######## design 1 ########
Design 1, cells coloured by class:
Bar = 20 microns. Fill, decap, tap and diode cells in grey.
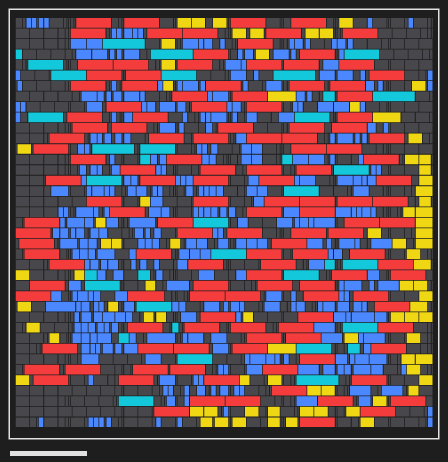

<file path="config.mk">
export PLATFORM = sky130hd
export DESIGN_NAME = i2s_rx_bram_writer
export DESIGN_NICKNAME = d
export VERILOG_FILES = /design/src/rtl/i2s_pkg.sv /design/src/rtl/i2s_edge_sync.sv /design/src/rtl/i2s_rx_bram_writer.sv
export SDC_FILE = /design/constraint.sdc
export NUM_CORES = 1
export LEC_CHECK = 0
export CAP_MARGIN = 20
export CORE_UTILIZATION = 52
export CTS_CLUSTER_SIZE = 30
export DETAILED_ROUTE_END_ITERATION = 6
export PLACE_DENSITY_LB_ADDON = 0.2
export SYNTH_ARGS = -nofsm -noshare
export SYNTH_HDL_FRONTEND = slang
export SYNTH_SLANG_ARGS = --single-unit
</file>
<file path="constraint.sdc">
create_clock -name clk -period 2.4 [get_ports clk]
set_input_delay 0.72 -clock clk [delete_from_list [all_inputs] [get_ports clk]]
set_output_delay 0.72 -clock clk [all_outputs]
set_load 0.02 [all_outputs]
</file>
<file path="src/rtl/i2s_pkg.sv">
// Shared types and constants for the I2S record-path capture block.
package i2s_pkg;

  typedef enum logic [2:0] {
    ST_IDLE,
    ST_ALIGN,
    ST_SKIP,
    ST_SHIFT,
    ST_HOLD,
    ST_WRITE
  } state_e;

  localparam int DEF_SAMPLE_BITS = 24;
  localparam int DEF_BUF_WORDS   = 1024;
  localparam int WORD_STRIDE     = 4;

endpackage

</file>
<file path="src/rtl/i2s_edge_sync.sv">
// Two-flop synchronizer for one asynchronous I2S line, followed by an
// edge-detect flop that yields single-cycle rise/fall pulses in the clk domain.
module i2s_edge_sync (
  input  logic clk,
  input  logic rstn,
  input  logic async_i,
  output logic level_o,
  output logic rise_o,
  output logic fall_o
);

  // [0],[1] synchronizer stages, [2] previous synchronized level
  logic [2:0] sr_q;

  always_ff @(posedge clk or negedge rstn) begin
    if (!rstn) begin
      sr_q <= '0;
    end else begin
      sr_q <= {sr_q[1:0], async_i};
    end
  end

  assign level_o = sr_q[1];
  assign rise_o  = sr_q[1] & ~sr_q[2];
  assign fall_o  = ~sr_q[1] & sr_q[2];

endmodule

</file>
<file path="src/rtl/i2s_rx_bram_writer.sv">
// I2S record capture into a BRAM ring buffer. Define I2S_RX_PACK16_EN to pack
// the top 16 bits of both channels into one word per frame.
module i2s_rx_bram_writer
  import i2s_pkg::*;
#(
  parameter int          SAMPLE_BITS = DEF_SAMPLE_BITS,
  parameter int          BUF_WORDS   = DEF_BUF_WORDS,
  parameter logic [31:0] BASE_ADDR   = 32'h0
) (
  input  logic                         clk,
  input  logic                         rstn,
  input  logic                         capture_en,
  input  logic                         audio_I2S_bclk,
  input  logic                         audio_I2S_reclrc,
  input  logic                         audio_I2S_recdat,
  output logic [31:0]                  BRAM_addr,
  output logic                         BRAM_clk,
  output logic [31:0]                  BRAM_din,
  input  logic [31:0]                  BRAM_dout,
  output logic                         BRAM_en,
  output logic                         BRAM_rst,
  output logic [3:0]                   BRAM_we,
  output logic [$clog2(BUF_WORDS)-1:0] wr_index,
  output logic                         frame_strobe,
  output logic                         short_word
);

  localparam int IDX_W = $clog2(BUF_WORDS);
  localparam int CNT_W = $clog2(SAMPLE_BITS + 1);
  localparam logic [CNT_W-1:0] BIT_TOP = CNT_W'(SAMPLE_BITS - 1);

  logic bclk_lvl, bclk_rise, bclk_fall;
  logic lr_lvl, lr_rise, lr_fall;
  logic dat_lvl, dat_rise, dat_fall;

  i2s_edge_sync u_sync_bclk (
    .clk    (clk),
    .rstn   (rstn),
    .async_i(audio_I2S_bclk),
    .level_o(bclk_lvl),
    .rise_o (bclk_rise),
    .fall_o (bclk_fall)
  );

  i2s_edge_sync u_sync_lr (
    .clk    (clk),
    .rstn   (rstn),
    .async_i(audio_I2S_reclrc),
    .level_o(lr_lvl),
    .rise_o (lr_rise),
    .fall_o (lr_fall)
  );

  i2s_edge_sync u_sync_dat (
    .clk    (clk),
    .rstn   (rstn),
    .async_i(audio_I2S_recdat),
    .level_o(dat_lvl),
    .rise_o (dat_rise),
    .fall_o (dat_fall)
  );

  state_e                 state_q, state_d;
  logic                   chan_q, chan_d;
  logic [CNT_W-1:0]       cnt_q, cnt_d;
  logic [SAMPLE_BITS-1:0] sr_q, sr_d;
  logic [SAMPLE_BITS-1:0] left_q, left_d;
  logic [IDX_W-1:0]       idx_q, idx_d;
  logic [31:0]            din_q, din_d;
  logic [31:0]            addr_q, addr_d;
  logic                   short_q, short_d;
  logic                   cap_q;
  logic                   cap_rise;
  logic                   lr_edge;
  logic                   last_word;
`ifndef I2S_RX_PACK16_EN
  logic [SAMPLE_BITS-1:0] right_q, right_d;
  logic                   wsel_q, wsel_d;
`endif

  logic unused_sink;
`ifdef I2S_RX_PACK16_EN
  assign unused_sink = ^{BRAM_dout, bclk_lvl, bclk_fall, dat_rise, dat_fall,
                         left_q[SAMPLE_BITS-17:0]};
`else
  assign unused_sink = ^{BRAM_dout, bclk_lvl, bclk_fall, dat_rise, dat_fall};
`endif

  function automatic logic [31:0] sext(input logic [SAMPLE_BITS-1:0] s);
    return {{(32 - SAMPLE_BITS){s[SAMPLE_BITS-1]}}, s};
  endfunction

  function automatic logic [31:0] word_addr(input logic [IDX_W-1:0] idx);
    return BASE_ADDR + 32'(WORD_STRIDE) * 32'(idx);
  endfunction

  // The word clock is launched on a bclk falling edge, so its synchronized edge
  // always precedes the next bclk rise, which carries the one-bit I2S delay slot.
  assign lr_edge  = lr_rise | lr_fall;
  assign cap_rise = capture_en & ~cap_q;

  always_comb begin
    state_d      = state_q;
    chan_d       = chan_q;
    cnt_d        = cnt_q;
    sr_d         = sr_q;
    left_d       = left_q;
    idx_d        = idx_q;
    din_d        = din_q;
    addr_d       = addr_q;
    short_d      = short_q;
    last_word    = 1'b0;
`ifndef I2S_RX_PACK16_EN
    right_d      = right_q;
    wsel_d       = wsel_q;
`endif
    BRAM_en      = 1'b0;
    BRAM_we      = 4'h0;
    frame_strobe = 1'b0;

    case (state_q)
      ST_IDLE: begin
        if (capture_en && lr_fall) begin
          state_d = ST_SKIP;
          chan_d  = 1'b0;
        end else if (cap_rise && lr_lvl) begin
          state_d = ST_ALIGN;
        end
      end

      ST_ALIGN: begin
        if (!capture_en) begin
          state_d = ST_IDLE;
        end else if (lr_fall) begin
          state_d = ST_SKIP;
          chan_d  = 1'b0;
        end
      end

      ST_SKIP: begin
        if (bclk_rise) begin
          state_d = ST_SHIFT;
          cnt_d   = '0;
          sr_d    = '0;
        end
      end

      ST_SHIFT, ST_HOLD: begin
        if (lr_edge) begin
          // sr_q is cleared on entry, so an early end leaves the LSBs zero
          if (state_q == ST_SHIFT) short_d = 1'b1;
          if (!chan_q) begin
            left_d  = sr_q;
            chan_d  = 1'b1;
            state_d = ST_SKIP;
          end else begin
            chan_d  = 1'b0;
            state_d = ST_WRITE;
            addr_d  = word_addr(idx_q);
`ifdef I2S_RX_PACK16_EN
            din_d   = {left_q[SAMPLE_BITS-1 -: 16], sr_q[SAMPLE_BITS-1 -: 16]};
`else
            din_d   = sext(left_q);
            right_d = sr_q;
            wsel_d  = 1'b0;
`endif
          end
        end else if (state_q == ST_SHIFT && bclk_rise) begin
          sr_d[BIT_TOP - cnt_q] = dat_lvl;
          cnt_d = cnt_q + CNT_W'(1);
          if (cnt_q == BIT_TOP) state_d = ST_HOLD;
        end
      end

      ST_WRITE: begin
        BRAM_en = 1'b1;
        BRAM_we = 4'hF;
        idx_d   = idx_q + IDX_W'(1);
`ifdef I2S_RX_PACK16_EN
        last_word = 1'b1;
`else
        last_word = wsel_q;
        wsel_d    = ~wsel_q;
        if (!wsel_q) begin
          din_d  = sext(right_q);
          addr_d = word_addr(idx_q + IDX_W'(1));
        end
`endif
        if (last_word) begin
          frame_strobe = 1'b1;
          state_d      = capture_en ? ST_SKIP : ST_IDLE;
        end
      end

      default: state_d = ST_IDLE;
    endcase
  end

  always_ff @(posedge clk or negedge rstn) begin
    if (!rstn) begin
      state_q <= ST_IDLE;
      chan_q  <= 1'b0;
      cnt_q   <= '0;
      sr_q    <= '0;
      left_q  <= '0;
      idx_q   <= '0;
      din_q   <= '0;
      addr_q  <= '0;
      short_q <= 1'b0;
      cap_q   <= 1'b0;
`ifndef I2S_RX_PACK16_EN
      right_q <= '0;
      wsel_q  <= 1'b0;
`endif
    end else begin
      state_q <= state_d;
      chan_q  <= chan_d;
      cnt_q   <= cnt_d;
      sr_q    <= sr_d;
      left_q  <= left_d;
      idx_q   <= idx_d;
      din_q   <= din_d;
      addr_q  <= addr_d;
      short_q <= short_d;
      cap_q   <= capture_en;
`ifndef I2S_RX_PACK16_EN
      right_q <= right_d;
      wsel_q  <= wsel_d;
`endif
    end
  end

  assign BRAM_clk   = clk;
  assign BRAM_rst   = 1'b0;
  assign BRAM_din   = din_q;
  assign BRAM_addr  = addr_q;
  assign wr_index   = idx_q;
  assign short_word = short_q;

endmodule

</file>
######## design 2 ########
### config.mk
export PLATFORM = sky130hd
export DESIGN_NAME = fmul_resp_buf
export DESIGN_NICKNAME = d
export VERILOG_FILES = /design/src/rtl/fmul_resp_buf.sv
export SDC_FILE = /design/constraint.sdc
export NUM_CORES = 1
export LEC_CHECK = 0
export ABC_AREA = 1
export CORE_ASPECT_RATIO = 0.6
export CORE_MARGIN = 4
export CORE_UTILIZATION = 45
export CTS_CLUSTER_DIAMETER = 200
export DETAILED_ROUTE_END_ITERATION = 6
export PLACE_DENSITY_LB_ADDON = 0.3
export SETUP_SLACK_MARGIN = 0.2
export SLEW_MARGIN = 20
export SYNTH_ARGS = -nofsm -noshare
export SYNTH_HDL_FRONTEND = slang
export SYNTH_SLANG_ARGS = --single-unit
### constraint.sdc
create_clock -name clk -period 4.4 [get_ports clk]
set_clock_uncertainty 0.05 [all_clocks]
set_input_delay 0.88 -clock clk [delete_from_list [all_inputs] [get_ports clk]]
set_output_delay 0.88 -clock clk [all_outputs]
set_load 0.01 [all_outputs]
### src/rtl/fmul_resp_buf.sv
// Issue/response shell for the fixed-latency fmul datapath: credit-gated issue,
// valid/tag shift pipe matching fmul latency, and an in-order response FIFO.
module fmul_resp_buf #(
    parameter int DEPTH = 4,
    parameter int LAT   = 1,
    parameter int TAG_W = 4
) (
    input  logic             clk,
    input  logic             rst,
    input  logic             in_valid,
    output logic             in_ready,
    input  logic [31:0]      in_a,
    input  logic [31:0]      in_b,
    input  logic [TAG_W-1:0] in_tag,
    output logic [31:0]      fmul_a,
    output logic [31:0]      fmul_b,
    output logic             fmul_rstn,
    input  logic [31:0]      fmul_out,
    output logic             out_valid,
    input  logic             out_ready,
    output logic [31:0]      out_data,
    output logic [TAG_W-1:0] out_tag,
    output logic [2:0]       out_flags
);

    localparam int PW = (DEPTH > 1) ? $clog2(DEPTH) : 1;
    localparam int CW = $clog2(DEPTH + 1);

    logic [LAT-1:0]            vpipe_q, vpipe_d;
    logic [LAT-1:0][TAG_W-1:0] tpipe_q, tpipe_d;
    logic [31:0]               mem_data_q [DEPTH];
    logic [31:0]               mem_data_d [DEPTH];
    logic [TAG_W-1:0]          mem_tag_q  [DEPTH];
    logic [TAG_W-1:0]          mem_tag_d  [DEPTH];
    logic [PW-1:0]             wr_ptr_q, wr_ptr_d, rd_ptr_q, rd_ptr_d;
    logic [CW-1:0]             count_q, count_d;

    logic          fire_in, fire_out, wr_en;
    logic [CW-1:0] inflight;
    logic [CW:0]   credits_used;
    logic [7:0]    out_exp;
    logic [22:0]   out_man;

    assign fmul_a    = in_a;
    assign fmul_b    = in_b;
    assign fmul_rstn = ~rst;

    // Every slot is reserved at issue, so a landing product always finds room.
    always_comb begin
        inflight = '0;
        for (int i = 0; i < LAT; i++) begin
            inflight = inflight + CW'(vpipe_q[i]);
        end
    end

    assign credits_used = {1'b0, count_q} + {1'b0, inflight};
    assign in_ready     = ~rst & (credits_used < (CW+1)'(DEPTH));
    assign fire_in      = in_valid & in_ready;
    assign out_valid    = (count_q != '0);
    assign fire_out     = out_valid & out_ready;
    assign wr_en        = vpipe_q[LAT-1];

    always_comb begin
        vpipe_d    = '0;
        tpipe_d    = '0;
        vpipe_d[0] = fire_in;
        tpipe_d[0] = in_tag;
        for (int i = 1; i < LAT; i++) begin
            vpipe_d[i] = vpipe_q[i-1];
            tpipe_d[i] = tpipe_q[i-1];
        end
    end

    always_comb begin
        mem_data_d = mem_data_q;
        mem_tag_d  = mem_tag_q;
        wr_ptr_d   = wr_ptr_q;
        rd_ptr_d   = rd_ptr_q;
        count_d    = count_q;
        if (wr_en) begin
            mem_data_d[wr_ptr_q] = fmul_out;
            mem_tag_d[wr_ptr_q]  = tpipe_q[LAT-1];
            wr_ptr_d = (wr_ptr_q == PW'(DEPTH - 1)) ? '0 : wr_ptr_q + PW'(1);
        end
        if (fire_out) begin
            rd_ptr_d = (rd_ptr_q == PW'(DEPTH - 1)) ? '0 : rd_ptr_q + PW'(1);
        end
        case ({wr_en, fire_out})
            2'b10:   count_d = count_q + CW'(1);
            2'b01:   count_d = count_q - CW'(1);
            default: count_d = count_q;
        endcase
    end

    always_ff @(posedge clk) begin
        if (rst) begin
            vpipe_q  <= '0;
            tpipe_q  <= '0;
            wr_ptr_q <= '0;
            rd_ptr_q <= '0;
            count_q  <= '0;
        end else begin
            vpipe_q  <= vpipe_d;
            tpipe_q  <= tpipe_d;
            wr_ptr_q <= wr_ptr_d;
            rd_ptr_q <= rd_ptr_d;
            count_q  <= count_d;
        end
    end

    // Storage needs no reset: the head is masked to zero whenever empty.
    always_ff @(posedge clk) begin
        mem_data_q <= mem_data_d;
        mem_tag_q  <= mem_tag_d;
    end

    assign out_data  = out_valid ? mem_data_q[rd_ptr_q] : 32'h0;
    assign out_tag   = out_valid ? mem_tag_q[rd_ptr_q]  : '0;
    assign out_exp   = out_data[30:23];
    assign out_man   = out_data[22:0];
    assign out_flags = {(out_exp == 8'hFF) & (out_man != '0),
                        (out_exp == 8'hFF) & (out_man == '0),
                        (out_exp == 8'h00) & (out_man == '0)};

endmodule
######## design 3 ########
`src/rtl/alu_ctrl.sv`:
```
// alu_ctrl: button-driven op-select register feeding a registered WIDTH-bit ALU.
// Optional macro ALU_DEBOUNCE_EN inserts per-button debouncers (DB_CYCLES).
module alu_ctrl #(
    parameter int WIDTH     = 4,
    parameter int DB_CYCLES = 16
) (
    input  logic             clk,
    input  logic             rst,
    input  logic [WIDTH-1:0] a,
    input  logic [WIDTH-1:0] b,
    input  logic             big_up_mode,
    input  logic             big_down_mode,
    input  logic             small_up_mode,
    input  logic             small_down_mode,
    output logic [2:0]       mode,
    output logic             mode_chg,
    output logic [WIDTH-1:0] result,
    output logic             zf,
    output logic             of,
    output logic             cf
);

    localparam logic [2:0] OP_ADD = 3'd0;
    localparam logic [2:0] OP_SUB = 3'd1;
    localparam logic [2:0] OP_AND = 3'd2;
    localparam logic [2:0] OP_OR  = 3'd3;
    localparam logic [2:0] OP_XOR = 3'd4;
    localparam logic [2:0] OP_SLT = 3'd5;
    localparam logic [2:0] OP_SHL = 3'd6;
    localparam logic [2:0] OP_SHR = 3'd7;

    // Button bit positions, also the priority order (lowest index wins).
    localparam int BD = 0;
    localparam int BU = 1;
    localparam int SU = 2;
    localparam int SD = 3;

    localparam int M = WIDTH - 1;

    if (WIDTH < 2 || WIDTH > 32) begin : g_bad_width
        $error("alu_ctrl: WIDTH must be 2..32");
    end
    if (DB_CYCLES < 1) begin : g_bad_db
        $error("alu_ctrl: DB_CYCLES must be >= 1");
    end

    logic [3:0] btn;
    logic [3:0] sync1_q;
    logic [3:0] sync2_q;
    logic [3:0] lvl;
    logic [3:0] prev_q;
    logic [3:0] pulse;

    assign btn = {small_down_mode, small_up_mode,
                  big_up_mode, big_down_mode};

    // Two-flop synchroniser for the asynchronous button levels.
    always_ff @(posedge clk or posedge rst) begin
        if (rst) begin
            sync1_q <= '0;
            sync2_q <= '0;
        end else begin
            sync1_q <= btn;
            sync2_q <= sync1_q;
        end
    end

`ifdef ALU_DEBOUNCE_EN
    localparam int CW = $clog2(DB_CYCLES + 1);

    logic [3:0]    db_q;
    logic [3:0]    db_d;
    logic [CW-1:0] cnt_q [4];
    logic [CW-1:0] cnt_d [4];

    // Flip the debounced level once the synced level disagrees for DB_CYCLES clocks.
    always_comb begin
        db_d = db_q;
        for (int i = 0; i < 4; i++) begin
            cnt_d[i] = '0;
            if (sync2_q[i] != db_q[i]) begin
                if (cnt_q[i] == CW'(DB_CYCLES - 1)) begin
                    db_d[i] = sync2_q[i];
                end else begin
                    cnt_d[i] = cnt_q[i] + 1'b1;
                end
            end
        end
    end

    // Debounce level and run-length counters.
    always_ff @(posedge clk or posedge rst) begin
        if (rst) begin
            db_q <= '0;
            for (int i = 0; i < 4; i++) begin
                cnt_q[i] <= '0;
            end
        end else begin
            db_q <= db_d;
            for (int i = 0; i < 4; i++) begin
                cnt_q[i] <= cnt_d[i];
            end
        end
    end

    assign lvl = db_q;
`else
    assign lvl = sync2_q;
`endif

    // Previous conditioned level for rising-edge detection.
    always_ff @(posedge clk or posedge rst) begin
        if (rst) begin
            prev_q <= '0;
        end else begin
            prev_q <= lvl;
        end
    end

    assign pulse = lvl & ~prev_q;

    logic [2:0] mode_q;
    logic [2:0] mode_d;
    logic [2:0] step;
    logic       chg_q;
    logic       chg_d;

    // Pick only the highest-priority pulse; the rest are dropped.
    always_comb begin
        step  = 3'd0;
        chg_d = 1'b1;
        if (pulse[BD]) begin
            step = 3'b110;
        end else if (pulse[BU]) begin
            step = 3'b010;
        end else if (pulse[SU]) begin
            step = 3'b001;
        end else if (pulse[SD]) begin
            step = 3'b111;
        end else begin
            chg_d = 1'b0;
        end
        mode_d = mode_q + step;
    end

    // Mode register (wraps modulo 8) and its change strobe.
    always_ff @(posedge clk or posedge rst) begin
        if (rst) begin
            mode_q <= 3'd0;
            chg_q  <= 1'b0;
        end else begin
            mode_q <= mode_d;
            chg_q  <= chg_d;
        end
    end

    logic [WIDTH:0]   sum;
    logic [WIDTH:0]   diff;
    logic             slt;
    logic [WIDTH-1:0] res_d;
    logic             cf_d;
    logic             of_d;
    logic             zf_d;

    assign sum  = {1'b0, a} + {1'b0, b};
    assign diff = {1'b0, a} - {1'b0, b};
    assign slt  = $signed(a) < $signed(b);

    // Combinational ALU selected by the current mode.
    always_comb begin
        res_d = '0;
        cf_d  = 1'b0;
        of_d  = 1'b0;
        unique case (mode_q)
            OP_ADD: begin
                res_d = sum[M:0];
                cf_d  = sum[WIDTH];
                of_d  = (a[M] == b[M]) && (sum[M] != a[M]);
            end
            OP_SUB: begin
                res_d = diff[M:0];
                cf_d  = diff[WIDTH];
                of_d  = (a[M] != b[M]) && (diff[M] != a[M]);
            end
            OP_AND: res_d = a & b;
            OP_OR:  res_d = a | b;
            OP_XOR: res_d = a ^ b;
            OP_SLT: res_d = {{(WIDTH-1){1'b0}}, slt};
            OP_SHL: begin
                res_d = {a[M-1:0], 1'b0};
                cf_d  = a[M];
            end
            OP_SHR: begin
                res_d = {1'b0, a[M:1]};
                cf_d  = a[0];
            end
        endcase
        zf_d = (res_d == '0);
    end

    logic [WIDTH-1:0] res_q;
    logic             zf_q;
    logic             of_q;
    logic             cf_q;

    // Result and flag registers, one clock behind the operands.
    always_ff @(posedge clk or posedge rst) begin
        if (rst) begin
            res_q <= '0;
            zf_q  <= 1'b0;
            of_q  <= 1'b0;
            cf_q  <= 1'b0;
        end else begin
            res_q <= res_d;
            zf_q  <= zf_d;
            of_q  <= of_d;
            cf_q  <= cf_d;
        end
    end

    assign mode     = mode_q;
    assign mode_chg = chg_q;
    assign result   = res_q;
    assign zf       = zf_q;
    assign of       = of_q;
    assign cf       = cf_q;

endmodule

```
`config.mk`:
```
export PLATFORM = sky130hd
export DESIGN_NAME = alu_ctrl
export DESIGN_NICKNAME = d
export VERILOG_FILES = /design/src/rtl/alu_ctrl.sv
export SDC_FILE = /design/constraint.sdc
export NUM_CORES = 1
export LEC_CHECK = 0
export CAP_MARGIN = 25
export CORE_MARGIN = 4
export CORE_UTILIZATION = 56
export CTS_CLUSTER_SIZE = 25
export DETAILED_ROUTE_END_ITERATION = 10
export PLACE_DENSITY = 0.83
export SYNTH_ARGS = -nofsm -noshare
export SYNTH_HDL_FRONTEND = slang
export SYNTH_SLANG_ARGS = --single-unit
```
`constraint.sdc`:
```
create_clock -name clk -period 2.65 [get_ports clk]
set_input_delay 0.265 -clock clk [delete_from_list [all_inputs] [get_ports clk]]
set_output_delay 0.265 -clock clk [all_outputs]
set_load 0.02 [all_outputs]
```
######## design 4 ########
===== config.mk =====
export PLATFORM = sky130hd
export DESIGN_NAME = adder_result_accum
export DESIGN_NICKNAME = d
export VERILOG_FILES = /design/src/rtl/result_accum_pkg.sv /design/src/rtl/valid_delay_line.sv /design/src/rtl/adder_result_accum.sv
export SDC_FILE = /design/constraint.sdc
export NUM_CORES = 1
export LEC_CHECK = 0
export CAP_MARGIN = 0
export CORE_MARGIN = 2
export CORE_UTILIZATION = 54
export DETAILED_ROUTE_END_ITERATION = 16
export PLACE_DENSITY = 0.92
export SLEW_MARGIN = 5
export SYNTH_ARGS = -nofsm -noshare
export SYNTH_HDL_FRONTEND = slang
export SYNTH_SLANG_ARGS = --single-unit

===== constraint.sdc =====
create_clock -name clk -period 2.1 [get_ports clk]
set_input_delay 0.42 -clock clk [delete_from_list [all_inputs] [get_ports clk]]
set_output_delay 0.42 -clock clk [all_outputs]
set_load 0.1 [all_outputs]

===== src/rtl/result_accum_pkg.sv =====
// Shared types and helpers for the adder result accumulator.
package result_accum_pkg;

    typedef enum logic [1:0] {
        IDLE  = 2'd0,
        ACCUM = 2'd1,
        HOLD  = 2'd2
    } accum_state_e;

    // Each adder result carries the carry-out above the sum bits.
    function automatic int res_width(input int data_width);
        return data_width + 1;
    endfunction

endpackage


===== src/rtl/valid_delay_line.sv =====
// Valid shift register that re-times issue-side valids to the adder output.
module valid_delay_line #(
    parameter int DEPTH = 2
) (
    input  logic clk,
    input  logic reset,
    input  logic valid_i,
    output logic tap_o,
    output logic any_o
);

    logic [DEPTH-1:0] stage_q;

    always_ff @(posedge clk or posedge reset) begin
        if (reset) begin
            stage_q <= '0;
        end else begin
            stage_q[0] <= valid_i;
            for (int i = 1; i < DEPTH; i++) begin
                stage_q[i] <= stage_q[i-1];
            end
        end
    end

    assign tap_o = stage_q[DEPTH-1];
    assign any_o = |stage_q;

endmodule


===== src/rtl/adder_result_accum.sv =====
// Aligns adder results to issue valids and accumulates BURST_LEN of them per output total.
// Build option: RESULT_ACCUM_SAT_EN makes the accumulator saturate instead of wrapping.
module adder_result_accum
    import result_accum_pkg::*;
#(
    parameter int DATA_WIDTH = 4,
    parameter int ACC_WIDTH  = 16,
    parameter int ADDER_LAT  = 2,
    parameter int BURST_LEN  = 4
) (
    input  logic                  clk,
    input  logic                  reset,
    input  logic                  in_valid,
    input  logic [DATA_WIDTH-1:0] sum,
    input  logic                  Cout,
    output logic                  out_valid,
    input  logic                  out_ready,
    output logic [ACC_WIDTH-1:0]  out_acc,
    output logic                  out_ovf,
    output logic                  drop_err,
    output logic                  busy,
    output logic [1:0]            dbg_state_o
);

    // Output handshake: a total transfers on a rising edge where out_valid & out_ready;
    // out_acc/out_ovf stay stable while out_valid is high and out_ready is low.

    localparam int RES_W = res_width(DATA_WIDTH);
    localparam int CNT_W = $clog2(BURST_LEN + 1);
    localparam logic [CNT_W-1:0] BURST_CNT = CNT_W'(BURST_LEN);

    accum_state_e         state_q, state_d;
    logic [ACC_WIDTH-1:0] acc_q, acc_d;
    logic [CNT_W-1:0]     cnt_q, cnt_d;
    logic                 ovf_q, ovf_d;
    logic [RES_W-1:0]     pend_q, pend_d;
    logic                 pend_full_q, pend_full_d;
    logic                 drop_q, drop_d;

    logic                 v_al;
    logic                 dl_any;
    logic [RES_W-1:0]     res_w;
    logic [ACC_WIDTH-1:0] res_ext;
    logic [ACC_WIDTH-1:0] pend_ext;
    logic [ACC_WIDTH:0]   sum_full;
    logic [ACC_WIDTH-1:0] acc_add;
    logic [ACC_WIDTH-1:0] seed_acc;
    logic [CNT_W-1:0]     seed_cnt;
    logic [CNT_W-1:0]     cnt_inc;

    valid_delay_line #(
        .DEPTH (ADDER_LAT)
    ) u_delay (
        .clk     (clk),
        .reset   (reset),
        .valid_i (in_valid),
        .tap_o   (v_al),
        .any_o   (dl_any)
    );

    assign res_w    = {Cout, sum};
    assign res_ext  = {{(ACC_WIDTH-RES_W){1'b0}}, res_w};
    assign pend_ext = {{(ACC_WIDTH-RES_W){1'b0}}, pend_q};
    assign sum_full = {1'b0, acc_q} + {1'b0, res_ext};
    assign cnt_inc  = cnt_q + 1'b1;

`ifdef RESULT_ACCUM_SAT_EN
    assign acc_add = sum_full[ACC_WIDTH] ? {ACC_WIDTH{1'b1}} : sum_full[ACC_WIDTH-1:0];
`else
    assign acc_add = sum_full[ACC_WIDTH-1:0];
`endif

    // Two seeds of at most RES_W bits each always fit, since ACC_WIDTH > RES_W.
    assign seed_acc = (pend_full_q ? pend_ext : '0) + (v_al ? res_ext : '0);
    assign seed_cnt = {{(CNT_W-1){1'b0}}, pend_full_q} + {{(CNT_W-1){1'b0}}, v_al};

    always_comb begin
        state_d     = state_q;
        acc_d       = acc_q;
        cnt_d       = cnt_q;
        ovf_d       = ovf_q;
        pend_d      = pend_q;
        pend_full_d = pend_full_q;
        drop_d      = drop_q;
        case (state_q)
            IDLE: begin
                if (v_al) begin
                    acc_d   = res_ext;
                    cnt_d   = {{(CNT_W-1){1'b0}}, 1'b1};
                    ovf_d   = 1'b0;
                    state_d = ACCUM;
                end
            end
            ACCUM: begin
                if (v_al) begin
                    acc_d = acc_add;
                    ovf_d = ovf_q | sum_full[ACC_WIDTH];
                    cnt_d = cnt_inc;
                    if (cnt_inc == BURST_CNT) begin
                        state_d = HOLD;
                    end
                end
            end
            HOLD: begin
                if (out_ready) begin
                    acc_d       = seed_acc;
                    cnt_d       = seed_cnt;
                    ovf_d       = 1'b0;
                    pend_full_d = 1'b0;
                    if (seed_cnt == '0) begin
                        state_d = IDLE;
                    end else if (seed_cnt == BURST_CNT) begin
                        state_d = HOLD;
                    end else begin
                        state_d = ACCUM;
                    end
                end else if (v_al) begin
                    if (!pend_full_q) begin
                        pend_d      = res_w;
                        pend_full_d = 1'b1;
                    end else begin
                        drop_d = 1'b1;
                    end
                end
            end
            default: begin
                state_d = IDLE;
            end
        endcase
    end

    always_ff @(posedge clk or posedge reset) begin
        if (reset) begin
            state_q     <= IDLE;
            acc_q       <= '0;
            cnt_q       <= '0;
            ovf_q       <= 1'b0;
            pend_q      <= '0;
            pend_full_q <= 1'b0;
            drop_q      <= 1'b0;
        end else begin
            state_q     <= state_d;
            acc_q       <= acc_d;
            cnt_q       <= cnt_d;
            ovf_q       <= ovf_d;
            pend_q      <= pend_d;
            pend_full_q <= pend_full_d;
            drop_q      <= drop_d;
        end
    end

    assign out_valid   = (state_q == HOLD);
    assign out_acc     = acc_q;
    assign out_ovf     = ovf_q;
    assign drop_err    = drop_q;
    assign busy        = (state_q != IDLE) | pend_full_q | dl_any;
    assign dbg_state_o = state_q;

endmodule

Design 1, met4 routing:
Bar = 20 microns. Supply wires on this layer in grey.
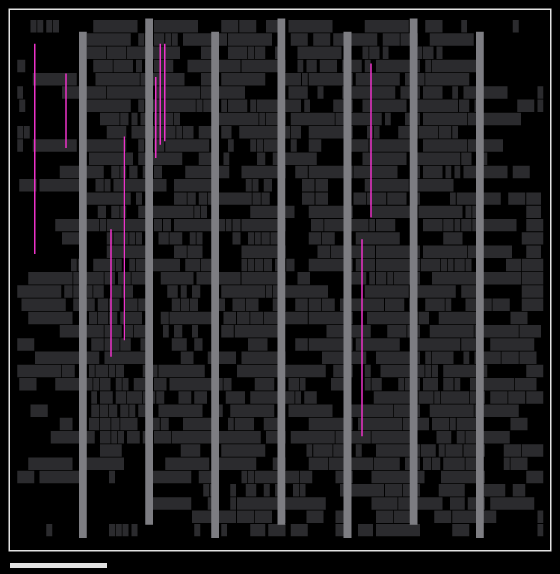
7 nets have wire on it. The layer carries 253 microns of wire. The longest straight run is 42.8 microns. The layer holds 2.1% of the routed length. The wires run mostly vertical.
total number of vias: 4,144
total wire length: 12.2 mm

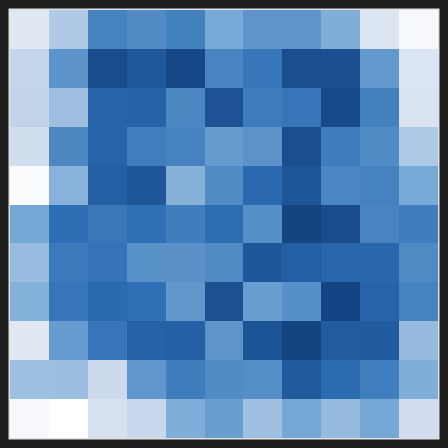
Design 1: local utilization
11 x 11 tiles, from white (low) to dark blue (high), 0 to 100% covered.
0.80% of the tiles are nearly empty. 28% of the tiles are over 75% full. The emptiest ninth of the die: south-west. The fullest tile reaches 92%. The mean over all tiles is 60%.
Core ar.: 11,500 sq um
Pre-Place Util: 53.6%
Layout Utilization: 65.9%

## Picture notes: 'cells coloured by class' of design 1
Key: other buffers and delay cells = yellow [cells 82, share of their area 11%]; combinational and other logic = blue [cells 368, share of their area 32%]; clock drivers and dummy loads = cyan [cells 36, share of their area 10%]; flops = red [cells 136, share of their area 46%]
Design Area, Final: 7550 sq um
# rows: 39
flop share of the area: 45.1%

==> flow_summary.toml, design 1 <==
# physical design summary
[power]
pwr-share-clk_pct = 38.7
switching_share_pct = 30.6
ir_drop_v = 0.000780
powerDensity_nw_per_um2 = 1100
comb_power_share_pct = 26.5
p_clk_mw = 3.23

[finish]
num_antenna_cells = 0
layout.nets = 653
layout-drive-gt1-share_pct = 20.7

[sta]
layout_setup_ws_ns = 0.0534

[routing]
route.met3.wl_microns = 518
drtAntennaViolNets = 0
wl_met1_mm = 5.28
drc = 0
highest_layer = "met4"

[run]
max_cap_violations = 0

[grt]
grt_pass1_vias = 4122
track_usage_pct = 21.4
grt-ovfl-total = 0

[synth]
synth_stat.cells = 553
top_cell = "dfrtp_1"
ys_area_sq_um = 6150
synth_flops = 136

[placed_design]
gp_congestion = 0.755
dp_hpwl_mm = 7.71

[run_status]
status = "completed"

[critical_path]
ff2ff_setup_slack_ns = 0.31
path_class = "register to output port"
timing.rr.end = "BRAM_din[10]"
worstSetupEndpointType = "output port"

[floorplanning]
die_h_microns = 111
design 1: area by class of cell:
cell class / instances / area (sq um) / share of cell area, %
clock buffers: 21 / 505 / 6.69
clock inverters: 15 / 250 / 3.31
inverters: 12 / 45.0 / 0.596
multi-input cells: 356 / 2350 / 31.1
flip-flops and latches: 136 / 3400 / 45.1
well taps: 143 / 179 / 2.37
repair buffers: 82 / 821 / 10.9
design 1: cell families after synthesis:
| kind of cell | share of synthesized area [%] |
|---|---|
| and+or+nand+nor | 12.1 |
| buffers and inverters | 7.95 |
| other | 0.0610 |
| adders and majority gates | 1.22 |
| DFF | 55.3 |
| muxes | 11.2 |
| xor gates and xnor gates | 1.57 |
| AOI/OAI and AO/OA | 10.5 |
design 1: layer usage:
metal / GRT usage, % / vias up
met1: 26.8 / 2046
met5: 0 / -
met2: 34.5 / 114
met3: 5.41 / 21
li1: - / 1963
met4: 10.7 / 0
design 1: critical path: stages, from the launching register on:
cell and delay, ns:
dfrtp_1 0.38, nand3b_4 0.24, inv_2 0.13, dlygate4sd2_1 0.34
design 1: what timing repair did:
action                     4_1_cts  5_1_grt
gates resized                   15       10
setup endpoints to repair       16       14
setup buffers                    0        0
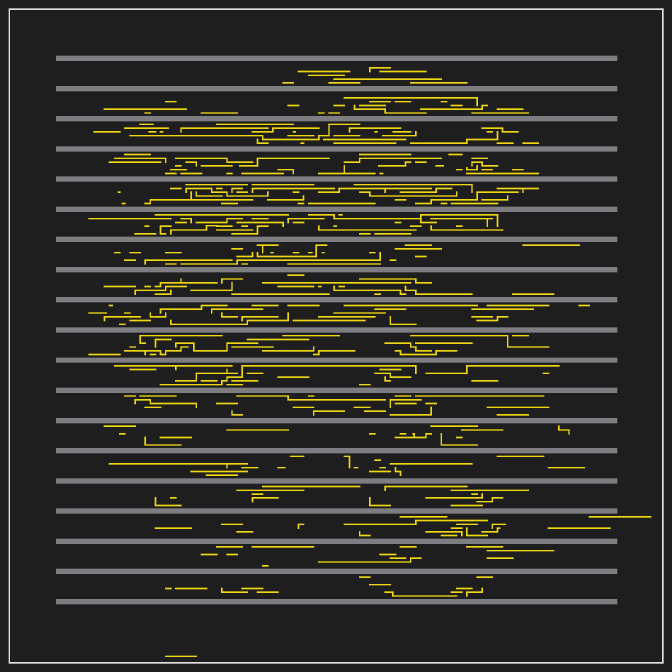
Design 3: met1 routing
Supply wires on this layer in grey.
The wires run mostly horizontal. The longest straight run is 15.6 microns. 155 nets have wire on it. The layer holds 46% of the routed length.
total wire length: 2.61 mm
met1 usage: 22.9%
total number of vias: 1,053

==> flow_summary.toml, design 3 <==
# physical design summary
[grt]
track_usage_pct = 16.7

[floorplanning]
die_w_microns = 58.8
ioPinCount = 25
core_sq_um = 2480
chipArea_sq_um = 3450

[run_status]
status = "completed"

[routing]
drt-initial-drc-count = 29

[synth]
yosys_warnings = 0
ys_area_sq_um = 1440
ys.flop_type = "dfrtp_1"

[finish]
seqCellArea_sq_um = 576

[run]
max_cap_violations = 0

[clock_tree]
ctsResizeCount = 0

[critical_path]
cp_common_cell = "inv_1"
timing.rr.end = "zf"
start_kind = "input port"

[sta]
rsz0062_at_grt = "no"
## design 3: metrics by stage
step                std cells  instance area (sq um)  util [%]  worst slack, ns
floorplan                 136                   1440         -            0.826
global placement          186                   1670      67.5            0.224
detailed placement        186                   1670      67.5            0.131
CTS                       190                   1700      68.6            0.476
global route              190                   1700      68.6            0.299
finish                    190                   1700      68.6            0.431
## design 3: placed cells by master (no fill, tap or decap), drive strengths merged, types with 2 or more instances in the layout
cell           Yosys  layout
clkdlybuf4s50      0      24
dfrtp             23      23
inv               16      16
ha                13      13
a21oi             12      12
nor2b             10      10
nand2              6       6
nand2b             4       4
mux2i              4       4
o21ai              4       4
fa                 3       3
clkbuf             0       3
nor2               3       3
xor2               2       2
xnor2              2       2
o21bai             2       2
o22ai              2       2
a2bb2oi            2       2
o32ai              2       2
nor3b              2       2
nor3               2       2
nor4               2       2
## design 3: kinds of logic after synthesis
kind of cell    Yosys count  synth area share (%)
compound gates           33                  16.1
xor+xnor                  4                  2.43
fa+ha+maj                16                  15.4
buf+inv                  21                  7.98
flops                    23                  39.9
mux                       4                  2.78
simple gates             35                  15.4
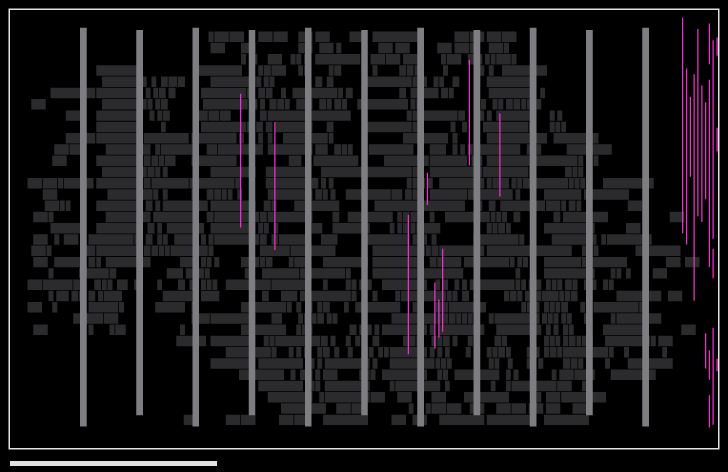
Design 2: met4 routing
Bar = 50 microns. Supply wires on this layer in grey.
The layer holds 3.9% of the routed length. The wires run mostly vertical. The longest straight run is 54.4 microns. The layer carries 627 microns of wire.
total number of vias: 4,710
total wire length: 16.2 mm

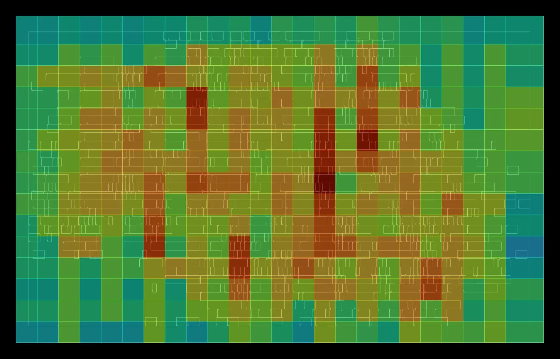
Design 2: routing congestion
met2 usage: 28.2%
total track usage: 18.2%
Layout Utilization: 53.4%

==> flow_summary.toml, design 2 <==
# physical design summary
[run_status]
status = "completed"

[grt]
grt_pass1_wl_mm = 24.9
grt_start_max_net_pins = 76

[critical_path]
r2r-start = "count_q[2]"
ff2ff_path_depth = 12
timing.rr.end = "count_q[2]"
cp_max_fo = 41
start_kind = "register"

[placed_design]
place_ws_ns = 0.819
gp_congestion = 0.790
portBuffers = 81

[synth]
ys_sh_adder_pct = 1.33
syn_nets = 823
synthMuxAreaShare_pct = 0
largest_area_cell = "edfxtp_1"
avgSynthCellArea_sq_um = 10.1
synth_stat.cells = 712
simple_gate_share_pct = 16.8

[routing]
drc = 0
route.met3.wl_mm = 1.26
dr.pass1.iters = 5
vias_per_cell = 4.98

[power]
powerDensity_nw_per_um2 = 645
ir_drop_v = 0.000404

[clock_tree]
cts-root-buf = "clkbuf_16"
cts_hold_buf = 0
worst_skew_pair.late_latency_ns = 0.41

[finish]
layoutNonFillerInstCount = 945
final_cell_mix = "nand2_1, edfxtp_1, inv_1"
final_common_cell = "nand2_1"

[min_path]
min_path_type = "register to register"
worst_hold_startpoint = "tpipe_q[2]"

[floorplanning]
die_h_microns = 106
core_sq_um = 15500
std_cell_rows = 35

[sta]
slew_violations = 0
setup_violations = 0
holdWs_ns = 0.431

[run]
max_cap_violations = 0
==> design 2: area by class of cell <==
cell class                      instances  area (sq um)
Multi-Input combinational cell        355          1550
Inverter                              109           410
Clock inverter                         15           166
Tap cell                              203           254
Clock buffer                           17           425
Sequential cell                       156          4570
Fill cell                            1329          7200
Timing Repair Buffer                   90           882
==> design 2: flip-flops by register name, summed over array words and instances, names as in the netlist <==
signal / count
vpipe_q: 1
mem_tag_q: 16
rd_ptr_q: 2
mem_data_q: 128
tpipe_q: 4
count_q: 3
wr_ptr_q: 2
==> design 2: critical path: stages, from the launching register on <==
cell             delay, ns
dfxtp_2               0.35
clkinv_2              0.44
buf_4                 0.44
o21ai_0               0.21
nand2_1               0.08
nand2_1               0.08
nand4_1               0.09
nor2_1                0.15
nand2_1               0.12
nor2_1                0.12
clkdlybuf4s50_1       0.54
==> design 2: metal layers <==
layer	track usage, %	vias up
li1	-	2255
met4	8.93	0
met2	28.2	198
met5	0	-
met1	23.3	2200
met3	5.51	57
==> design 2: power breakdown <==
part	internal [mW]	switching, mW	total, mW
Sequential	1.71	0.0343	1.74
Combinational	0.844	1.30	2.15
Clock	0.765	0.672	1.44
Total	3.32	2.01	5.33
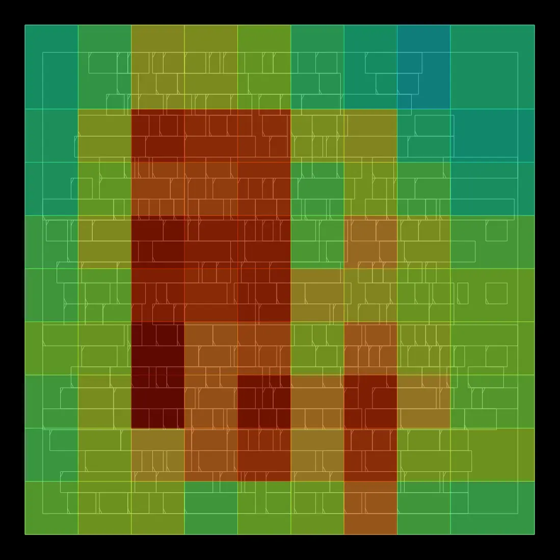
Design 4: routing congestion
grt met3 use: 5.79%
met2 usage: 46.5%
GR peak layer: met2

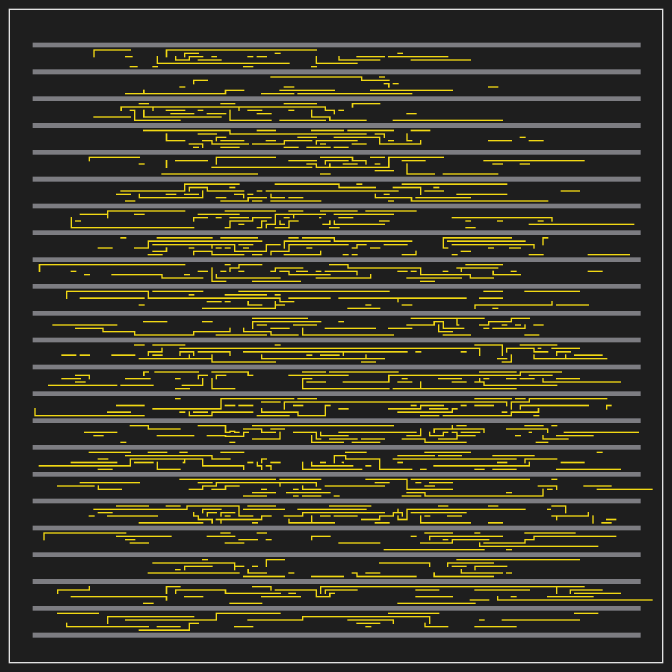
Design 4: met1 routing
Supply wires on this layer in grey.
264 nets have wire on it. The layer carries 2,400 microns of wire. The longest straight run is 30.4 microns. The layer holds 42% of the routed length. The wires run mostly horizontal.
total number of vias: 1,854
met1 usage: 34.6%
total wire length: 5.66 mm

==> flow_summary.toml, design 4 <==
# physical design summary
[sta]
setup_violations = 1
layout_setup_ws_ns = -0.0216
relSlewSlack_pct = 68.1

[run_status]
status = "finished, violations left"
failed_checks = "setup timing"

[synth]
syn_inst = 209
top_cell = "dfrtp_1"
ys_sh_adder_pct = 12.7

[clock_tree]
worst_skew_pair.late_latency_ns = 0.29
cts-root-buf = "clkbuf_8"

[critical_path]
timing.rr.end = "out_acc[13]"

[finish]
seq_cells = 31
comb-cell-share_pct = 47.8
layoutNonFillerInstCount = 313
buffers = 53
clock_area_share_pct = 2.90
layout-drive-gt1-share_pct = 34.3

[floorplanning]
chipArea_sq_um = 4370

[placed_design]
dp_hpwl_mm = 3.87
[design 4: stage by stage]
step | total power, mW | setup TNS [ns] | hold slack, ns
floorplan | 3.00 | 0 | 0.356
global placement | 3.72 | -3.69 | 0.358
detailed placement | 3.84 | -4.53 | 0.375
CTS | 4.39 | -0.0217 | 0.392
global route | 4.82 | -0.0511 | 0.419
finish | 4.56 | -0.0216 | 0.392
[design 4: what timing repair did]
item,4_1_cts,5_1_grt
endpoints found under the hold margin,0,0
gates resized,9,11
endpoints found under the setup margin,10,14
buffers inserted,1,1
pin swaps,1,3
[design 4: layout by cell type, fill, tap and decap left out, types with 4 or more instances in the layout]
cell              n
ha_4              4
dfrtp_4           4
o21ai_1           4
o21ai_0          10
xor2_1            6
nor2_1           18
dfrtp_1          24
buf_12            4
a21oi_1           5
nand4_1           4
and2_1           10
nand2_1          14
mux2_2            5
buf_4            41
ha_1             14
a211oi_1          5
o2111ai_1         4
clkdlybuf4s50_1   5
clkbuf_8          5
inv_1            10
xnor2_1           9
[design 4: sequential cells by signal, indices dropped and copies added, names as in the netlist]
register and flops:
out_ovf 1, pend_full_q 1, out_acc 16, cnt_q 3, dbg_state_o 2, pend_q 5, u_delay.stage_q 2, drop_err 1

==> layout pictures side by side <==
Cells coloured by class.
picture 1
Bar = 50 microns. Fill, decap, tap and diode cells in grey.
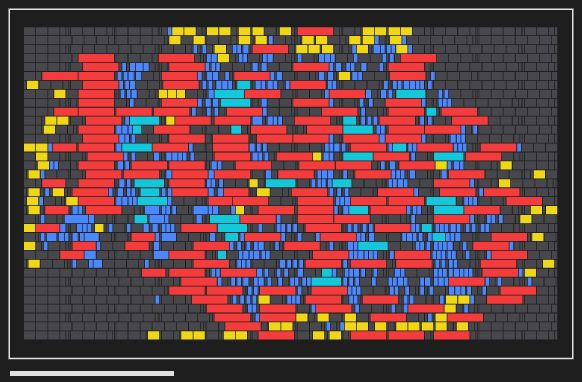
picture 2
Bar = 20 microns. Fill, decap, tap and diode cells in grey.
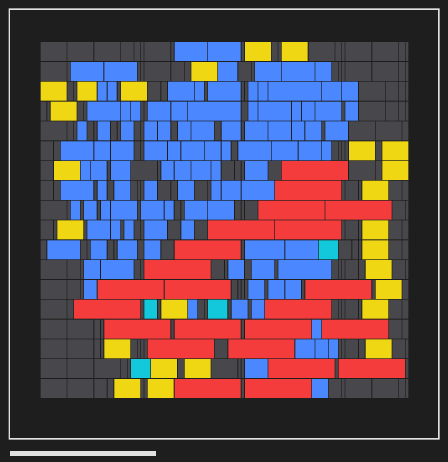
picture 3
Bar = 20 microns. Fill, decap, tap and diode cells in grey.
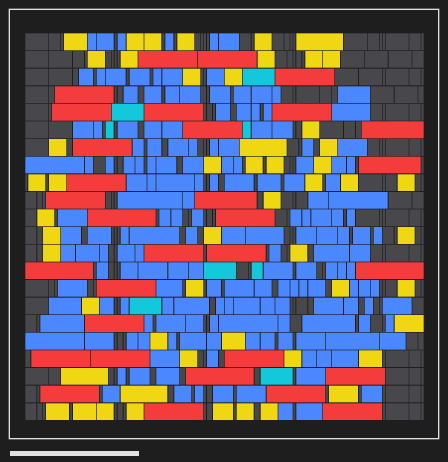
design 3 -> picture 2
design 2 -> picture 1
design 4 -> picture 3
Of these, most sequential cells: picture 1
Of these, smallest die: picture 2

Key to picture 2:
Key: combinational and other logic = blue [cells 108, share of their area 49%]; flops = red [cells 23, share of their area 35%]; other buffers and delay cells = yellow [cells 25, share of their area 15%]; clock drivers and dummy loads = cyan [cells 4, share of their area 1.7%]


######## design 5 ########
Design 5, routing congestion:
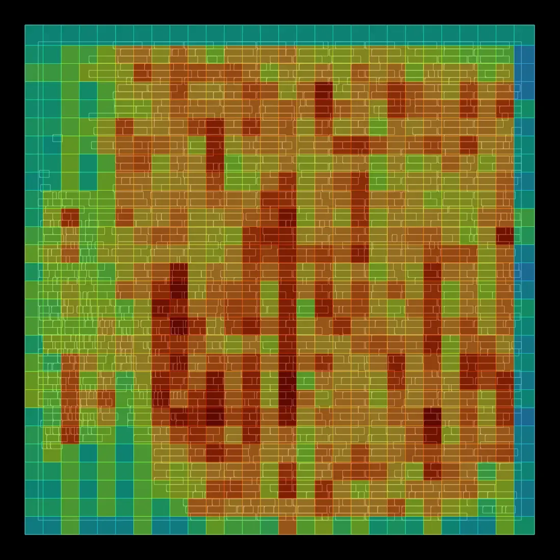

--- src/rtl/rvga_debug_trace.sv ---
// Instruction-trace buffer: captures retired-instruction records into a circular
// buffer, freezes on an opcode trigger plus post-window, then drains via valid/yumi.
module rvga_debug_trace #(
  parameter int REC_W = 32,
  parameter int DEPTH = 16,
  parameter int CNT_W = $clog2(DEPTH + 1)
) (
  input  logic             clk,
  input  logic             rst,
  input  logic             cap_v_i,
  input  logic [REC_W-1:0] cap_rec_i,
  input  logic             arm_i,
  input  logic             mode_i,
  input  logic [6:0]       trig_opcode_i,
  input  logic [6:0]       trig_mask_i,
  input  logic [CNT_W-1:0] post_cnt_i,
  output logic             rd_v_o,
  output logic [REC_W-1:0] rd_rec_o,
  input  logic             rd_yumi_i,
  output logic [CNT_W-1:0] count_o,
  output logic [1:0]       state_o,
  output logic             overflow_o
);

  // state | meaning
  // IDLE  | not capturing, waiting for arm
  // ARMED | capturing, watching for the trigger opcode
  // POST  | trigger seen, capturing the post-trigger window
  // DONE  | trace frozen, available for draining
  localparam int PW = (DEPTH > 1) ? $clog2(DEPTH) : 1;
  localparam logic [1:0] S_IDLE  = 2'd0;
  localparam logic [1:0] S_ARMED = 2'd1;
  localparam logic [1:0] S_POST  = 2'd2;
  localparam logic [1:0] S_DONE  = 2'd3;
  localparam logic [CNT_W-1:0] FULL_CNT = CNT_W'(DEPTH);
  localparam logic [CNT_W-1:0] LAST_CNT = CNT_W'(DEPTH - 1);

  logic [1:0]       state, state_nxt;
  logic [REC_W-1:0] mem [DEPTH];
  logic [PW-1:0]    wr_ptr, rd_ptr;
  logic [CNT_W-1:0] count, post_ctr, cfg_post, post_sat;
  logic             cfg_mode, overflow;
  logic [6:0]       cfg_op, cfg_mask;
  logic             capturing, full, wr_en, trig_hit, pop, fill_last;

  assign capturing = cap_v_i && !arm_i && (state == S_ARMED || state == S_POST);
  assign full      = (count == FULL_CNT);
  // fill-stop never overwrites; ring mode always writes
  assign wr_en     = capturing && !(cfg_mode && full);
  assign trig_hit  = (state == S_ARMED) && wr_en &&
                     (((cap_rec_i[6:0] ^ cfg_op) & cfg_mask) == 7'd0);
  assign pop       = (state == S_DONE) && rd_yumi_i && (count != '0) && !arm_i;
  assign fill_last = cfg_mode && (count == LAST_CNT);
  assign post_sat  = (post_cnt_i > LAST_CNT) ? LAST_CNT : post_cnt_i;

  always_ff @(posedge clk) begin
    if (rst) state <= S_IDLE;
    else     state <= state_nxt;
  end

  always_comb begin
    state_nxt = state;
    if (arm_i) begin
      state_nxt = S_ARMED;
    end else begin
      case (state)
        S_ARMED: begin
          if (wr_en) begin
            if (fill_last)     state_nxt = S_DONE;
            else if (trig_hit) state_nxt = (cfg_post == '0) ? S_DONE : S_POST;
          end
        end
        S_POST: begin
          if (capturing && ((cfg_mode && full) || fill_last || post_ctr == CNT_W'(1)))
            state_nxt = S_DONE;
        end
        default: state_nxt = state;
      endcase
    end
  end

  always_comb begin
    state_o    = state;
    count_o    = count;
    overflow_o = overflow;
    rd_v_o     = (state == S_DONE) && (count != '0);
    rd_rec_o   = rd_v_o ? mem[rd_ptr] : '0;
  end

  always_ff @(posedge clk) begin
    if (rst) begin
      wr_ptr   <= '0;
      rd_ptr   <= '0;
      count    <= '0;
      overflow <= 1'b0;
      post_ctr <= '0;
      cfg_mode <= 1'b0;
      cfg_op   <= '0;
      cfg_mask <= '0;
      cfg_post <= '0;
    end else if (arm_i) begin
      wr_ptr   <= '0;
      rd_ptr   <= '0;
      count    <= '0;
      overflow <= 1'b0;
      post_ctr <= '0;
      cfg_mode <= mode_i;
      cfg_op   <= trig_opcode_i;
      cfg_mask <= trig_mask_i;
      cfg_post <= post_sat;
    end else begin
      if (wr_en) begin
        wr_ptr <= wr_ptr + PW'(1);
        if (full) begin
          rd_ptr   <= rd_ptr + PW'(1);
          overflow <= 1'b1;
        end
      end
      if (pop) rd_ptr <= rd_ptr + PW'(1);

      if (wr_en && !full) count <= count + CNT_W'(1);
      else if (pop)       count <= count - CNT_W'(1);

      if (trig_hit)
        post_ctr <= cfg_post;
      else if (state == S_POST && wr_en && post_ctr != '0)
        post_ctr <= post_ctr - CNT_W'(1);
    end
  end

  always_ff @(posedge clk) begin
    if (wr_en) mem[wr_ptr] <= cap_rec_i;
  end

endmodule

--- config.mk ---
export PLATFORM = sky130hd
export DESIGN_NAME = rvga_debug_trace
export DESIGN_NICKNAME = d
export VERILOG_FILES = /design/src/rtl/rvga_debug_trace.sv
export SDC_FILE = /design/constraint.sdc
export NUM_CORES = 1
export LEC_CHECK = 0
export CORE_MARGIN = 5
export CORE_UTILIZATION = 64
export CTS_BUF_LIST = sky130_fd_sc_hd__clkbuf_8 sky130_fd_sc_hd__clkbuf_16
export DETAILED_ROUTE_END_ITERATION = 10
export PLACE_DENSITY = 0.91
export SLEW_MARGIN = 0
export SYNTH_ARGS = -nofsm -noshare
export SYNTH_HDL_FRONTEND = slang
export SYNTH_SLANG_ARGS = --single-unit
--- constraint.sdc ---
create_clock -name clk -period 9.16 [get_ports clk]
set_input_delay 0.916 -clock clk [delete_from_list [all_inputs] [get_ports clk]]
set_output_delay 0.916 -clock clk [all_outputs]
set_load 0.03 [all_outputs]
######## design 6 ########
### config.mk
export PLATFORM = sky130hd
export DESIGN_NAME = ram_log_ctrl
export DESIGN_NICKNAME = d
export VERILOG_FILES = /design/src/rtl/ram_log_pkg.sv /design/src/rtl/ram_log_ctrl.sv
export SDC_FILE = /design/constraint.sdc
export NUM_CORES = 1
export LEC_CHECK = 0
export CAP_MARGIN = 20
export CORE_MARGIN = 4
export CORE_UTILIZATION = 58
export DETAILED_ROUTE_END_ITERATION = 6
export MAX_ROUTING_LAYER = met4
export PLACE_DENSITY = 0.86
export REMOVE_ABC_BUFFERS = 1
export SYNTH_ARGS = -nofsm -noshare
export SYNTH_HDL_FRONTEND = slang
export SYNTH_SLANG_ARGS = --single-unit
### constraint.sdc
create_clock -name clock -period 4.03 [get_ports clock]
set_input_delay 0.6045 -clock clock [delete_from_list [all_inputs] [get_ports clock]]
set_output_delay 0.6045 -clock clock [all_outputs]
set_load 0.02 [all_outputs]
### src/rtl/ram_log_pkg.sv
// ram_log_pkg: shared definitions for ram_log_ctrl.
//   state_t : FSM state encoding, 3 bits (ST_IDLE..ST_RD_OUT)
//   DEPTH   : default log depth (2**15 words); ram_log_ctrl derives its default NB_ADDR from it
package ram_log_pkg;

   localparam int NB_ADDR_DFLT = 15;
   localparam int DEPTH        = 2 ** NB_ADDR_DFLT;

   typedef enum logic [2:0] {
      ST_IDLE    = 3'd0,
      ST_CAPTURE = 3'd1,
      ST_RD_REQ  = 3'd2,
      ST_RD_WAIT = 3'd3,
      ST_RD_OUT  = 3'd4
   } state_t;

endpackage

### src/rtl/ram_log_ctrl.sv
// ram_log_ctrl: capture/readout controller for a block RAM with a 1-cycle read latency.
//   Logs a qualified sample stream into RAM, then on request streams the log back out
//   on a valid/ready port, one word per three cycles when the consumer is always ready.
// Ports:
//   clock, i_reset_n                    clock and asynchronous active-low reset
//   i_start_log, i_stop_log, i_read_log command pulses
//   i_data, i_data_valid                sample input
//   o_ram_wr_data/addr/en               RAM write port
//   o_ram_rd_addr/en, i_ram_rd_data     RAM read port (data returns one cycle after o_ram_rd_en)
//   o_data, o_valid, i_ready            readout stream
//   o_busy, o_mem_full, o_done          status
// Configuration:
//   LOG_WRAP_EN defined   : circular log; capture continues past full, overwriting the oldest words,
//                           and readout begins at the oldest word.
//   LOG_WRAP_EN undefined : linear log; capture stops at full and readout begins at address 0.
module ram_log_ctrl
   import ram_log_pkg::*;
#(
   parameter int NB_ADDR = $clog2(DEPTH),
   parameter int NB_DATA = 14
) (
   input  logic               clock,
   input  logic               i_reset_n,
   input  logic               i_start_log,
   input  logic               i_stop_log,
   input  logic               i_read_log,
   input  logic [NB_DATA-1:0] i_data,
   input  logic               i_data_valid,
   output logic [NB_DATA-1:0] o_ram_wr_data,
   output logic [NB_ADDR-1:0] o_ram_wr_addr,
   output logic               o_ram_wr_en,
   output logic [NB_ADDR-1:0] o_ram_rd_addr,
   output logic               o_ram_rd_en,
   input  logic [NB_DATA-1:0] i_ram_rd_data,
   output logic [NB_DATA-1:0] o_data,
   output logic               o_valid,
   input  logic               i_ready,
   output logic               o_busy,
   output logic               o_mem_full,
   output logic               o_done
);

`ifdef LOG_WRAP_EN
   localparam bit LP_WRAP = 1'b1;
`else
   localparam bit LP_WRAP = 1'b0;
`endif
   localparam logic [NB_ADDR:0] LP_FULL = {1'b1, {NB_ADDR{1'b0}}};

   state_t             r_state, w_state_nxt;
   logic [NB_ADDR-1:0] r_wr_ptr, r_rd_addr, r_wr_addr;
   logic [NB_ADDR:0]   r_cnt, r_rd_cnt, w_cnt_inc, w_rd_cnt_inc;
   logic [NB_DATA-1:0] r_wr_data, r_data;
   logic               r_mem_full, r_wr_en, r_valid, r_done;
   logic               w_start, w_write, w_hit_full, w_rd_start, w_rd_empty, w_accept, w_last_rd;

   assign w_cnt_inc    = r_cnt + 1'b1;
   assign w_rd_cnt_inc = r_rd_cnt + 1'b1;
   assign w_start      = (r_state == ST_IDLE) & i_start_log;
   // start has priority over read when both arrive together
   assign w_rd_start   = (r_state == ST_IDLE) & i_read_log & ~i_start_log & (r_cnt != '0);
   assign w_rd_empty   = (r_state == ST_IDLE) & i_read_log & ~i_start_log & (r_cnt == '0);
   assign w_write      = (r_state == ST_CAPTURE) & i_data_valid;
   // fires only on the write that brings the count to DEPTH; cnt saturates afterwards
   assign w_hit_full   = w_write & (w_cnt_inc == LP_FULL);
   assign w_accept     = (r_state == ST_RD_OUT) & i_ready;
   assign w_last_rd    = w_accept & (w_rd_cnt_inc == r_cnt);

   always_ff @(posedge clock or negedge i_reset_n) begin
      if (!i_reset_n) r_state <= ST_IDLE;
      else            r_state <= w_state_nxt;
   end

   always_comb begin
      w_state_nxt = r_state;
      case (r_state)
         ST_IDLE:    w_state_nxt = w_start ? ST_CAPTURE : (w_rd_start ? ST_RD_REQ : ST_IDLE);
         ST_CAPTURE: w_state_nxt = (i_stop_log | (w_hit_full & ~LP_WRAP)) ? ST_IDLE : ST_CAPTURE;
         ST_RD_REQ:  w_state_nxt = ST_RD_WAIT;
         ST_RD_WAIT: w_state_nxt = ST_RD_OUT;
         ST_RD_OUT:  w_state_nxt = w_accept ? (w_last_rd ? ST_IDLE : ST_RD_REQ) : ST_RD_OUT;
         default:    w_state_nxt = ST_IDLE;
      endcase
   end

   always_ff @(posedge clock or negedge i_reset_n) begin
      if (!i_reset_n) begin
         r_wr_ptr   <= '0;
         r_cnt      <= '0;
         r_rd_cnt   <= '0;
         r_rd_addr  <= '0;
         r_wr_addr  <= '0;
         r_wr_data  <= '0;
         r_wr_en    <= 1'b0;
         r_mem_full <= 1'b0;
         r_data     <= '0;
         r_valid    <= 1'b0;
         r_done     <= 1'b0;
      end else begin
         r_wr_en <= w_write;
         r_done  <= w_rd_empty | w_last_rd;
         if (w_start) begin
            r_wr_ptr   <= '0;
            r_cnt      <= '0;
            r_mem_full <= 1'b0;
         end
         if (w_write) begin
            r_wr_addr <= r_wr_ptr;
            r_wr_data <= i_data;
            r_wr_ptr  <= r_wr_ptr + 1'b1;
            r_cnt     <= (r_cnt == LP_FULL) ? r_cnt : w_cnt_inc;
         end
         if (w_hit_full) r_mem_full <= 1'b1;
         // a full circular log has its oldest word at the write pointer
         if (w_rd_start) begin
            r_rd_addr <= (LP_WRAP && r_mem_full) ? r_wr_ptr : '0;
            r_rd_cnt  <= '0;
         end
         if (r_state == ST_RD_WAIT) begin
            r_data  <= i_ram_rd_data;
            r_valid <= 1'b1;
         end
         if (w_accept) begin
            r_valid   <= 1'b0;
            r_rd_cnt  <= w_rd_cnt_inc;
            r_rd_addr <= r_rd_addr + 1'b1;
         end
      end
   end

   assign o_ram_wr_data = r_wr_data;
   assign o_ram_wr_addr = r_wr_addr;
   assign o_ram_wr_en   = r_wr_en;
   assign o_ram_rd_addr = r_rd_addr;
   assign o_ram_rd_en   = (r_state == ST_RD_REQ);
   assign o_data        = r_data;
   assign o_valid       = r_valid;
   assign o_busy        = (r_state != ST_IDLE);
   assign o_mem_full    = r_mem_full;
   assign o_done        = r_done;

endmodule

######## design 7 ########
$ cat config.mk
export PLATFORM = sky130hd
export DESIGN_NAME = wb_stage_ext
export DESIGN_NICKNAME = d
export VERILOG_FILES = /design/src/rtl/wb_pkg.sv /design/src/rtl/wb_stage_ext_ld_extract.sv /design/src/rtl/wb_stage_ext.sv
export SDC_FILE = /design/constraint.sdc
export NUM_CORES = 1
export LEC_CHECK = 0
export CAP_MARGIN = 20
export CORE_MARGIN = 2
export CORE_UTILIZATION = 35
export DETAILED_ROUTE_END_ITERATION = 7
export DONT_BUFFER_PORTS = 1
export PLACE_DENSITY = 0.56
export SLEW_MARGIN = 20
export SYNTH_ARGS = -nofsm -noshare
export SYNTH_HDL_FRONTEND = slang
export SYNTH_SLANG_ARGS = --single-unit
export TNS_END_PERCENT = 50
$ cat constraint.sdc
create_clock -name clk -period 2.2 [get_ports clk]
set_input_delay 0.66 -clock clk [delete_from_list [all_inputs] [get_ports clk]]
set_output_delay 0.66 -clock clk [all_outputs]
set_load 0.02 [all_outputs]
$ cat src/rtl/wb_pkg.sv
// wb_pkg: shared encodings for the PLP writeback stage.
//   - WB_SRC_*  : result source select carried with each retiring instruction
//   - LD_SIZE_* : load access size
//   - wb_state_t: writeback control states
//   - ZERO_DATA : all-zero constant wide enough for any legal datapath
package wb_pkg;

  localparam logic [1:0] WB_SRC_ALU   = 2'd0;
  localparam logic [1:0] WB_SRC_JALRA = 2'd1;
  localparam logic [1:0] WB_SRC_LOAD  = 2'd2;
  localparam logic [1:0] WB_SRC_NONE  = 2'd3;

  localparam logic [1:0] LD_SIZE_B = 2'd0;
  localparam logic [1:0] LD_SIZE_H = 2'd1;
  localparam logic [1:0] LD_SIZE_W = 2'd2;
  localparam logic [1:0] LD_SIZE_D = 2'd3;

  typedef enum logic [1:0] {
    ST_IDLE  = 2'd0,
    ST_WAIT  = 2'd1,
    ST_DRAIN = 2'd2
  } wb_state_t;

  localparam logic [63:0] ZERO_DATA = 64'd0;

endpackage

$ cat src/rtl/wb_stage_ext_ld_extract.sv
// ld_extract: combinational load lane select with sign/zero extension and
// alignment legality check.
// Ports:
//   rdata    in  W_DATA  raw memory word
//   addr_lo  in  W_LANE  byte offset of the access within the word
//   size     in  2       LD_SIZE_* encoding
//   sign_ext in  1       1 = replicate the lane's top bit, 0 = zero-fill
//   data     out W_DATA  extracted, extended value
//   illegal  out 1       misaligned offset or dword on a 32-bit datapath
module ld_extract
  import wb_pkg::*;
#(
  parameter int W_DATA = 32,
  parameter int W_LANE = $clog2(W_DATA / 8)
) (
  input  logic [W_DATA-1:0] rdata,
  input  logic [W_LANE-1:0] addr_lo,
  input  logic [1:0]        size,
  input  logic              sign_ext,
  output logic [W_DATA-1:0] data,
  output logic              illegal
);

  localparam logic [W_DATA-1:0] ONES = '1;

  logic [W_DATA-1:0] shifted;
  logic [W_DATA-1:0] mask;
  logic              msb;

  // Move the addressed lane down to bit 0; masking then trims it to size.
  assign shifted = rdata >> {addr_lo, 3'b000};

  always_comb begin
    mask    = ONES;
    msb     = shifted[W_DATA-1];
    illegal = 1'b0;
    case (size)
      LD_SIZE_B: begin
        mask = ~(ONES << 8);
        msb  = shifted[7];
      end
      LD_SIZE_H: begin
        mask    = ~(ONES << 16);
        msb     = shifted[15];
        illegal = addr_lo[0];
      end
      LD_SIZE_W: begin
        // Shifting by the full width yields zero, so on a 32-bit datapath
        // the mask degenerates to all ones as intended.
        mask    = ~(ONES << 32);
        msb     = shifted[31];
        illegal = (addr_lo[1:0] != 2'd0);
      end
      default: begin
        mask    = ONES;
        msb     = shifted[W_DATA-1];
        illegal = (addr_lo != '0) || (W_DATA == 32);
      end
    endcase
    data = (shifted & mask) | ((sign_ext && msb) ? ~mask : '0);
  end

endmodule

$ cat src/rtl/wb_stage_ext.sv
// wb_stage_ext: registered writeback stage. Retires ALU / link-address
// results with one cycle of latency and waits for late load responses,
// extracting and extending the addressed lane before the register write.
// Ports:
//   clk, rst_n                 clock, async active-low reset
//   in_valid/in_ready          MEM handshake; in_ready decoded from state only
//   in_rd/in_src/in_size/in_signed/in_addr_lo  instruction fields
//   in_alu_r/in_jalra          result candidates
//   flush                      cancel the outstanding load
//   mem_rvalid/mem_rdata       load response (single-cycle pulse)
//   rf_we/rf_waddr/rf_wdata    registered register-file write port
//   exc_misalign/exc_timeout   one-cycle exception pulses
//   err_spurious               sticky: response with no load outstanding
module wb_stage_ext
  import wb_pkg::*;
#(
  parameter int W_DATA      = 32,
  parameter int W_REG       = 5,
  parameter int TIMEOUT_CYC = 255,
  parameter int W_LANE      = $clog2(W_DATA / 8)
) (
  input  logic              clk,
  input  logic              rst_n,
  input  logic              in_valid,
  output logic              in_ready,
  input  logic [W_REG-1:0]  in_rd,
  input  logic [1:0]        in_src,
  input  logic [1:0]        in_size,
  input  logic              in_signed,
  input  logic [W_LANE-1:0] in_addr_lo,
  input  logic [W_DATA-1:0] in_alu_r,
  input  logic [W_DATA-1:0] in_jalra,
  input  logic              flush,
  input  logic              mem_rvalid,
  input  logic [W_DATA-1:0] mem_rdata,
  output logic              rf_we,
  output logic [W_REG-1:0]  rf_waddr,
  output logic [W_DATA-1:0] rf_wdata,
  output logic              exc_misalign,
  output logic              exc_timeout,
  output logic              err_spurious
);

  localparam int              W_CNT   = (TIMEOUT_CYC < 2) ? 1 : $clog2(TIMEOUT_CYC + 1);
  localparam bit              TO_EN   = (TIMEOUT_CYC != 0);
  // The counter holds the number of completed WAIT cycles, so the cycle in
  // which it equals TIMEOUT_CYC-1 is the last one allowed.
  localparam logic [W_CNT-1:0] TO_LAST = W_CNT'(TIMEOUT_CYC - 1);

  wb_state_t         state_q, state_d;
  logic [W_REG-1:0]  rd_q, rd_d;
  logic [1:0]        size_q, size_d;
  logic              signed_q, signed_d;
  logic [W_LANE-1:0] addr_q, addr_d;
  logic [W_CNT-1:0]  cnt_q, cnt_d;
  logic              rf_we_q, rf_we_d;
  logic [W_REG-1:0]  rf_waddr_q, rf_waddr_d;
  logic [W_DATA-1:0] rf_wdata_q, rf_wdata_d;
  logic              mis_q, mis_d;
  logic              to_q, to_d;
  logic              spur_q, spur_d;

  // One extractor serves both jobs: in IDLE it checks the incoming load's
  // legality, otherwise it decodes the response using the captured fields.
  logic              sel_in;
  logic [W_LANE-1:0] ext_addr;
  logic [1:0]        ext_size;
  logic              ext_signed;
  logic [W_DATA-1:0] ext_data;
  logic              ext_illegal;

  assign sel_in     = (state_q == ST_IDLE);
  assign ext_addr   = sel_in ? in_addr_lo : addr_q;
  assign ext_size   = sel_in ? in_size    : size_q;
  assign ext_signed = sel_in ? in_signed  : signed_q;

  ld_extract #(.W_DATA(W_DATA), .W_LANE(W_LANE)) u_ld_extract (
    .rdata   (mem_rdata),
    .addr_lo (ext_addr),
    .size    (ext_size),
    .sign_ext(ext_signed),
    .data    (ext_data),
    .illegal (ext_illegal)
  );

  wire expire = TO_EN && (cnt_q == TO_LAST);

  always_comb begin
    state_d    = state_q;
    rd_d       = rd_q;
    size_d     = size_q;
    signed_d   = signed_q;
    addr_d     = addr_q;
    cnt_d      = cnt_q;
    rf_we_d    = 1'b0;
    rf_waddr_d = rf_waddr_q;
    rf_wdata_d = rf_wdata_q;
    mis_d      = 1'b0;
    to_d       = 1'b0;
    spur_d     = spur_q;
    case (state_q)
      ST_IDLE: begin
        // Includes a response arriving in the same cycle as a load accept.
        if (mem_rvalid) spur_d = 1'b1;
        if (in_valid) begin
          case (in_src)
            WB_SRC_ALU, WB_SRC_JALRA: begin
              rf_we_d    = (in_rd != '0);
              rf_waddr_d = in_rd;
              rf_wdata_d = (in_src == WB_SRC_ALU) ? in_alu_r : in_jalra;
            end
            WB_SRC_LOAD: begin
              if (ext_illegal) begin
                mis_d = 1'b1;
              end else begin
                rd_d     = in_rd;
                size_d   = in_size;
                signed_d = in_signed;
                addr_d   = in_addr_lo;
                cnt_d    = '0;
                state_d  = ST_WAIT;
              end
            end
            default: ;
          endcase
        end
      end
      ST_WAIT: begin
        if (flush) begin
          state_d = mem_rvalid ? ST_IDLE : ST_DRAIN;
        end else if (mem_rvalid) begin
          rf_we_d    = (rd_q != '0);
          rf_waddr_d = rd_q;
          rf_wdata_d = ext_data;
          state_d    = ST_IDLE;
        end else if (expire) begin
          to_d    = 1'b1;
          state_d = ST_DRAIN;
        end else if (TO_EN) begin
          cnt_d = cnt_q + 1'b1;
        end
      end
      ST_DRAIN: begin
        if (mem_rvalid) state_d = ST_IDLE;
      end
      default: state_d = ST_IDLE;
    endcase
  end

  always_ff @(posedge clk or negedge rst_n) begin
    if (!rst_n) begin
      state_q    <= ST_IDLE;
      rd_q       <= '0;
      size_q     <= LD_SIZE_B;
      signed_q   <= 1'b0;
      addr_q     <= '0;
      cnt_q      <= '0;
      rf_we_q    <= 1'b0;
      rf_waddr_q <= '0;
      rf_wdata_q <= ZERO_DATA[W_DATA-1:0];
      mis_q      <= 1'b0;
      to_q       <= 1'b0;
      spur_q     <= 1'b0;
    end else begin
      state_q    <= state_d;
      rd_q       <= rd_d;
      size_q     <= size_d;
      signed_q   <= signed_d;
      addr_q     <= addr_d;
      cnt_q      <= cnt_d;
      rf_we_q    <= rf_we_d;
      rf_waddr_q <= rf_waddr_d;
      rf_wdata_q <= rf_wdata_d;
      mis_q      <= mis_d;
      to_q       <= to_d;
      spur_q     <= spur_d;
    end
  end

  assign in_ready     = (state_q == ST_IDLE);
  assign rf_we        = rf_we_q;
  assign rf_waddr     = rf_waddr_q;
  assign rf_wdata     = rf_wdata_q;
  assign exc_misalign = mis_q;
  assign exc_timeout  = to_q;
  assign err_spurious = spur_q;

endmodule

######## design 8 ########
`src/rtl/vad_defs.sv`:
```
// Shared encodings for the classifier result and the smoother state.
// Also imported by the compare stage and by testbenches.
package vad_defs;

  localparam logic [1:0] RES_SPEECH = 2'b10;
  localparam logic [1:0] RES_NOISE  = 2'b01;

  typedef enum logic [1:0] {
    SILENCE = 2'b00,
    ONSET   = 2'b01,
    SPEECH  = 2'b10,
    HANG    = 2'b11
  } vad_state_t;

endpackage

```
`src/rtl/sat_counter.sv`:
```
// Saturating up-counter with clear and load-to-one; q_inc is the saturated q+1.
// Priority is clr, then load, then inc.
module sat_counter #(
  parameter int W = 12
) (
  input  logic         clk,
  input  logic         rst_n,
  input  logic         inc,
  input  logic         load,
  input  logic         clr,
  output logic [W-1:0] q,
  output logic [W-1:0] q_inc
);

  localparam logic [W-1:0] MAX_VAL = '1;

  assign q_inc = (q == MAX_VAL) ? q : q + 1'b1;

  always_ff @(posedge clk or negedge rst_n) begin
    if (!rst_n) begin
      q <= '0;
    end else if (clr) begin
      q <= '0;
    end else if (load) begin
      q <= W'(1);
    end else if (inc) begin
      q <= q_inc;
    end
  end

endmodule

```
`src/rtl/vad_hangover.sv`:
```
// Onset-confirm / hangover smoother over per-frame classifier decisions.
// Emits a registered speech flag, edge pulses and the length of each finished segment.
module vad_hangover
  import vad_defs::*;
#(
  parameter int ONSET_FRAMES = 3,
  parameter int HANG_FRAMES  = 8,
  parameter int CNT_W        = 4,
  parameter int LEN_W        = 12
) (
  input  logic             clk,
  input  logic             rst_n,
  input  logic             clear,
  input  logic             res_valid,
  input  logic [1:0]       res_in,
  output logic             vad_valid,
  output logic             vad_out,
  output logic             onset_pulse,
  output logic             offset_pulse,
  output logic [LEN_W-1:0] seg_len
);

  vad_state_t       state_reg, state_next;
  logic [CNT_W-1:0] ocnt_reg, ocnt_next;
  logic [CNT_W-1:0] hcnt_reg, hcnt_next;
  logic             onset_next, offset_next;
  logic             slen_inc, slen_load, slen_clr;
  logic [LEN_W-1:0] slen_q, slen_q_inc;
  logic             is_s, is_n;

  assign is_s = (res_in == RES_SPEECH);
  assign is_n = (res_in == RES_NOISE);

  sat_counter #(.W(LEN_W)) u_slen (
    .clk   (clk),
    .rst_n (rst_n),
    .inc   (slen_inc),
    .load  (slen_load),
    .clr   (slen_clr),
    .q     (slen_q),
    .q_inc (slen_q_inc)
  );

  always_ff @(posedge clk or negedge rst_n) begin
    if (!rst_n) begin
      state_reg <= SILENCE;
      ocnt_reg  <= '0;
      hcnt_reg  <= '0;
    end else begin
      state_reg <= state_next;
      ocnt_reg  <= ocnt_next;
      hcnt_reg  <= hcnt_next;
    end
  end

  always_comb begin
    state_next  = state_reg;
    ocnt_next   = ocnt_reg;
    hcnt_next   = hcnt_reg;
    onset_next  = 1'b0;
    offset_next = 1'b0;
    slen_inc    = 1'b0;
    slen_load   = 1'b0;
    slen_clr    = 1'b0;
    if (clear) begin
      state_next = SILENCE;
      ocnt_next  = '0;
      hcnt_next  = '0;
      slen_clr   = 1'b1;
    end else if (res_valid) begin
      // Ties fall through every branch below: only slen may advance.
      unique case (state_reg)
        SILENCE: begin
          if (is_s) begin
            if (ONSET_FRAMES == 1) begin
              state_next = SPEECH;
              onset_next = 1'b1;
              slen_load  = 1'b1;
            end else begin
              state_next = ONSET;
              ocnt_next  = CNT_W'(1);
            end
          end
        end
        ONSET: begin
          if (is_s) begin
            if ((ocnt_reg + 1'b1) == CNT_W'(ONSET_FRAMES)) begin
              state_next = SPEECH;
              ocnt_next  = '0;
              onset_next = 1'b1;
              slen_load  = 1'b1;
            end else begin
              ocnt_next = ocnt_reg + 1'b1;
            end
          end else if (is_n) begin
            state_next = SILENCE;
            ocnt_next  = '0;
          end
        end
        SPEECH: begin
          slen_inc = 1'b1;
          if (is_n) begin
            if (HANG_FRAMES == 0) begin
              state_next  = SILENCE;
              offset_next = 1'b1;
            end else begin
              state_next = HANG;
              hcnt_next  = CNT_W'(1);
            end
          end
        end
        HANG: begin
          slen_inc = 1'b1;
          if (is_s) begin
            state_next = SPEECH;
            hcnt_next  = '0;
          end else if (is_n) begin
            if (hcnt_reg == CNT_W'(HANG_FRAMES)) begin
              state_next  = SILENCE;
              hcnt_next   = '0;
              offset_next = 1'b1;
            end else begin
              hcnt_next = hcnt_reg + 1'b1;
            end
          end
        end
        default: state_next = SILENCE;
      endcase
      if (offset_next) slen_clr = 1'b1;
    end
  end

  always_ff @(posedge clk or negedge rst_n) begin
    if (!rst_n) begin
      vad_valid    <= 1'b0;
      vad_out      <= 1'b0;
      onset_pulse  <= 1'b0;
      offset_pulse <= 1'b0;
      seg_len      <= '0;
    end else if (clear) begin
      vad_valid    <= 1'b0;
      vad_out      <= 1'b0;
      onset_pulse  <= 1'b0;
      offset_pulse <= 1'b0;
      seg_len      <= '0;
    end else begin
      vad_valid    <= res_valid;
      vad_out      <= (state_next == SPEECH) || (state_next == HANG);
      onset_pulse  <= onset_next;
      offset_pulse <= offset_next;
      // The offset frame itself counts toward the reported length.
      if (offset_next) seg_len <= slen_q_inc;
    end
  end

endmodule

```
`config.mk`:
```
export PLATFORM = sky130hd
export DESIGN_NAME = vad_hangover
export DESIGN_NICKNAME = d
export VERILOG_FILES = /design/src/rtl/vad_defs.sv /design/src/rtl/sat_counter.sv /design/src/rtl/vad_hangover.sv
export SDC_FILE = /design/constraint.sdc
export NUM_CORES = 1
export LEC_CHECK = 0
export CAP_MARGIN = 0
export CORE_ASPECT_RATIO = 0.7
export CORE_MARGIN = 4
export CORE_UTILIZATION = 51
export DETAILED_ROUTE_END_ITERATION = 8
export GPL_ROUTABILITY_DRIVEN = 0
export PLACE_DENSITY = 0.76
export SLEW_MARGIN = 20
export SYNTH_ARGS = -nofsm -noshare
export SYNTH_HDL_FRONTEND = slang
export SYNTH_SLANG_ARGS = --single-unit
```
`constraint.sdc`:
```
create_clock -name clk -period 1.9 [get_ports clk]
set_clock_uncertainty 0.05 [all_clocks]
set_input_delay 0.38 -clock clk [delete_from_list [all_inputs] [get_ports clk]]
set_output_delay 0.38 -clock clk [all_outputs]
set_load 0.01 [all_outputs]
```
Design 8, local utilization:
9 x 6 tiles, from white (low) to dark blue (high), 0 to 100% covered.
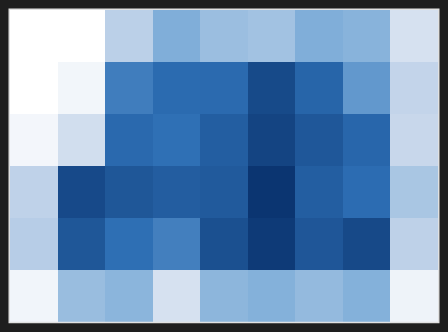
39% of the tiles are over 75% full. The emptiest ninth of the die: north-west. The densest ninth of the die: centre. 5.6% of the tiles are nearly empty. The fullest tile reaches 98%.
Layout Utilization: 72.8%
Pre-Place Util: 53.8%

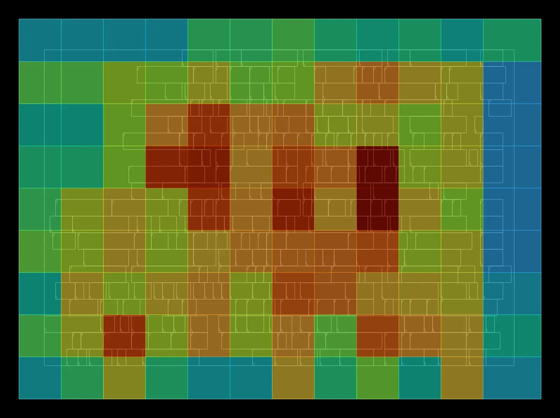
Design 8: routing congestion
met2 usage: 25.8%
met1 usage: 33.8%

==> flow_summary.toml, design 8 <==
# physical design summary
[run_status]
status = "completed"

[sta]
relSlewSlack_pct = 65.8
tns_ns = 0
rsz0062_at_grt = "yes"
hold_viol = 0

[synth]
top_cell_area_share_pct = 44.5
async_flop_share_pct = 100
syn_inst = 227
synth_stat.cells = 227
area_leaders = "dfrtp_1, o21ai_0, nand2_1"

[routing]
highest_layer = "met4"
vias_per_cell = 5.71
wl_met2_mm = 2.23

[clock_tree]
cts_made_buffers = 5
worst_skew_pair.late_latency_ns = 0.30

[critical_path]
timing.rr.end = "seg_len[0]"
startpoint = "u_slen.q[1]"
ff2ff_setup_slack_ns = 0.05
r2r-start = "u_slen.q[1]"

[placed_design]
detailed_place.area_sq_um = 2660
place_ws_ns = -0.214

[power]
p_leak_nw = 1.36
total_power_mw = 1.80
comb_power_share_pct = 8.1
switching_share_pct = 21.8
p_sw_mw = 0.391

[grt]
grt_pass1_wl_mm = 8.66
grt-ovfl-total = 0
grt.busiest_layer = "met1"

[run]
max_cap_violations = 0
warnings = 29

[finish]
finish.instance_area_sq_um = 2890

[min_path]
worst_hold_startpoint = "seg_len[9]"
min_path_type = "register to register"
design 8: power groups by stage:
stage               Clock (mW)  Sequential, mW  Combinational [mW]
CTS                      0.835           0.819               0.135
global route             0.883           0.820               0.159
finish                   0.832           0.819               0.145
global placement             0           0.835               0.129
floorplan                    0           0.834              0.0526
detailed placement           0           0.835               0.131
design 8: layout make-up:
cell class	instances	area [sq um]	share of cell area, %
multi-input cells	171	1160	40.1
repair buffers	63	546	18.9
inverters	9	33.8	1.17
clock buffers	5	68.8	2.38
clock inverters	3	68.8	2.38
well taps	52	65.1	2.25
flip-flops and latches	38	951	32.9
design 8: cell families after synthesis:
logic type | share of synthesized area, %
multiplexers | 1.46
adder cells (fa/ha/maj) | 2.93
AND/OR/NAND/NOR | 21.7
flip-flops | 44.5
XOR/XNOR | 3.28
AND-OR/OR-AND | 21.7
buffers and inverters | 4.45
design 8: stage by stage:
step	instances	hold WS, ns
after global placement	331	0.310
final	341	0.433
after detailed placement	331	0.303
after floorplan	227	0.0344
after global routing	341	0.465
after CTS	340	0.439
design 8: repair_timing:
item,CTS,global route
endpoints found under the setup margin,4,21
pin swaps,0,6
buffers inserted,0,1
resized,2,13
hold buffers,1,0
hold endpoints to repair,18,0
gates cloned,0,0
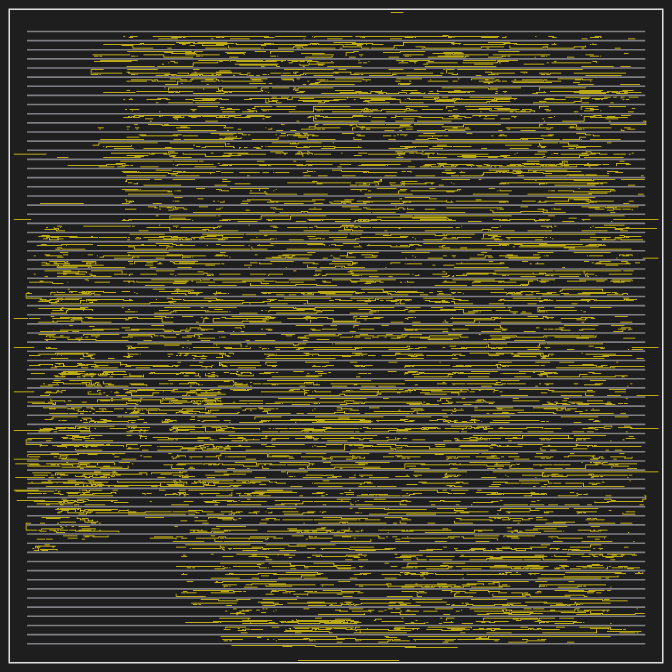
Design 5: met1 routing
Supply wires on this layer in grey.
The longest straight run is 49.2 microns. The layer carries 18,400 microns of wire. The layer holds 34% of the routed length.
met1 usage: 36.6%
total number of vias: 11,100

Notes on 'routing congestion' of design 5 above:
Layout Utilization: 75.0%
grt met3 use: 6.20%

==> flow_summary.toml, design 5 <==
# physical design summary
[run_status]
status = "completed"

[synth]
synthMuxAreaShare_pct = 17.4
avgSynthCellArea_sq_um = 21.6
synth_stat.cells = 1006
synth_flops = 557
ys_sh_adder_pct = 0.958
top_cell_area_share_pct = 70.9
synthXorXnorAreaFrac_pct = 0.808
aoi_share_pct = 1.32

[grt]
grt.busiest_layer = "met2"
grt_start_max_net_pins = 66

[placed_design]
detailed_place.area_sq_um = 23300

[power]
p_leak_nw = 7.75

[clock_tree]
cts_hold_buf = 0

[critical_path]
crit_chain = "buf_4 > mux4_2 > mux4_2 > nor2b_1 > clkdlybuf4s50_1"
worstSetupEndpointType = "output port"
start_kind = "register"

[run]
warnings = 34

[finish]
area_delta_synth_final_pct = 15.9

[routing]
route.met3.wl_mm = 5.14

[floorplanning]
die_w_microns = 194

[sta]
setup_violations = 0
design 5: registers in the layout (all words and copies together) (netlist names), named ones only:
register	flops
mem	512
cfg_post	5
post_ctr	5
overflow_o	1
count_o	5
cfg_op	7
cfg_mask	7
state_o	2
rd_ptr	4
wr_ptr	4
cfg_mode	1
design 5: area by class of cell:
cell class	instances	area [sq um]	share of cell area (%)
Antenna cell	1	2.50	0.00996
Tap cell	448	561	2.23
Timing Repair Buffer	123	1170	4.64
Clock inverter	41	402	1.60
Multi-Input combinational cell	387	5270	21.0
Sequential cell	557	16300	64.8
Inverter	14	52.6	0.209
Clock buffer	57	1390	5.54
design 5: stage by stage:
step           setup WS, ns  std cells  hold slack (ns)
2_1_floorplan          4.59       1006            0.453
6_report               3.84       1628            0.450
4_1_cts                3.77       1627            0.455
3_5_place_dp           4.41       1529            0.440
5_1_grt                3.55       1628            0.499
3_3_place_gp           4.51       1529            0.442
design 5: power groups by stage:
stage                     clock (mW)  sequential, mW  combinational, mW
final                           2.25            2.79              0.126
after global routing            2.39            2.79              0.135
after global placement             0            2.85              0.115
after CTS                       2.27            2.79              0.126
after detailed placement           0            2.85              0.122
after floorplan                    0            2.85             0.0502
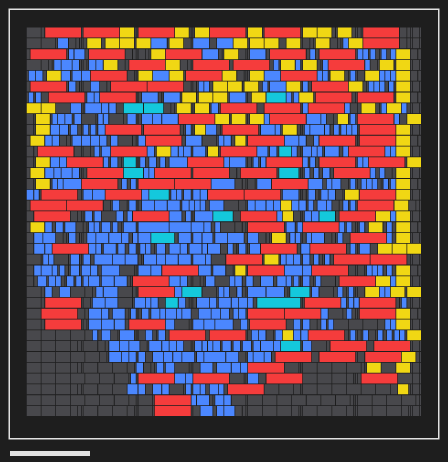
Design 6: cells coloured by class
Bar = 20 microns. Fill, decap, tap and diode cells in grey.
Key: combinational and other logic = blue [cells 475, share of their area 40%]; other buffers and delay cells = yellow [cells 106, share of their area 15%]; clock drivers and dummy loads = cyan [cells 16, share of their area 3.2%]; flops = red [cells 112, share of their area 41%]
flop share of the area: 40.1%
Layout Utilization: 71.8%
Core ar.: 9730 sq um

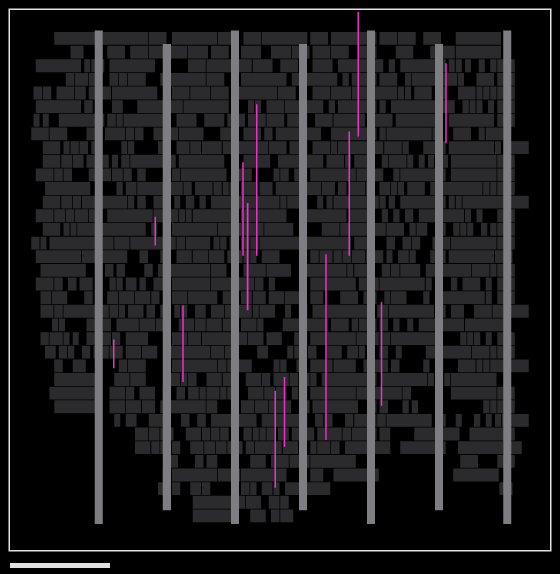
Design 6: met4 routing
Bar = 20 microns. Supply wires on this layer in grey.
The longest straight run is 36.7 microns. The layer carries 250 microns of wire. The wires run mostly vertical.
total wire length: 14.1 mm
total number of vias: 5,003

==> flow_summary.toml, design 6 <==
# physical design summary
[power]
powerDensity_nw_per_um2 = 530
seqPwrFrac_pct = 41.3
comb_power_share_pct = 38.8
power_top_consumer = "sequential cells"

[run]
warnings = 27

[clock_tree]
clkTransAtPathRegs_ns = 0.11
cts_tree = "yes"
cts_made_buffers = 9
cts_hold_buf = 0
worst_skew_pair.late_latency_ns = 0.38

[finish]
num-nonclk-inverters = 11
final_common_cell = "nand2_1"
largestRegisters = "r_cnt x16, r_rd_cnt x16"
final_cell_mix = "nand2_1, dfrtp_1, clkdlybuf4s50_1"
clock_area_share_pct = 3.17

[synth]
largest_area_cell = "dfrtp_1"
postSynthSeqShare_pct = 48.6
syn_inst = 632
async_flop_share_pct = 100
area_leaders = "dfrtp_1, nand2_1, o21ai_0"

[sta]
layout_setup_ws_ns = 1.17
hold_viol = 0

[grt]
grt.met3_usage_pct = 3.72
met2_usage_pct = 41.7

[critical_path]
path_class = "register to register"

[run_status]
status = "completed"

[routing]
wl_met2_mm = 7.00
design 6: stage by stage:
step / hold WS, ns / std cells
5_1_grt: 0.387 / 842
6_report: 0.308 / 842
2_1_floorplan: 0.309 / 587
3_3_place_gp: 0.457 / 826
3_5_place_dp: 0.462 / 826
4_1_cts: 0.347 / 842
design 6: logic make-up (layout without fill, tap and decap cells):
group / count (synthesis) / after routing / share of synthesized area [%]
adders and majority gates: 6 / 6 / 1.30
xor gates and xnor gates: 31 / 31 / 4.71
and+or+nand+nor: 281 / 281 / 23.3
muxes: 24 / 24 / 4.50
AOI/OAI and AO/OA: 122 / 122 / 13.1
DFF: 112 / 112 / 48.6
buffers and inverters: 56 / 133 / 4.41
design 6: path summary, 6_finish.rpt:
check	from	end	slack, ns	cells after the start
min in group clock	o_ram_wr_addr[8]	o_ram_wr_addr[8]	0.48	2
hold reg to reg	o_ram_wr_addr[8]	o_ram_wr_addr[8]	0.48	2
max in group asynchronous	i_reset_n	o_data[5]	2.84	2
setup / recovery	r_cnt[0]	r_rd_cnt[7]	1.17	8
setup reg to reg	r_cnt[0]	r_rd_cnt[7]	1.17	8
hold / removal	i_reset_n	o_ram_wr_addr[0]	0.31	1
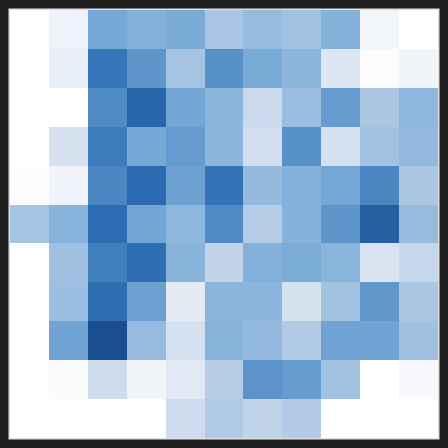
Design 7: local utilization
11 x 11 tiles, from white (low) to dark blue (high), 0 to 100% covered.
The mean over all tiles is 35%. The fullest tile reaches 88%. The emptiest ninth of the die: south-west. 17% of the tiles are nearly empty. 5.0% of the tiles are over 75% full.
Layout Utilization: 40.3%
Pre-Place Util: 35.6%

==> flow_summary.toml, design 7 <==
# physical design summary
[run_status]
status = "completed"

[power]
p_clk_mw = 0.993
power_top_consumer = "sequential cells"
comb_power_share_pct = 24.3
seq_power_mw = 1.81
ir_drop_v = 0.000279
p_sw_mw = 1.35

[run]
max_cap_violations = 0

[critical_path]
timing.rr.end = "rf_wdata[2]"
arrival_ns = 1.40
start_kind = "register"

[synth]
yosys_warnings = 0
syn_nets = 553
synth_stat.cells = 438
area_leaders = "dfrtp_1, nand2_1, a31oi_1"
yosysUniqueCellTypes = 52
ys.flop_type = "dfrtp_1"
top_cells_by_count = "nand2_1, dfrtp_1, a21oi_1"
syn_inst = 438
ys_area_sq_um = 3840

[sta]
layout_setup_ws_ns = 0.137
hold_viol = 0
period_needed_ns = 2.06
tns_ns = 0
slew_violations = 0

[grt]
track_usage_pct = 20.0
grt.busiest_layer = "met2"
grt_start_max_net_pins = 62
met1_usage_pct = 22.4
grt_pass1_vias = 3259
met2_usage_pct = 32.9
grt.met3_usage_pct = 8.85

[floorplanning]
ioPinCount = 155

[clock_tree]
clock_sinks = 61

[routing]
dr.pass1.iters = 4
drtAntennaViolNets = 0
wire_per_inst_microns = 20.1

[min_path]
min_path_type = "input port to async pin"
design 7: worst max-delay path: stages, from the launching register on:
cell,delay (ns)
dfrtp_2,0.48
or2_2,0.35
clkinv_2,0.08
buf_4,0.16
design 7: timing repair:
item,4_1_cts,5_1_grt
endpoints found under the hold margin,61,0
hold buffers,1,0
resized,0,5
endpoints found under the setup margin,0,22
design 7: cell families (layout without fill, tap and decap cells):
family          Yosys count  after routing  share of synthesized area, %
fa+ha+maj                 2              2                         0.652
flops                    61             61                          39.8
xor+xnor                  5              5                          1.14
simple gates            157            157                          19.5
mux                      31             31                          10.7
compound gates          143            143                          23.4
buf+inv                  39             51                          4.92
design 7: final cells by class:
class | count | area [sq um]
Clock buffer | 12 | 145
Clock inverter | 4 | 47.5
Fill cell | 1093 | 6450
Inverter | 8 | 31.3
Multi-Input combinational cell | 338 | 2140
Sequential cell | 61 | 1530
Tap cell | 140 | 175
Timing Repair Buffer | 27 | 273
design 7: registers in the layout (all words and copies together) (netlist names), 2 cells and up:
register  flops
rd_q          5
rf_waddr      5
addr_q        2
state_q       2
size_q        2
rf_wdata     32
cnt_q         8

######## design 9 ########
Design 9, cells coloured by class:
Bar = 20 microns. Fill, decap, tap and diode cells in grey.
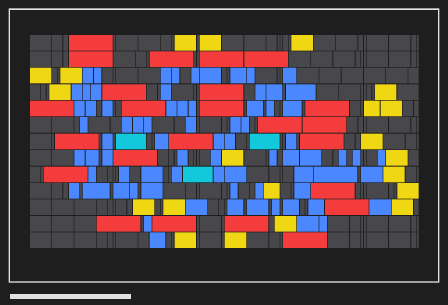

File: config.mk
export PLATFORM = sky130hd
export DESIGN_NAME = serial_subtractor
export DESIGN_NICKNAME = d
export VERILOG_FILES = /design/src/rtl/serial_subtractor.sv
export SDC_FILE = /design/constraint.sdc
export NUM_CORES = 1
export LEC_CHECK = 0
export CAP_MARGIN = 20
export CORE_ASPECT_RATIO = 0.6
export CORE_MARGIN = 3
export CORE_UTILIZATION = 40
export DETAILED_ROUTE_END_ITERATION = 16
export PLACE_DENSITY = 0.73
export SLEW_MARGIN = 20
export SYNTH_ARGS = -nofsm -noshare
export SYNTH_HDL_FRONTEND = slang
export SYNTH_SLANG_ARGS = --single-unit
File: constraint.sdc
create_clock -name clk -period 2.2 [get_ports clk]
set_input_delay 0.33 -clock clk [delete_from_list [all_inputs] [get_ports clk]]
set_output_delay 0.33 -clock clk [all_outputs]
set_load 0.02 [all_outputs]
File: src/rtl/serial_subtractor.sv
// Bit-serial WIDTH-bit subtractor: diff = A - B - bin, one bit per clock, LSB first.
// Start/busy/done handshake; results held in output registers until the next completion.
module serial_subtractor #(
    parameter int WIDTH = 4
) (
    input  logic             clk,
    input  logic             reset,
    input  logic             start,
    input  logic [WIDTH-1:0] A,
    input  logic [WIDTH-1:0] B,
    input  logic             bin,
    output logic [WIDTH-1:0] diff,
    output logic             borrowout,
    output logic             overflow,
    output logic             busy,
    output logic             done
);

    localparam int CW = (WIDTH > 2) ? $clog2(WIDTH) : 1;
    localparam logic [CW-1:0] LAST_BIT = CW'(WIDTH - 1);

    typedef enum logic [1:0] {
        IDLE = 2'd0,
        RUN  = 2'd1,
        DONE = 2'd2
    } state_t;

    state_t state, state_nx;

    logic [WIDTH-1:0] a_sh, b_sh, res_sh;
    logic             a_msb, b_msb;
    logic             br;
    logic [CW-1:0]    cnt;

    logic             accept, last, d_bit, br_nx;
    logic [WIDTH-1:0] diff_new;

    // One full-subtractor cell shared by every bit position.
    always_comb begin
        d_bit    = a_sh[0] ^ b_sh[0] ^ br;
        br_nx    = (~a_sh[0] & b_sh[0]) | (~(a_sh[0] ^ b_sh[0]) & br);
        diff_new = {d_bit, res_sh[WIDTH-1:1]};
        last     = (cnt == LAST_BIT);
        accept   = start && (state != RUN);
    end

    always_ff @(posedge clk) begin
        if (reset) state <= IDLE;
        else       state <= state_nx;
    end

    always_comb begin
        state_nx = state;
        case (state)
            IDLE:    if (start) state_nx = RUN;
            RUN:     if (last)  state_nx = DONE;
            DONE:    state_nx = start ? RUN : IDLE;
            default: state_nx = IDLE;
        endcase
    end

    always_ff @(posedge clk) begin
        if (reset) begin
            a_sh      <= '0;
            b_sh      <= '0;
            res_sh    <= '0;
            a_msb     <= 1'b0;
            b_msb     <= 1'b0;
            br        <= 1'b0;
            cnt       <= '0;
            diff      <= '0;
            borrowout <= 1'b0;
            overflow  <= 1'b0;
        end else if (accept) begin
            a_sh   <= A;
            b_sh   <= B;
            a_msb  <= A[WIDTH-1];
            b_msb  <= B[WIDTH-1];
            br     <= bin;
            cnt    <= '0;
            res_sh <= '0;
        end else if (state == RUN) begin
            a_sh   <= a_sh >> 1;
            b_sh   <= b_sh >> 1;
            res_sh <= diff_new;
            br     <= br_nx;
            cnt    <= cnt + CW'(1);
            if (last) begin
                diff      <= diff_new;
                borrowout <= br_nx;
                // Signed overflow only possible when operand signs differ.
                overflow  <= (a_msb != b_msb) && (diff_new[WIDTH-1] != a_msb);
            end
        end
    end

    assign busy = (state == RUN);
    assign done = (state == DONE);

endmodule
######## design 10 ########
[src/rtl/axis_pkt_gen.sv]
// AXI-Stream test-packet generator: bursts of counter-pattern packets with sweeping tail tkeep.
// Optional PRBS-31 payload when AXIS_PKT_GEN_PRBS_EN is defined.
module axis_pkt_gen #(
  parameter int unsigned P_DATA_WIDTH = 64,
  parameter int unsigned P_USER_WIDTH = 32,
  parameter int unsigned P_INIT_WAIT  = 63
) (
  input  logic                      i_clk,
  input  logic                      i_rst,
  input  logic                      i_start,
  input  logic                      i_stop,
  input  logic [15:0]               i_pkt_beats,
  input  logic [15:0]               i_pkt_num,
  input  logic [7:0]                i_gap,
`ifdef AXIS_PKT_GEN_PRBS_EN
  input  logic                      i_prbs_mode,
`endif
  output logic [P_DATA_WIDTH-1:0]   m_axis_tdata,
  output logic [P_USER_WIDTH-1:0]   m_axis_tuser,
  output logic [P_DATA_WIDTH/8-1:0] m_axis_tkeep,
  output logic                      m_axis_tlast,
  output logic                      m_axis_tvalid,
  input  logic                      s_axis_tready,
  output logic                      o_busy,
  output logic [31:0]               o_pkt_cnt
);

  localparam int unsigned BYTES  = P_DATA_WIDTH / 8;
  localparam int unsigned LANES  = P_DATA_WIDTH / 16;
  localparam int unsigned SEQ_W  = $clog2(BYTES + 1);
  localparam int unsigned CALC_W = 24;

  typedef enum logic [1:0] {S_WAIT, S_IDLE, S_SEND, S_GAP} state_e;

  state_e                  state_q, state_d;
  logic [31:0]             wait_q, wait_d;
  logic [15:0]             beats_q, beats_d, num_q, num_d;
  logic [7:0]              gap_q, gap_d, gap_cnt_q, gap_cnt_d;
  logic [15:0]             burst_q, burst_d, beat_q, beat_d;
  logic [SEQ_W-1:0]        seq_q, seq_d;
  logic [P_DATA_WIDTH-1:0] tdata_q, tdata_d;
  logic [P_USER_WIDTH-1:0] tuser_q, tuser_d;
  logic [BYTES-1:0]        tkeep_q, tkeep_d;
  logic                    tlast_q, tlast_d, tvalid_q, tvalid_d, busy_q, busy_d;
  logic [31:0]             pkt_cnt_q, pkt_cnt_d;

  logic [15:0]             beats_eff_c;
  logic [SEQ_W-1:0]        valid_bytes_c;
  logic [BYTES-1:0]        tail_keep_c;
  logic                    hs_c;
  logic [P_DATA_WIDTH-1:0] beat_data_c;

  assign beats_eff_c   = (beats_q == 16'd0) ? 16'd1 : beats_q;
  assign valid_bytes_c = seq_q + SEQ_W'(1);
  // MSB-aligned tail: top valid_bytes_c bits set
  assign tail_keep_c   = ~({BYTES{1'b1}} >> valid_bytes_c);
  assign hs_c          = tvalid_q & s_axis_tready;

`ifdef AXIS_PKT_GEN_PRBS_EN
  logic [30:0]             prbs_q, prbs_d, prbs_next_c, lfsr_c;
  logic                    prbs_mode_q, prbs_mode_d;
  logic [P_DATA_WIDTH-1:0] prbs_data_c;

  // PRBS-31 (x^31 + x^28 + 1), P_DATA_WIDTH bits per beat
  always_comb begin
    lfsr_c      = prbs_q;
    prbs_data_c = '0;
    for (int i = 0; i < int'(P_DATA_WIDTH); i++) begin
      prbs_data_c[i] = lfsr_c[30] ^ lfsr_c[27];
      lfsr_c         = {lfsr_c[29:0], prbs_data_c[i]};
    end
    prbs_next_c = lfsr_c;
  end

  assign beat_data_c = prbs_mode_q ? prbs_data_c : {LANES{16'(beat_q + 16'd1)}};

  always_ff @(posedge i_clk or posedge i_rst) begin
    if (i_rst) begin
      prbs_q      <= '1;
      prbs_mode_q <= 1'b0;
    end else begin
      prbs_q      <= prbs_d;
      prbs_mode_q <= prbs_mode_d;
    end
  end
`else
  assign beat_data_c = {LANES{16'(beat_q + 16'd1)}};
`endif

  always_comb begin
    state_d   = state_q;
    wait_d    = wait_q;
    beats_d   = beats_q;
    num_d     = num_q;
    gap_d     = gap_q;
    gap_cnt_d = gap_cnt_q;
    burst_d   = burst_q;
    beat_d    = beat_q;
    seq_d     = seq_q;
    tdata_d   = tdata_q;
    tuser_d   = tuser_q;
    tkeep_d   = tkeep_q;
    tlast_d   = tlast_q;
    tvalid_d  = tvalid_q;
    pkt_cnt_d = pkt_cnt_q;
`ifdef AXIS_PKT_GEN_PRBS_EN
    prbs_d      = prbs_q;
    prbs_mode_d = prbs_mode_q;
`endif
    case (state_q)
      S_WAIT: begin
        wait_d = wait_q + 32'd1;
        if ((wait_q + 32'd1) >= 32'(P_INIT_WAIT)) state_d = S_IDLE;
      end
      S_IDLE: begin
        if (i_start) begin
          beats_d = i_pkt_beats;
          num_d   = i_pkt_num;
          gap_d   = i_gap;
          burst_d = '0;
          seq_d   = '0;
          beat_d  = '0;
          state_d = S_SEND;
`ifdef AXIS_PKT_GEN_PRBS_EN
          prbs_d      = '1;
          prbs_mode_d = i_prbs_mode;
`endif
        end
      end
      S_SEND: begin
        if (hs_c && tlast_q) begin
          tvalid_d  = 1'b0;
          pkt_cnt_d = pkt_cnt_q + 32'd1;
          burst_d   = burst_q + 16'd1;
          seq_d     = (seq_q == SEQ_W'(BYTES - 1)) ? '0 : seq_q + SEQ_W'(1);
          gap_cnt_d = '0;
          state_d   = S_GAP;
        end else if ((!tvalid_q || s_axis_tready) && (beat_q < beats_eff_c)) begin
          // present the next beat; registers only move when the sink took the previous one
          tvalid_d = 1'b1;
          tdata_d  = beat_data_c;
          tlast_d  = (beat_q == beats_eff_c - 16'd1);
          tkeep_d  = (beat_q == beats_eff_c - 16'd1) ? tail_keep_c : '1;
          tuser_d  = P_USER_WIDTH'(CALC_W'(BYTES) * CALC_W'(beats_eff_c - 16'd1)
                                   + CALC_W'(valid_bytes_c));
          beat_d   = beat_q + 16'd1;
`ifdef AXIS_PKT_GEN_PRBS_EN
          if (prbs_mode_q) prbs_d = prbs_next_c;
`endif
        end else if (hs_c) begin
          tvalid_d = 1'b0;
        end
      end
      S_GAP: begin
        gap_cnt_d = gap_cnt_q + 8'd1;
        if (({1'b0, gap_cnt_q} + 9'd1) >= {1'b0, gap_q}) begin
          beat_d = '0;
          if (i_stop || ((num_q != 16'd0) && (burst_q == num_q))) state_d = S_IDLE;
          else                                                   state_d = S_SEND;
        end
      end
      default: state_d = S_WAIT;
    endcase
    busy_d = (state_d != S_IDLE);
  end

  always_ff @(posedge i_clk or posedge i_rst) begin
    if (i_rst) begin
      state_q   <= S_WAIT;
      wait_q    <= '0;
      beats_q   <= '0;
      num_q     <= '0;
      gap_q     <= '0;
      gap_cnt_q <= '0;
      burst_q   <= '0;
      beat_q    <= '0;
      seq_q     <= '0;
      tdata_q   <= '0;
      tuser_q   <= '0;
      tkeep_q   <= '1;
      tlast_q   <= 1'b0;
      tvalid_q  <= 1'b0;
      busy_q    <= 1'b0;
      pkt_cnt_q <= '0;
    end else begin
      state_q   <= state_d;
      wait_q    <= wait_d;
      beats_q   <= beats_d;
      num_q     <= num_d;
      gap_q     <= gap_d;
      gap_cnt_q <= gap_cnt_d;
      burst_q   <= burst_d;
      beat_q    <= beat_d;
      seq_q     <= seq_d;
      tdata_q   <= tdata_d;
      tuser_q   <= tuser_d;
      tkeep_q   <= tkeep_d;
      tlast_q   <= tlast_d;
      tvalid_q  <= tvalid_d;
      busy_q    <= busy_d;
      pkt_cnt_q <= pkt_cnt_d;
    end
  end

  assign m_axis_tdata  = tdata_q;
  assign m_axis_tuser  = tuser_q;
  assign m_axis_tkeep  = tkeep_q;
  assign m_axis_tlast  = tlast_q;
  assign m_axis_tvalid = tvalid_q;
  assign o_busy        = busy_q;
  assign o_pkt_cnt     = pkt_cnt_q;

endmodule
[config.mk]
export PLATFORM = sky130hd
export DESIGN_NAME = axis_pkt_gen
export DESIGN_NICKNAME = d
export VERILOG_FILES = /design/src/rtl/axis_pkt_gen.sv
export SDC_FILE = /design/constraint.sdc
export NUM_CORES = 1
export LEC_CHECK = 0
export CORE_ASPECT_RATIO = 1.4
export CORE_MARGIN = 10
export CORE_UTILIZATION = 55
export DETAILED_ROUTE_END_ITERATION = 8
export PLACE_DENSITY_LB_ADDON = 0.1
export REMOVE_ABC_BUFFERS = 1
export SYNTH_ARGS = -nofsm -noshare
export SYNTH_HDL_FRONTEND = slang
export SYNTH_SLANG_ARGS = --single-unit
[constraint.sdc]
create_clock -name i_clk -period 9.35 [get_ports i_clk]
set_input_delay 1.4025 -clock i_clk [delete_from_list [all_inputs] [get_ports i_clk]]
set_output_delay 1.4025 -clock i_clk [all_outputs]
set_load 0.02 [all_outputs]
######## design 11 ########
**config.mk**
```make
export PLATFORM = sky130hd
export DESIGN_NAME = timer_arbiter
export DESIGN_NICKNAME = d
export VERILOG_FILES = /design/src/rtl/timer_arbiter.sv
export SDC_FILE = /design/constraint.sdc
export NUM_CORES = 1
export LEC_CHECK = 0
export CAP_MARGIN = 5
export CORE_ASPECT_RATIO = 2
export CORE_MARGIN = 3
export CORE_UTILIZATION = 45
export CTS_BUF_LIST = sky130_fd_sc_hd__clkbuf_2 sky130_fd_sc_hd__clkbuf_4 sky130_fd_sc_hd__clkbuf_8
export CTS_CLUSTER_SIZE = 20
export DETAILED_ROUTE_END_ITERATION = 6
export GPL_ROUTABILITY_DRIVEN = 0
export PLACE_DENSITY = 0.81
export SLEW_MARGIN = 20
export SYNTH_ARGS = -nofsm -noshare
export SYNTH_HDL_FRONTEND = slang
export SYNTH_SLANG_ARGS = --single-unit
export TNS_END_PERCENT = 1
```
**constraint.sdc**
```tcl
create_clock -name clk -period 2.3 [get_ports clk]
set_input_delay 0.345 -clock clk [delete_from_list [all_inputs] [get_ports clk]]
set_output_delay 0.345 -clock clk [all_outputs]
set_load 0.02 [all_outputs]
```
**src/rtl/timer_arbiter.sv**
```systemverilog
// Round-robin arbiter that hands one shared down-counting delay timer to N requesters.
// A granted requester holds req until its one-cycle done pulse, or drops it to abandon.
module timer_arbiter #(
   parameter int unsigned N = 4,
   parameter int unsigned W = 8
) (
   input  logic           clk,
   input  logic           reset,
   input  logic [N-1:0]   req,
   input  logic [N*W-1:0] dly,
   output logic [N-1:0]   gnt,
   output logic [N-1:0]   done,
   output logic           busy,
   output logic [W-1:0]   count
);

   localparam int unsigned PtrW = (N > 1) ? $clog2(N) : 1;

   typedef enum logic [1:0] {StIdle, StCount, StDone} state_e;

   state_e         state_q, state_d;
   logic [N-1:0]   gnt_q, gnt_d;
   logic [N-1:0]   done_q, done_d;
   logic           busy_q, busy_d;
   logic [W-1:0]   count_q, count_d;
   logic [PtrW-1:0] ptr_q, ptr_d;

   logic            found;
   logic [PtrW-1:0] pick;
   logic [PtrW-1:0] cand;

   // Rotating priority scan: first asserted request at or after ptr, wrapping mod N.
   always_comb begin
      found = 1'b0;
      pick  = '0;
      cand  = '0;
      for (int unsigned off = 0; off < N; off++) begin
         cand = PtrW'((32'(ptr_q) + off) % N);
         if (!found && req[cand]) begin
            found = 1'b1;
            pick  = cand;
         end
      end
   end

   // Next-state and registered-output logic for the IDLE/COUNT/DONE sequencer.
   always_comb begin
      state_d = state_q;
      gnt_d   = gnt_q;
      done_d  = '0;
      busy_d  = busy_q;
      count_d = count_q;
      ptr_d   = ptr_q;
      case (state_q)
         StIdle: begin
            if (found) begin
               state_d = StCount;
               gnt_d   = {{(N-1){1'b0}}, 1'b1} << pick;
               busy_d  = 1'b1;
               count_d = dly[32'(pick)*W +: W];
               // Pointer moves at grant so an abandoning requester still yields priority.
               ptr_d   = (pick == PtrW'(N-1)) ? '0 : pick + PtrW'(1);
            end else begin
               gnt_d   = '0;
               busy_d  = 1'b0;
               count_d = '0;
            end
         end
         StCount: begin
            // Abandon beats expiry.
            if ((req & gnt_q) == '0) begin
               state_d = StIdle;
               gnt_d   = '0;
               busy_d  = 1'b0;
               count_d = '0;
            end else if (count_q == '0) begin
               state_d = StDone;
               done_d  = gnt_q;
            end else begin
               count_d = count_q - W'(1);
            end
         end
         StDone: begin
            state_d = StIdle;
            gnt_d   = '0;
            busy_d  = 1'b0;
            count_d = '0;
         end
         default: begin
            state_d = StIdle;
            gnt_d   = '0;
            busy_d  = 1'b0;
            count_d = '0;
         end
      endcase
   end

   // State and output registers; async active-low reset clears everything including ptr.
   always_ff @(posedge clk or negedge reset) begin
      if (!reset) begin
         state_q <= StIdle;
         gnt_q   <= '0;
         done_q  <= '0;
         busy_q  <= 1'b0;
         count_q <= '0;
         ptr_q   <= '0;
      end else begin
         state_q <= state_d;
         gnt_q   <= gnt_d;
         done_q  <= done_d;
         busy_q  <= busy_d;
         count_q <= count_d;
         ptr_q   <= ptr_d;
      end
   end

   assign gnt   = gnt_q;
   assign done  = done_q;
   assign busy  = busy_q;
   assign count = count_q;

endmodule

```
Design 10, met4 routing:
Bar = 50 microns. Supply wires on this layer in grey.
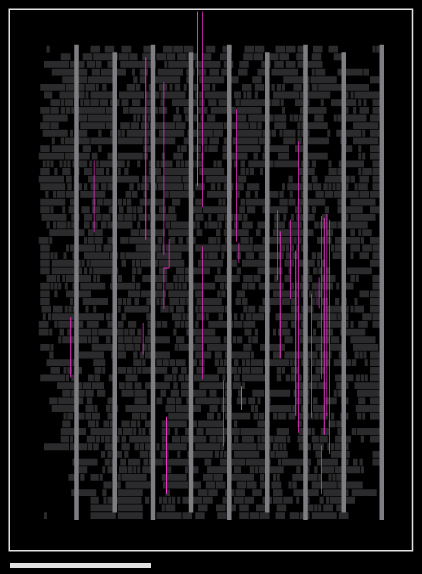
The longest straight run is 103 microns. The layer carries 1,120 microns of wire. The layer holds 3.8% of the routed length.
total wire length: 29.5 mm
total number of vias: 9,352

==> flow_summary.toml, design 10 <==
# physical design summary
[power]
ir_drop_v = 0.000166
internal_power_mw = 2.05
powerComb_mw = 1.20
p_sw_mw = 1.30

[synth]
ys_sh_adder_pct = 3.98
async_flop_share_pct = 100
yosysUniqueCellTypes = 71
postSynthSeqShare_pct = 44.2
avgSynthCellArea_sq_um = 9.12
syn_inst = 1275
ys_area_sq_um = 11600
edf_count = 0
synth_flops = 205

[clock_tree]
cts_tree = "yes"
clkTransAtPathRegs_ns = 0.06
cts_made_buffers = 22

[critical_path]
startpoint = "beats_q[0]"

[routing]
drc = 0
drtAntennaViolNets = 0
drt-initial-drc-count = 495

[grt]
antenna_found_initial = 1
track_usage_pct = 21.4

[placed_design]
dp_hpwl_mm = 21.5

[finish]
fill_cells = 1725

[run]
max_cap_violations = 0

[run_status]
status = "completed"

[sta]
period_used_pct = 47.1

[min_path]
hold_depth = 1
-- design 10: layout make-up --
type,instances,area share [%]
inverters,42,1.19
multi-input cells,918,41.1
clock buffers,31,4.41
diodes,1,0.0180
clock inverters,9,0.808
flip-flops and latches,205,36.9
repair buffers,187,13.3
well taps,256,2.30
-- design 10: cells in the mapped netlist, drive strengths merged, types with 15 or more instances --
cell type	n	share of area (%)
buf	66	3.9
ha	37	4.0
dfrtp	197	42
a21oi	25	1.1
nor4	29	2.1
nor3	33	1.5
clkbuf	47	1.5
xnor2	80	6.0
xor2	73	5.5
nand2	209	6.7
a21o	15	0.97
nand3	74	3.2
and3	24	1.3
nand4	28	1.6
inv	41	1.3
nor2	83	2.7
o21ai	70	3.0
-- design 10: metrics by stage --
step	total power [mW]	cells	cell area, sq um	utilization (%)
2_1_floorplan	2.02	1165	11000	-
3_3_place_gp	2.45	1608	13200	64.0
3_5_place_dp	2.47	1608	13200	64.0
4_1_cts	3.36	1648	13900	67.5
5_1_grt	3.57	1649	13900	67.5
6_report	3.35	1649	13900	67.5
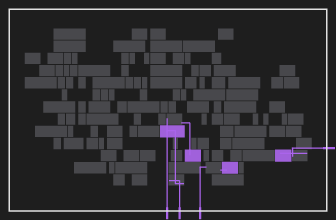
Design 9: wires at chosen ports, followed through buffers
Key: B = purple [direction input, end cells 5, wire 80.8 microns]
Ports: 20
port buffer count: 19

About 'cells coloured by class' of design 9:
Key: combinational and other logic = blue [cells 76, share of their area 39%]; flops = red [cells 24, share of their area 40%]; other buffers and delay cells = yellow [cells 21, share of their area 17%]; clock drivers = cyan [cells 3, share of their area 3.4%]
flop share of the area: 38.9%
# rows: 13
Design Area, Final: 1240 sq um
Layout Utilization: 54.3%

==> flow_summary.toml, design 9 <==
# physical design summary
[run_status]
status = "completed"

[grt]
grt-ovfl-total = 0
grt_start_max_net_pins = 25
grt_pass1_vias = 728
antenna_found_initial = 0

[sta]
hold_viol = 0
layout_setup_ws_ns = 0.175
worst_pin_slew_ns = 0.385

[clock_tree]
cts_hold_buf = 0
post_cts_buffers = 0
clock_path_buffers = 2
clock_sinks = 24

[power]
pwr-share-clk_pct = 29.3
p_leak_nw = 0.472
p_clk_mw = 0.244
p_sw_mw = 0.199
powerDensity_nw_per_um2 = 674

[critical_path]
arrival_ns = 1.70
worstSetupEndpointType = "output port"
cp_slowest_cell = "clkdlybuf4s50_1"

[run]
max_cap_violations = 0
warnings = 26

[synth]
ys_sh_adder_pct = 3.23
ys_area_sq_um = 1010
edf_count = 0
aoi_share_pct = 16.2
ys.flop_type = "dfxtp_1"
ys_top_logic_family = "simple AND/OR/NAND/NOR gates"
simple_gate_share_pct = 16.8
postSynthSeqShare_pct = 47.8

[routing]
wire_per_inst_microns = 12.5
## design 9: worst max-delay path: cells and delay by family (launching register included)
| kind | cells | cell delay (ns) |
|---|---|---|
| buf+inv | 2 | 0.84 |
| flops | 1 | 0.41 |
| simple gates | 1 | 0.19 |
## design 9: final cells by class
class	count	share of cell area, %
clock buffer	3	3.34
inverter	4	1.42
multi-input combinational	72	36.7
sequential	24	38.9
timing repair buffer	21	16.6
tap	30	3.04
## design 9: cells in the mapped netlist, types with 2 or more instances
library cell / number / area [sq um]
nor2_1: 10 / 37.5
a211oi_1: 8 / 60.1
nand3_1: 10 / 50.1
buf_6: 3 / 33.8
a21oi_1: 13 / 65.1
inv_1: 3 / 11.3
o21ai_0: 2 / 10.0
nand3b_1: 2 / 15.0
clkbuf_1: 2 / 7.51
mux2i_1: 9 / 90.1
dfxtp_1: 24 / 480
nor3_1: 2 / 10.0
nand2_1: 8 / 30.0
## design 9: routing by layer
metal	share of wire (%)	vias to the layer above	global-route usage [%]
met4	0.67	0	3.37
met5	0	-	0
met2	42	18	19.2
met1	52	361	18.8
li1	-	410	-
met3	5.8	2	5.11
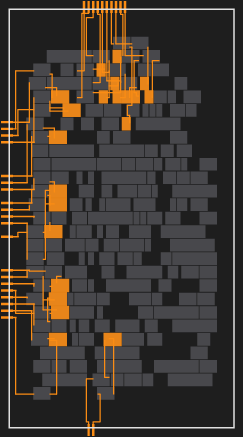
Design 11: wires at chosen ports, followed through buffers
Key: dly = orange [direction input, end cells 21, wire 512 microns]
port buffer count: 54
Ports: 55

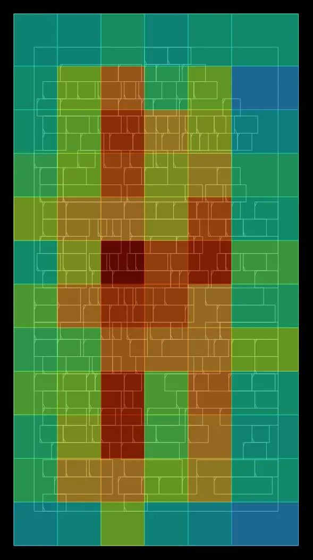
Design 11: routing congestion
grt met3 use: 2.58%
Avg WL per Cell: 16.3 microns

==> flow_summary.toml, design 11 <==
# physical design summary
[finish]
layoutNonFillerInstCount = 222
layout-drive-gt1-share_pct = 11.4
sh_seq_area_pct = 26.1

[critical_path]
ff2ff_path_depth = 4
worstSetupEndpointType = "register"
start_kind = "register"

[sta]
layout_setup_ws_ns = 0.220
clock.fmax_mhz = 481
period_needed_ns = 2.08
tns_ns = 0
hold_viol = 0

[clock_tree]
clkTransAtPathRegs_ns = 0.08
cts_hold_buf = 0

[routing]
wirelength_mm = 3.63
drt-initial-drc-count = 42
wl_met1_mm = 1.20
wl_met2_mm = 2.17

[synth]
largest_area_cell = "dfrtp_1"
yosysUniqueCellTypes = 43
area_leaders = "dfrtp_1, mux2i_1, ha_1"
synthXorXnorAreaFrac_pct = 3.82
edf_count = 0

[floorplanning]
chipArea_sq_um = 3800
fp_util_pct = 48.5

[placed_design]
dp_hpwl_mm = 3.02

[run_status]
status = "completed"
design 11: flip-flops by register name (all words and copies together), names as in the netlist:
signal / flops
busy: 1
count: 8
done: 4
gnt: 4
ptr_q: 2
state_q: 2
design 11: logic make-up after synthesis:
logic type               count (synthesis)
multiplexers                            13
adder cells (fa/ha/maj)                  6
XOR/XNOR                                 6
buffers and inverters                   12
AND/OR/NAND/NOR                         38
flip-flops                              21
AND-OR/OR-AND                           37
design 11: critical path: stages (launching register included):
cell and delay [ns]:
dfrtp_1 0.45, or4_4 0.57, or4b_4 0.55, and2_4 0.19, or2_1 0.20
design 11: per-layer routing:
metal	global-route usage (%)	up-vias
li1	-	611
met3	2.58	6
met4	4.00	0
met2	41.3	65
met1	21.8	603
met5	0	-
design 11: power groups by stage:
stage / Sequential (mW) / Clock [mW] / Combinational [mW]
final: 0.655 / 0.243 / 1.33
after global routing: 0.680 / 0.265 / 1.45
after CTS: 0.654 / 0.251 / 1.33
after detailed placement: 0.658 / 0 / 1.32
after global placement: 0.653 / 0 / 1.30
after floorplan: 0.721 / 0 / 0.794


==> gallery <==
Local utilization.
Plate I
7 x 7 tiles, from white (low) to dark blue (high), 0 to 100% covered.
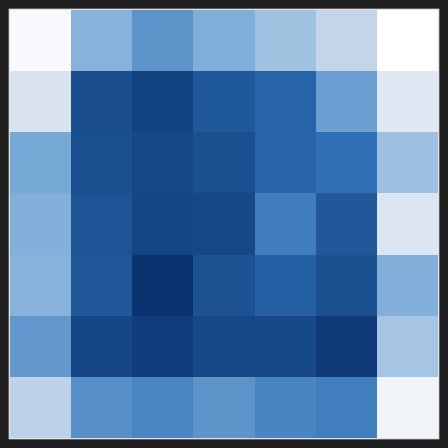
Plate II
19 x 19 tiles, from white (low) to dark blue (high), 0 to 100% covered.
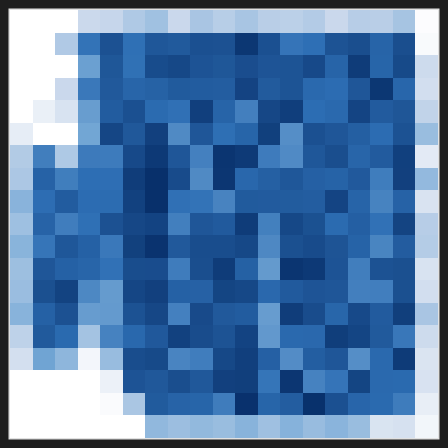
Plate III
5 x 8 tiles, from white (low) to dark blue (high), 0 to 100% covered.
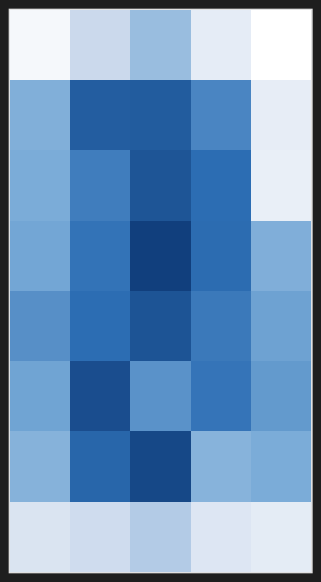
Plate IV
17 x 11 tiles, from white (low) to dark blue (high), 0 to 100% covered.
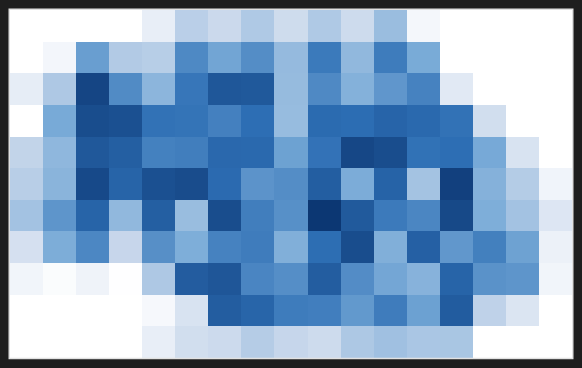
Plate V
14 x 19 tiles, from white (low) to dark blue (high), 0 to 100% covered.
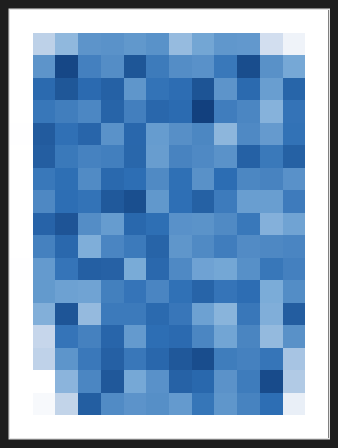
Plate VI
12 x 12 tiles, from white (low) to dark blue (high), 0 to 100% covered.
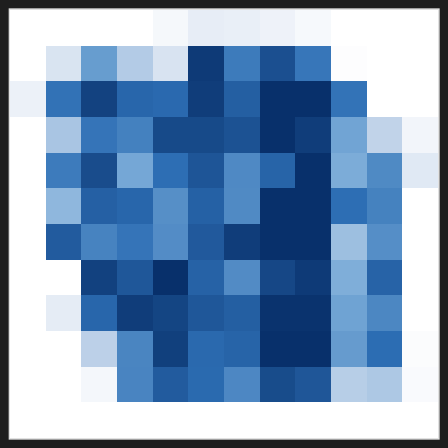
- design 11 = Plate III
- design 2 = Plate IV
- design 3 = Plate VI
- design 4 = Plate I
- design 5 = Plate II
- design 10 = Plate V
The one with the lowest utilization is Plate IV.


## Gallery

Wires at chosen ports, followed through buffers.
panel A
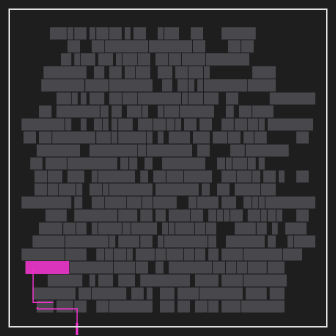
panel B
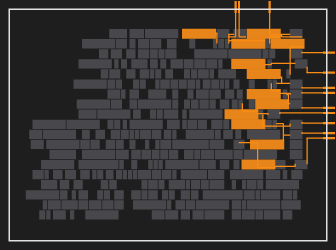
panel C
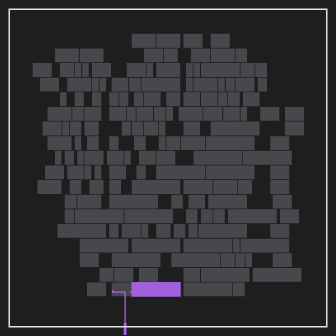
Of these, fewest cells: panel C
panel A -> design 4
panel C -> design 3
panel B -> design 8

Power and IR drop assume default switching activity.
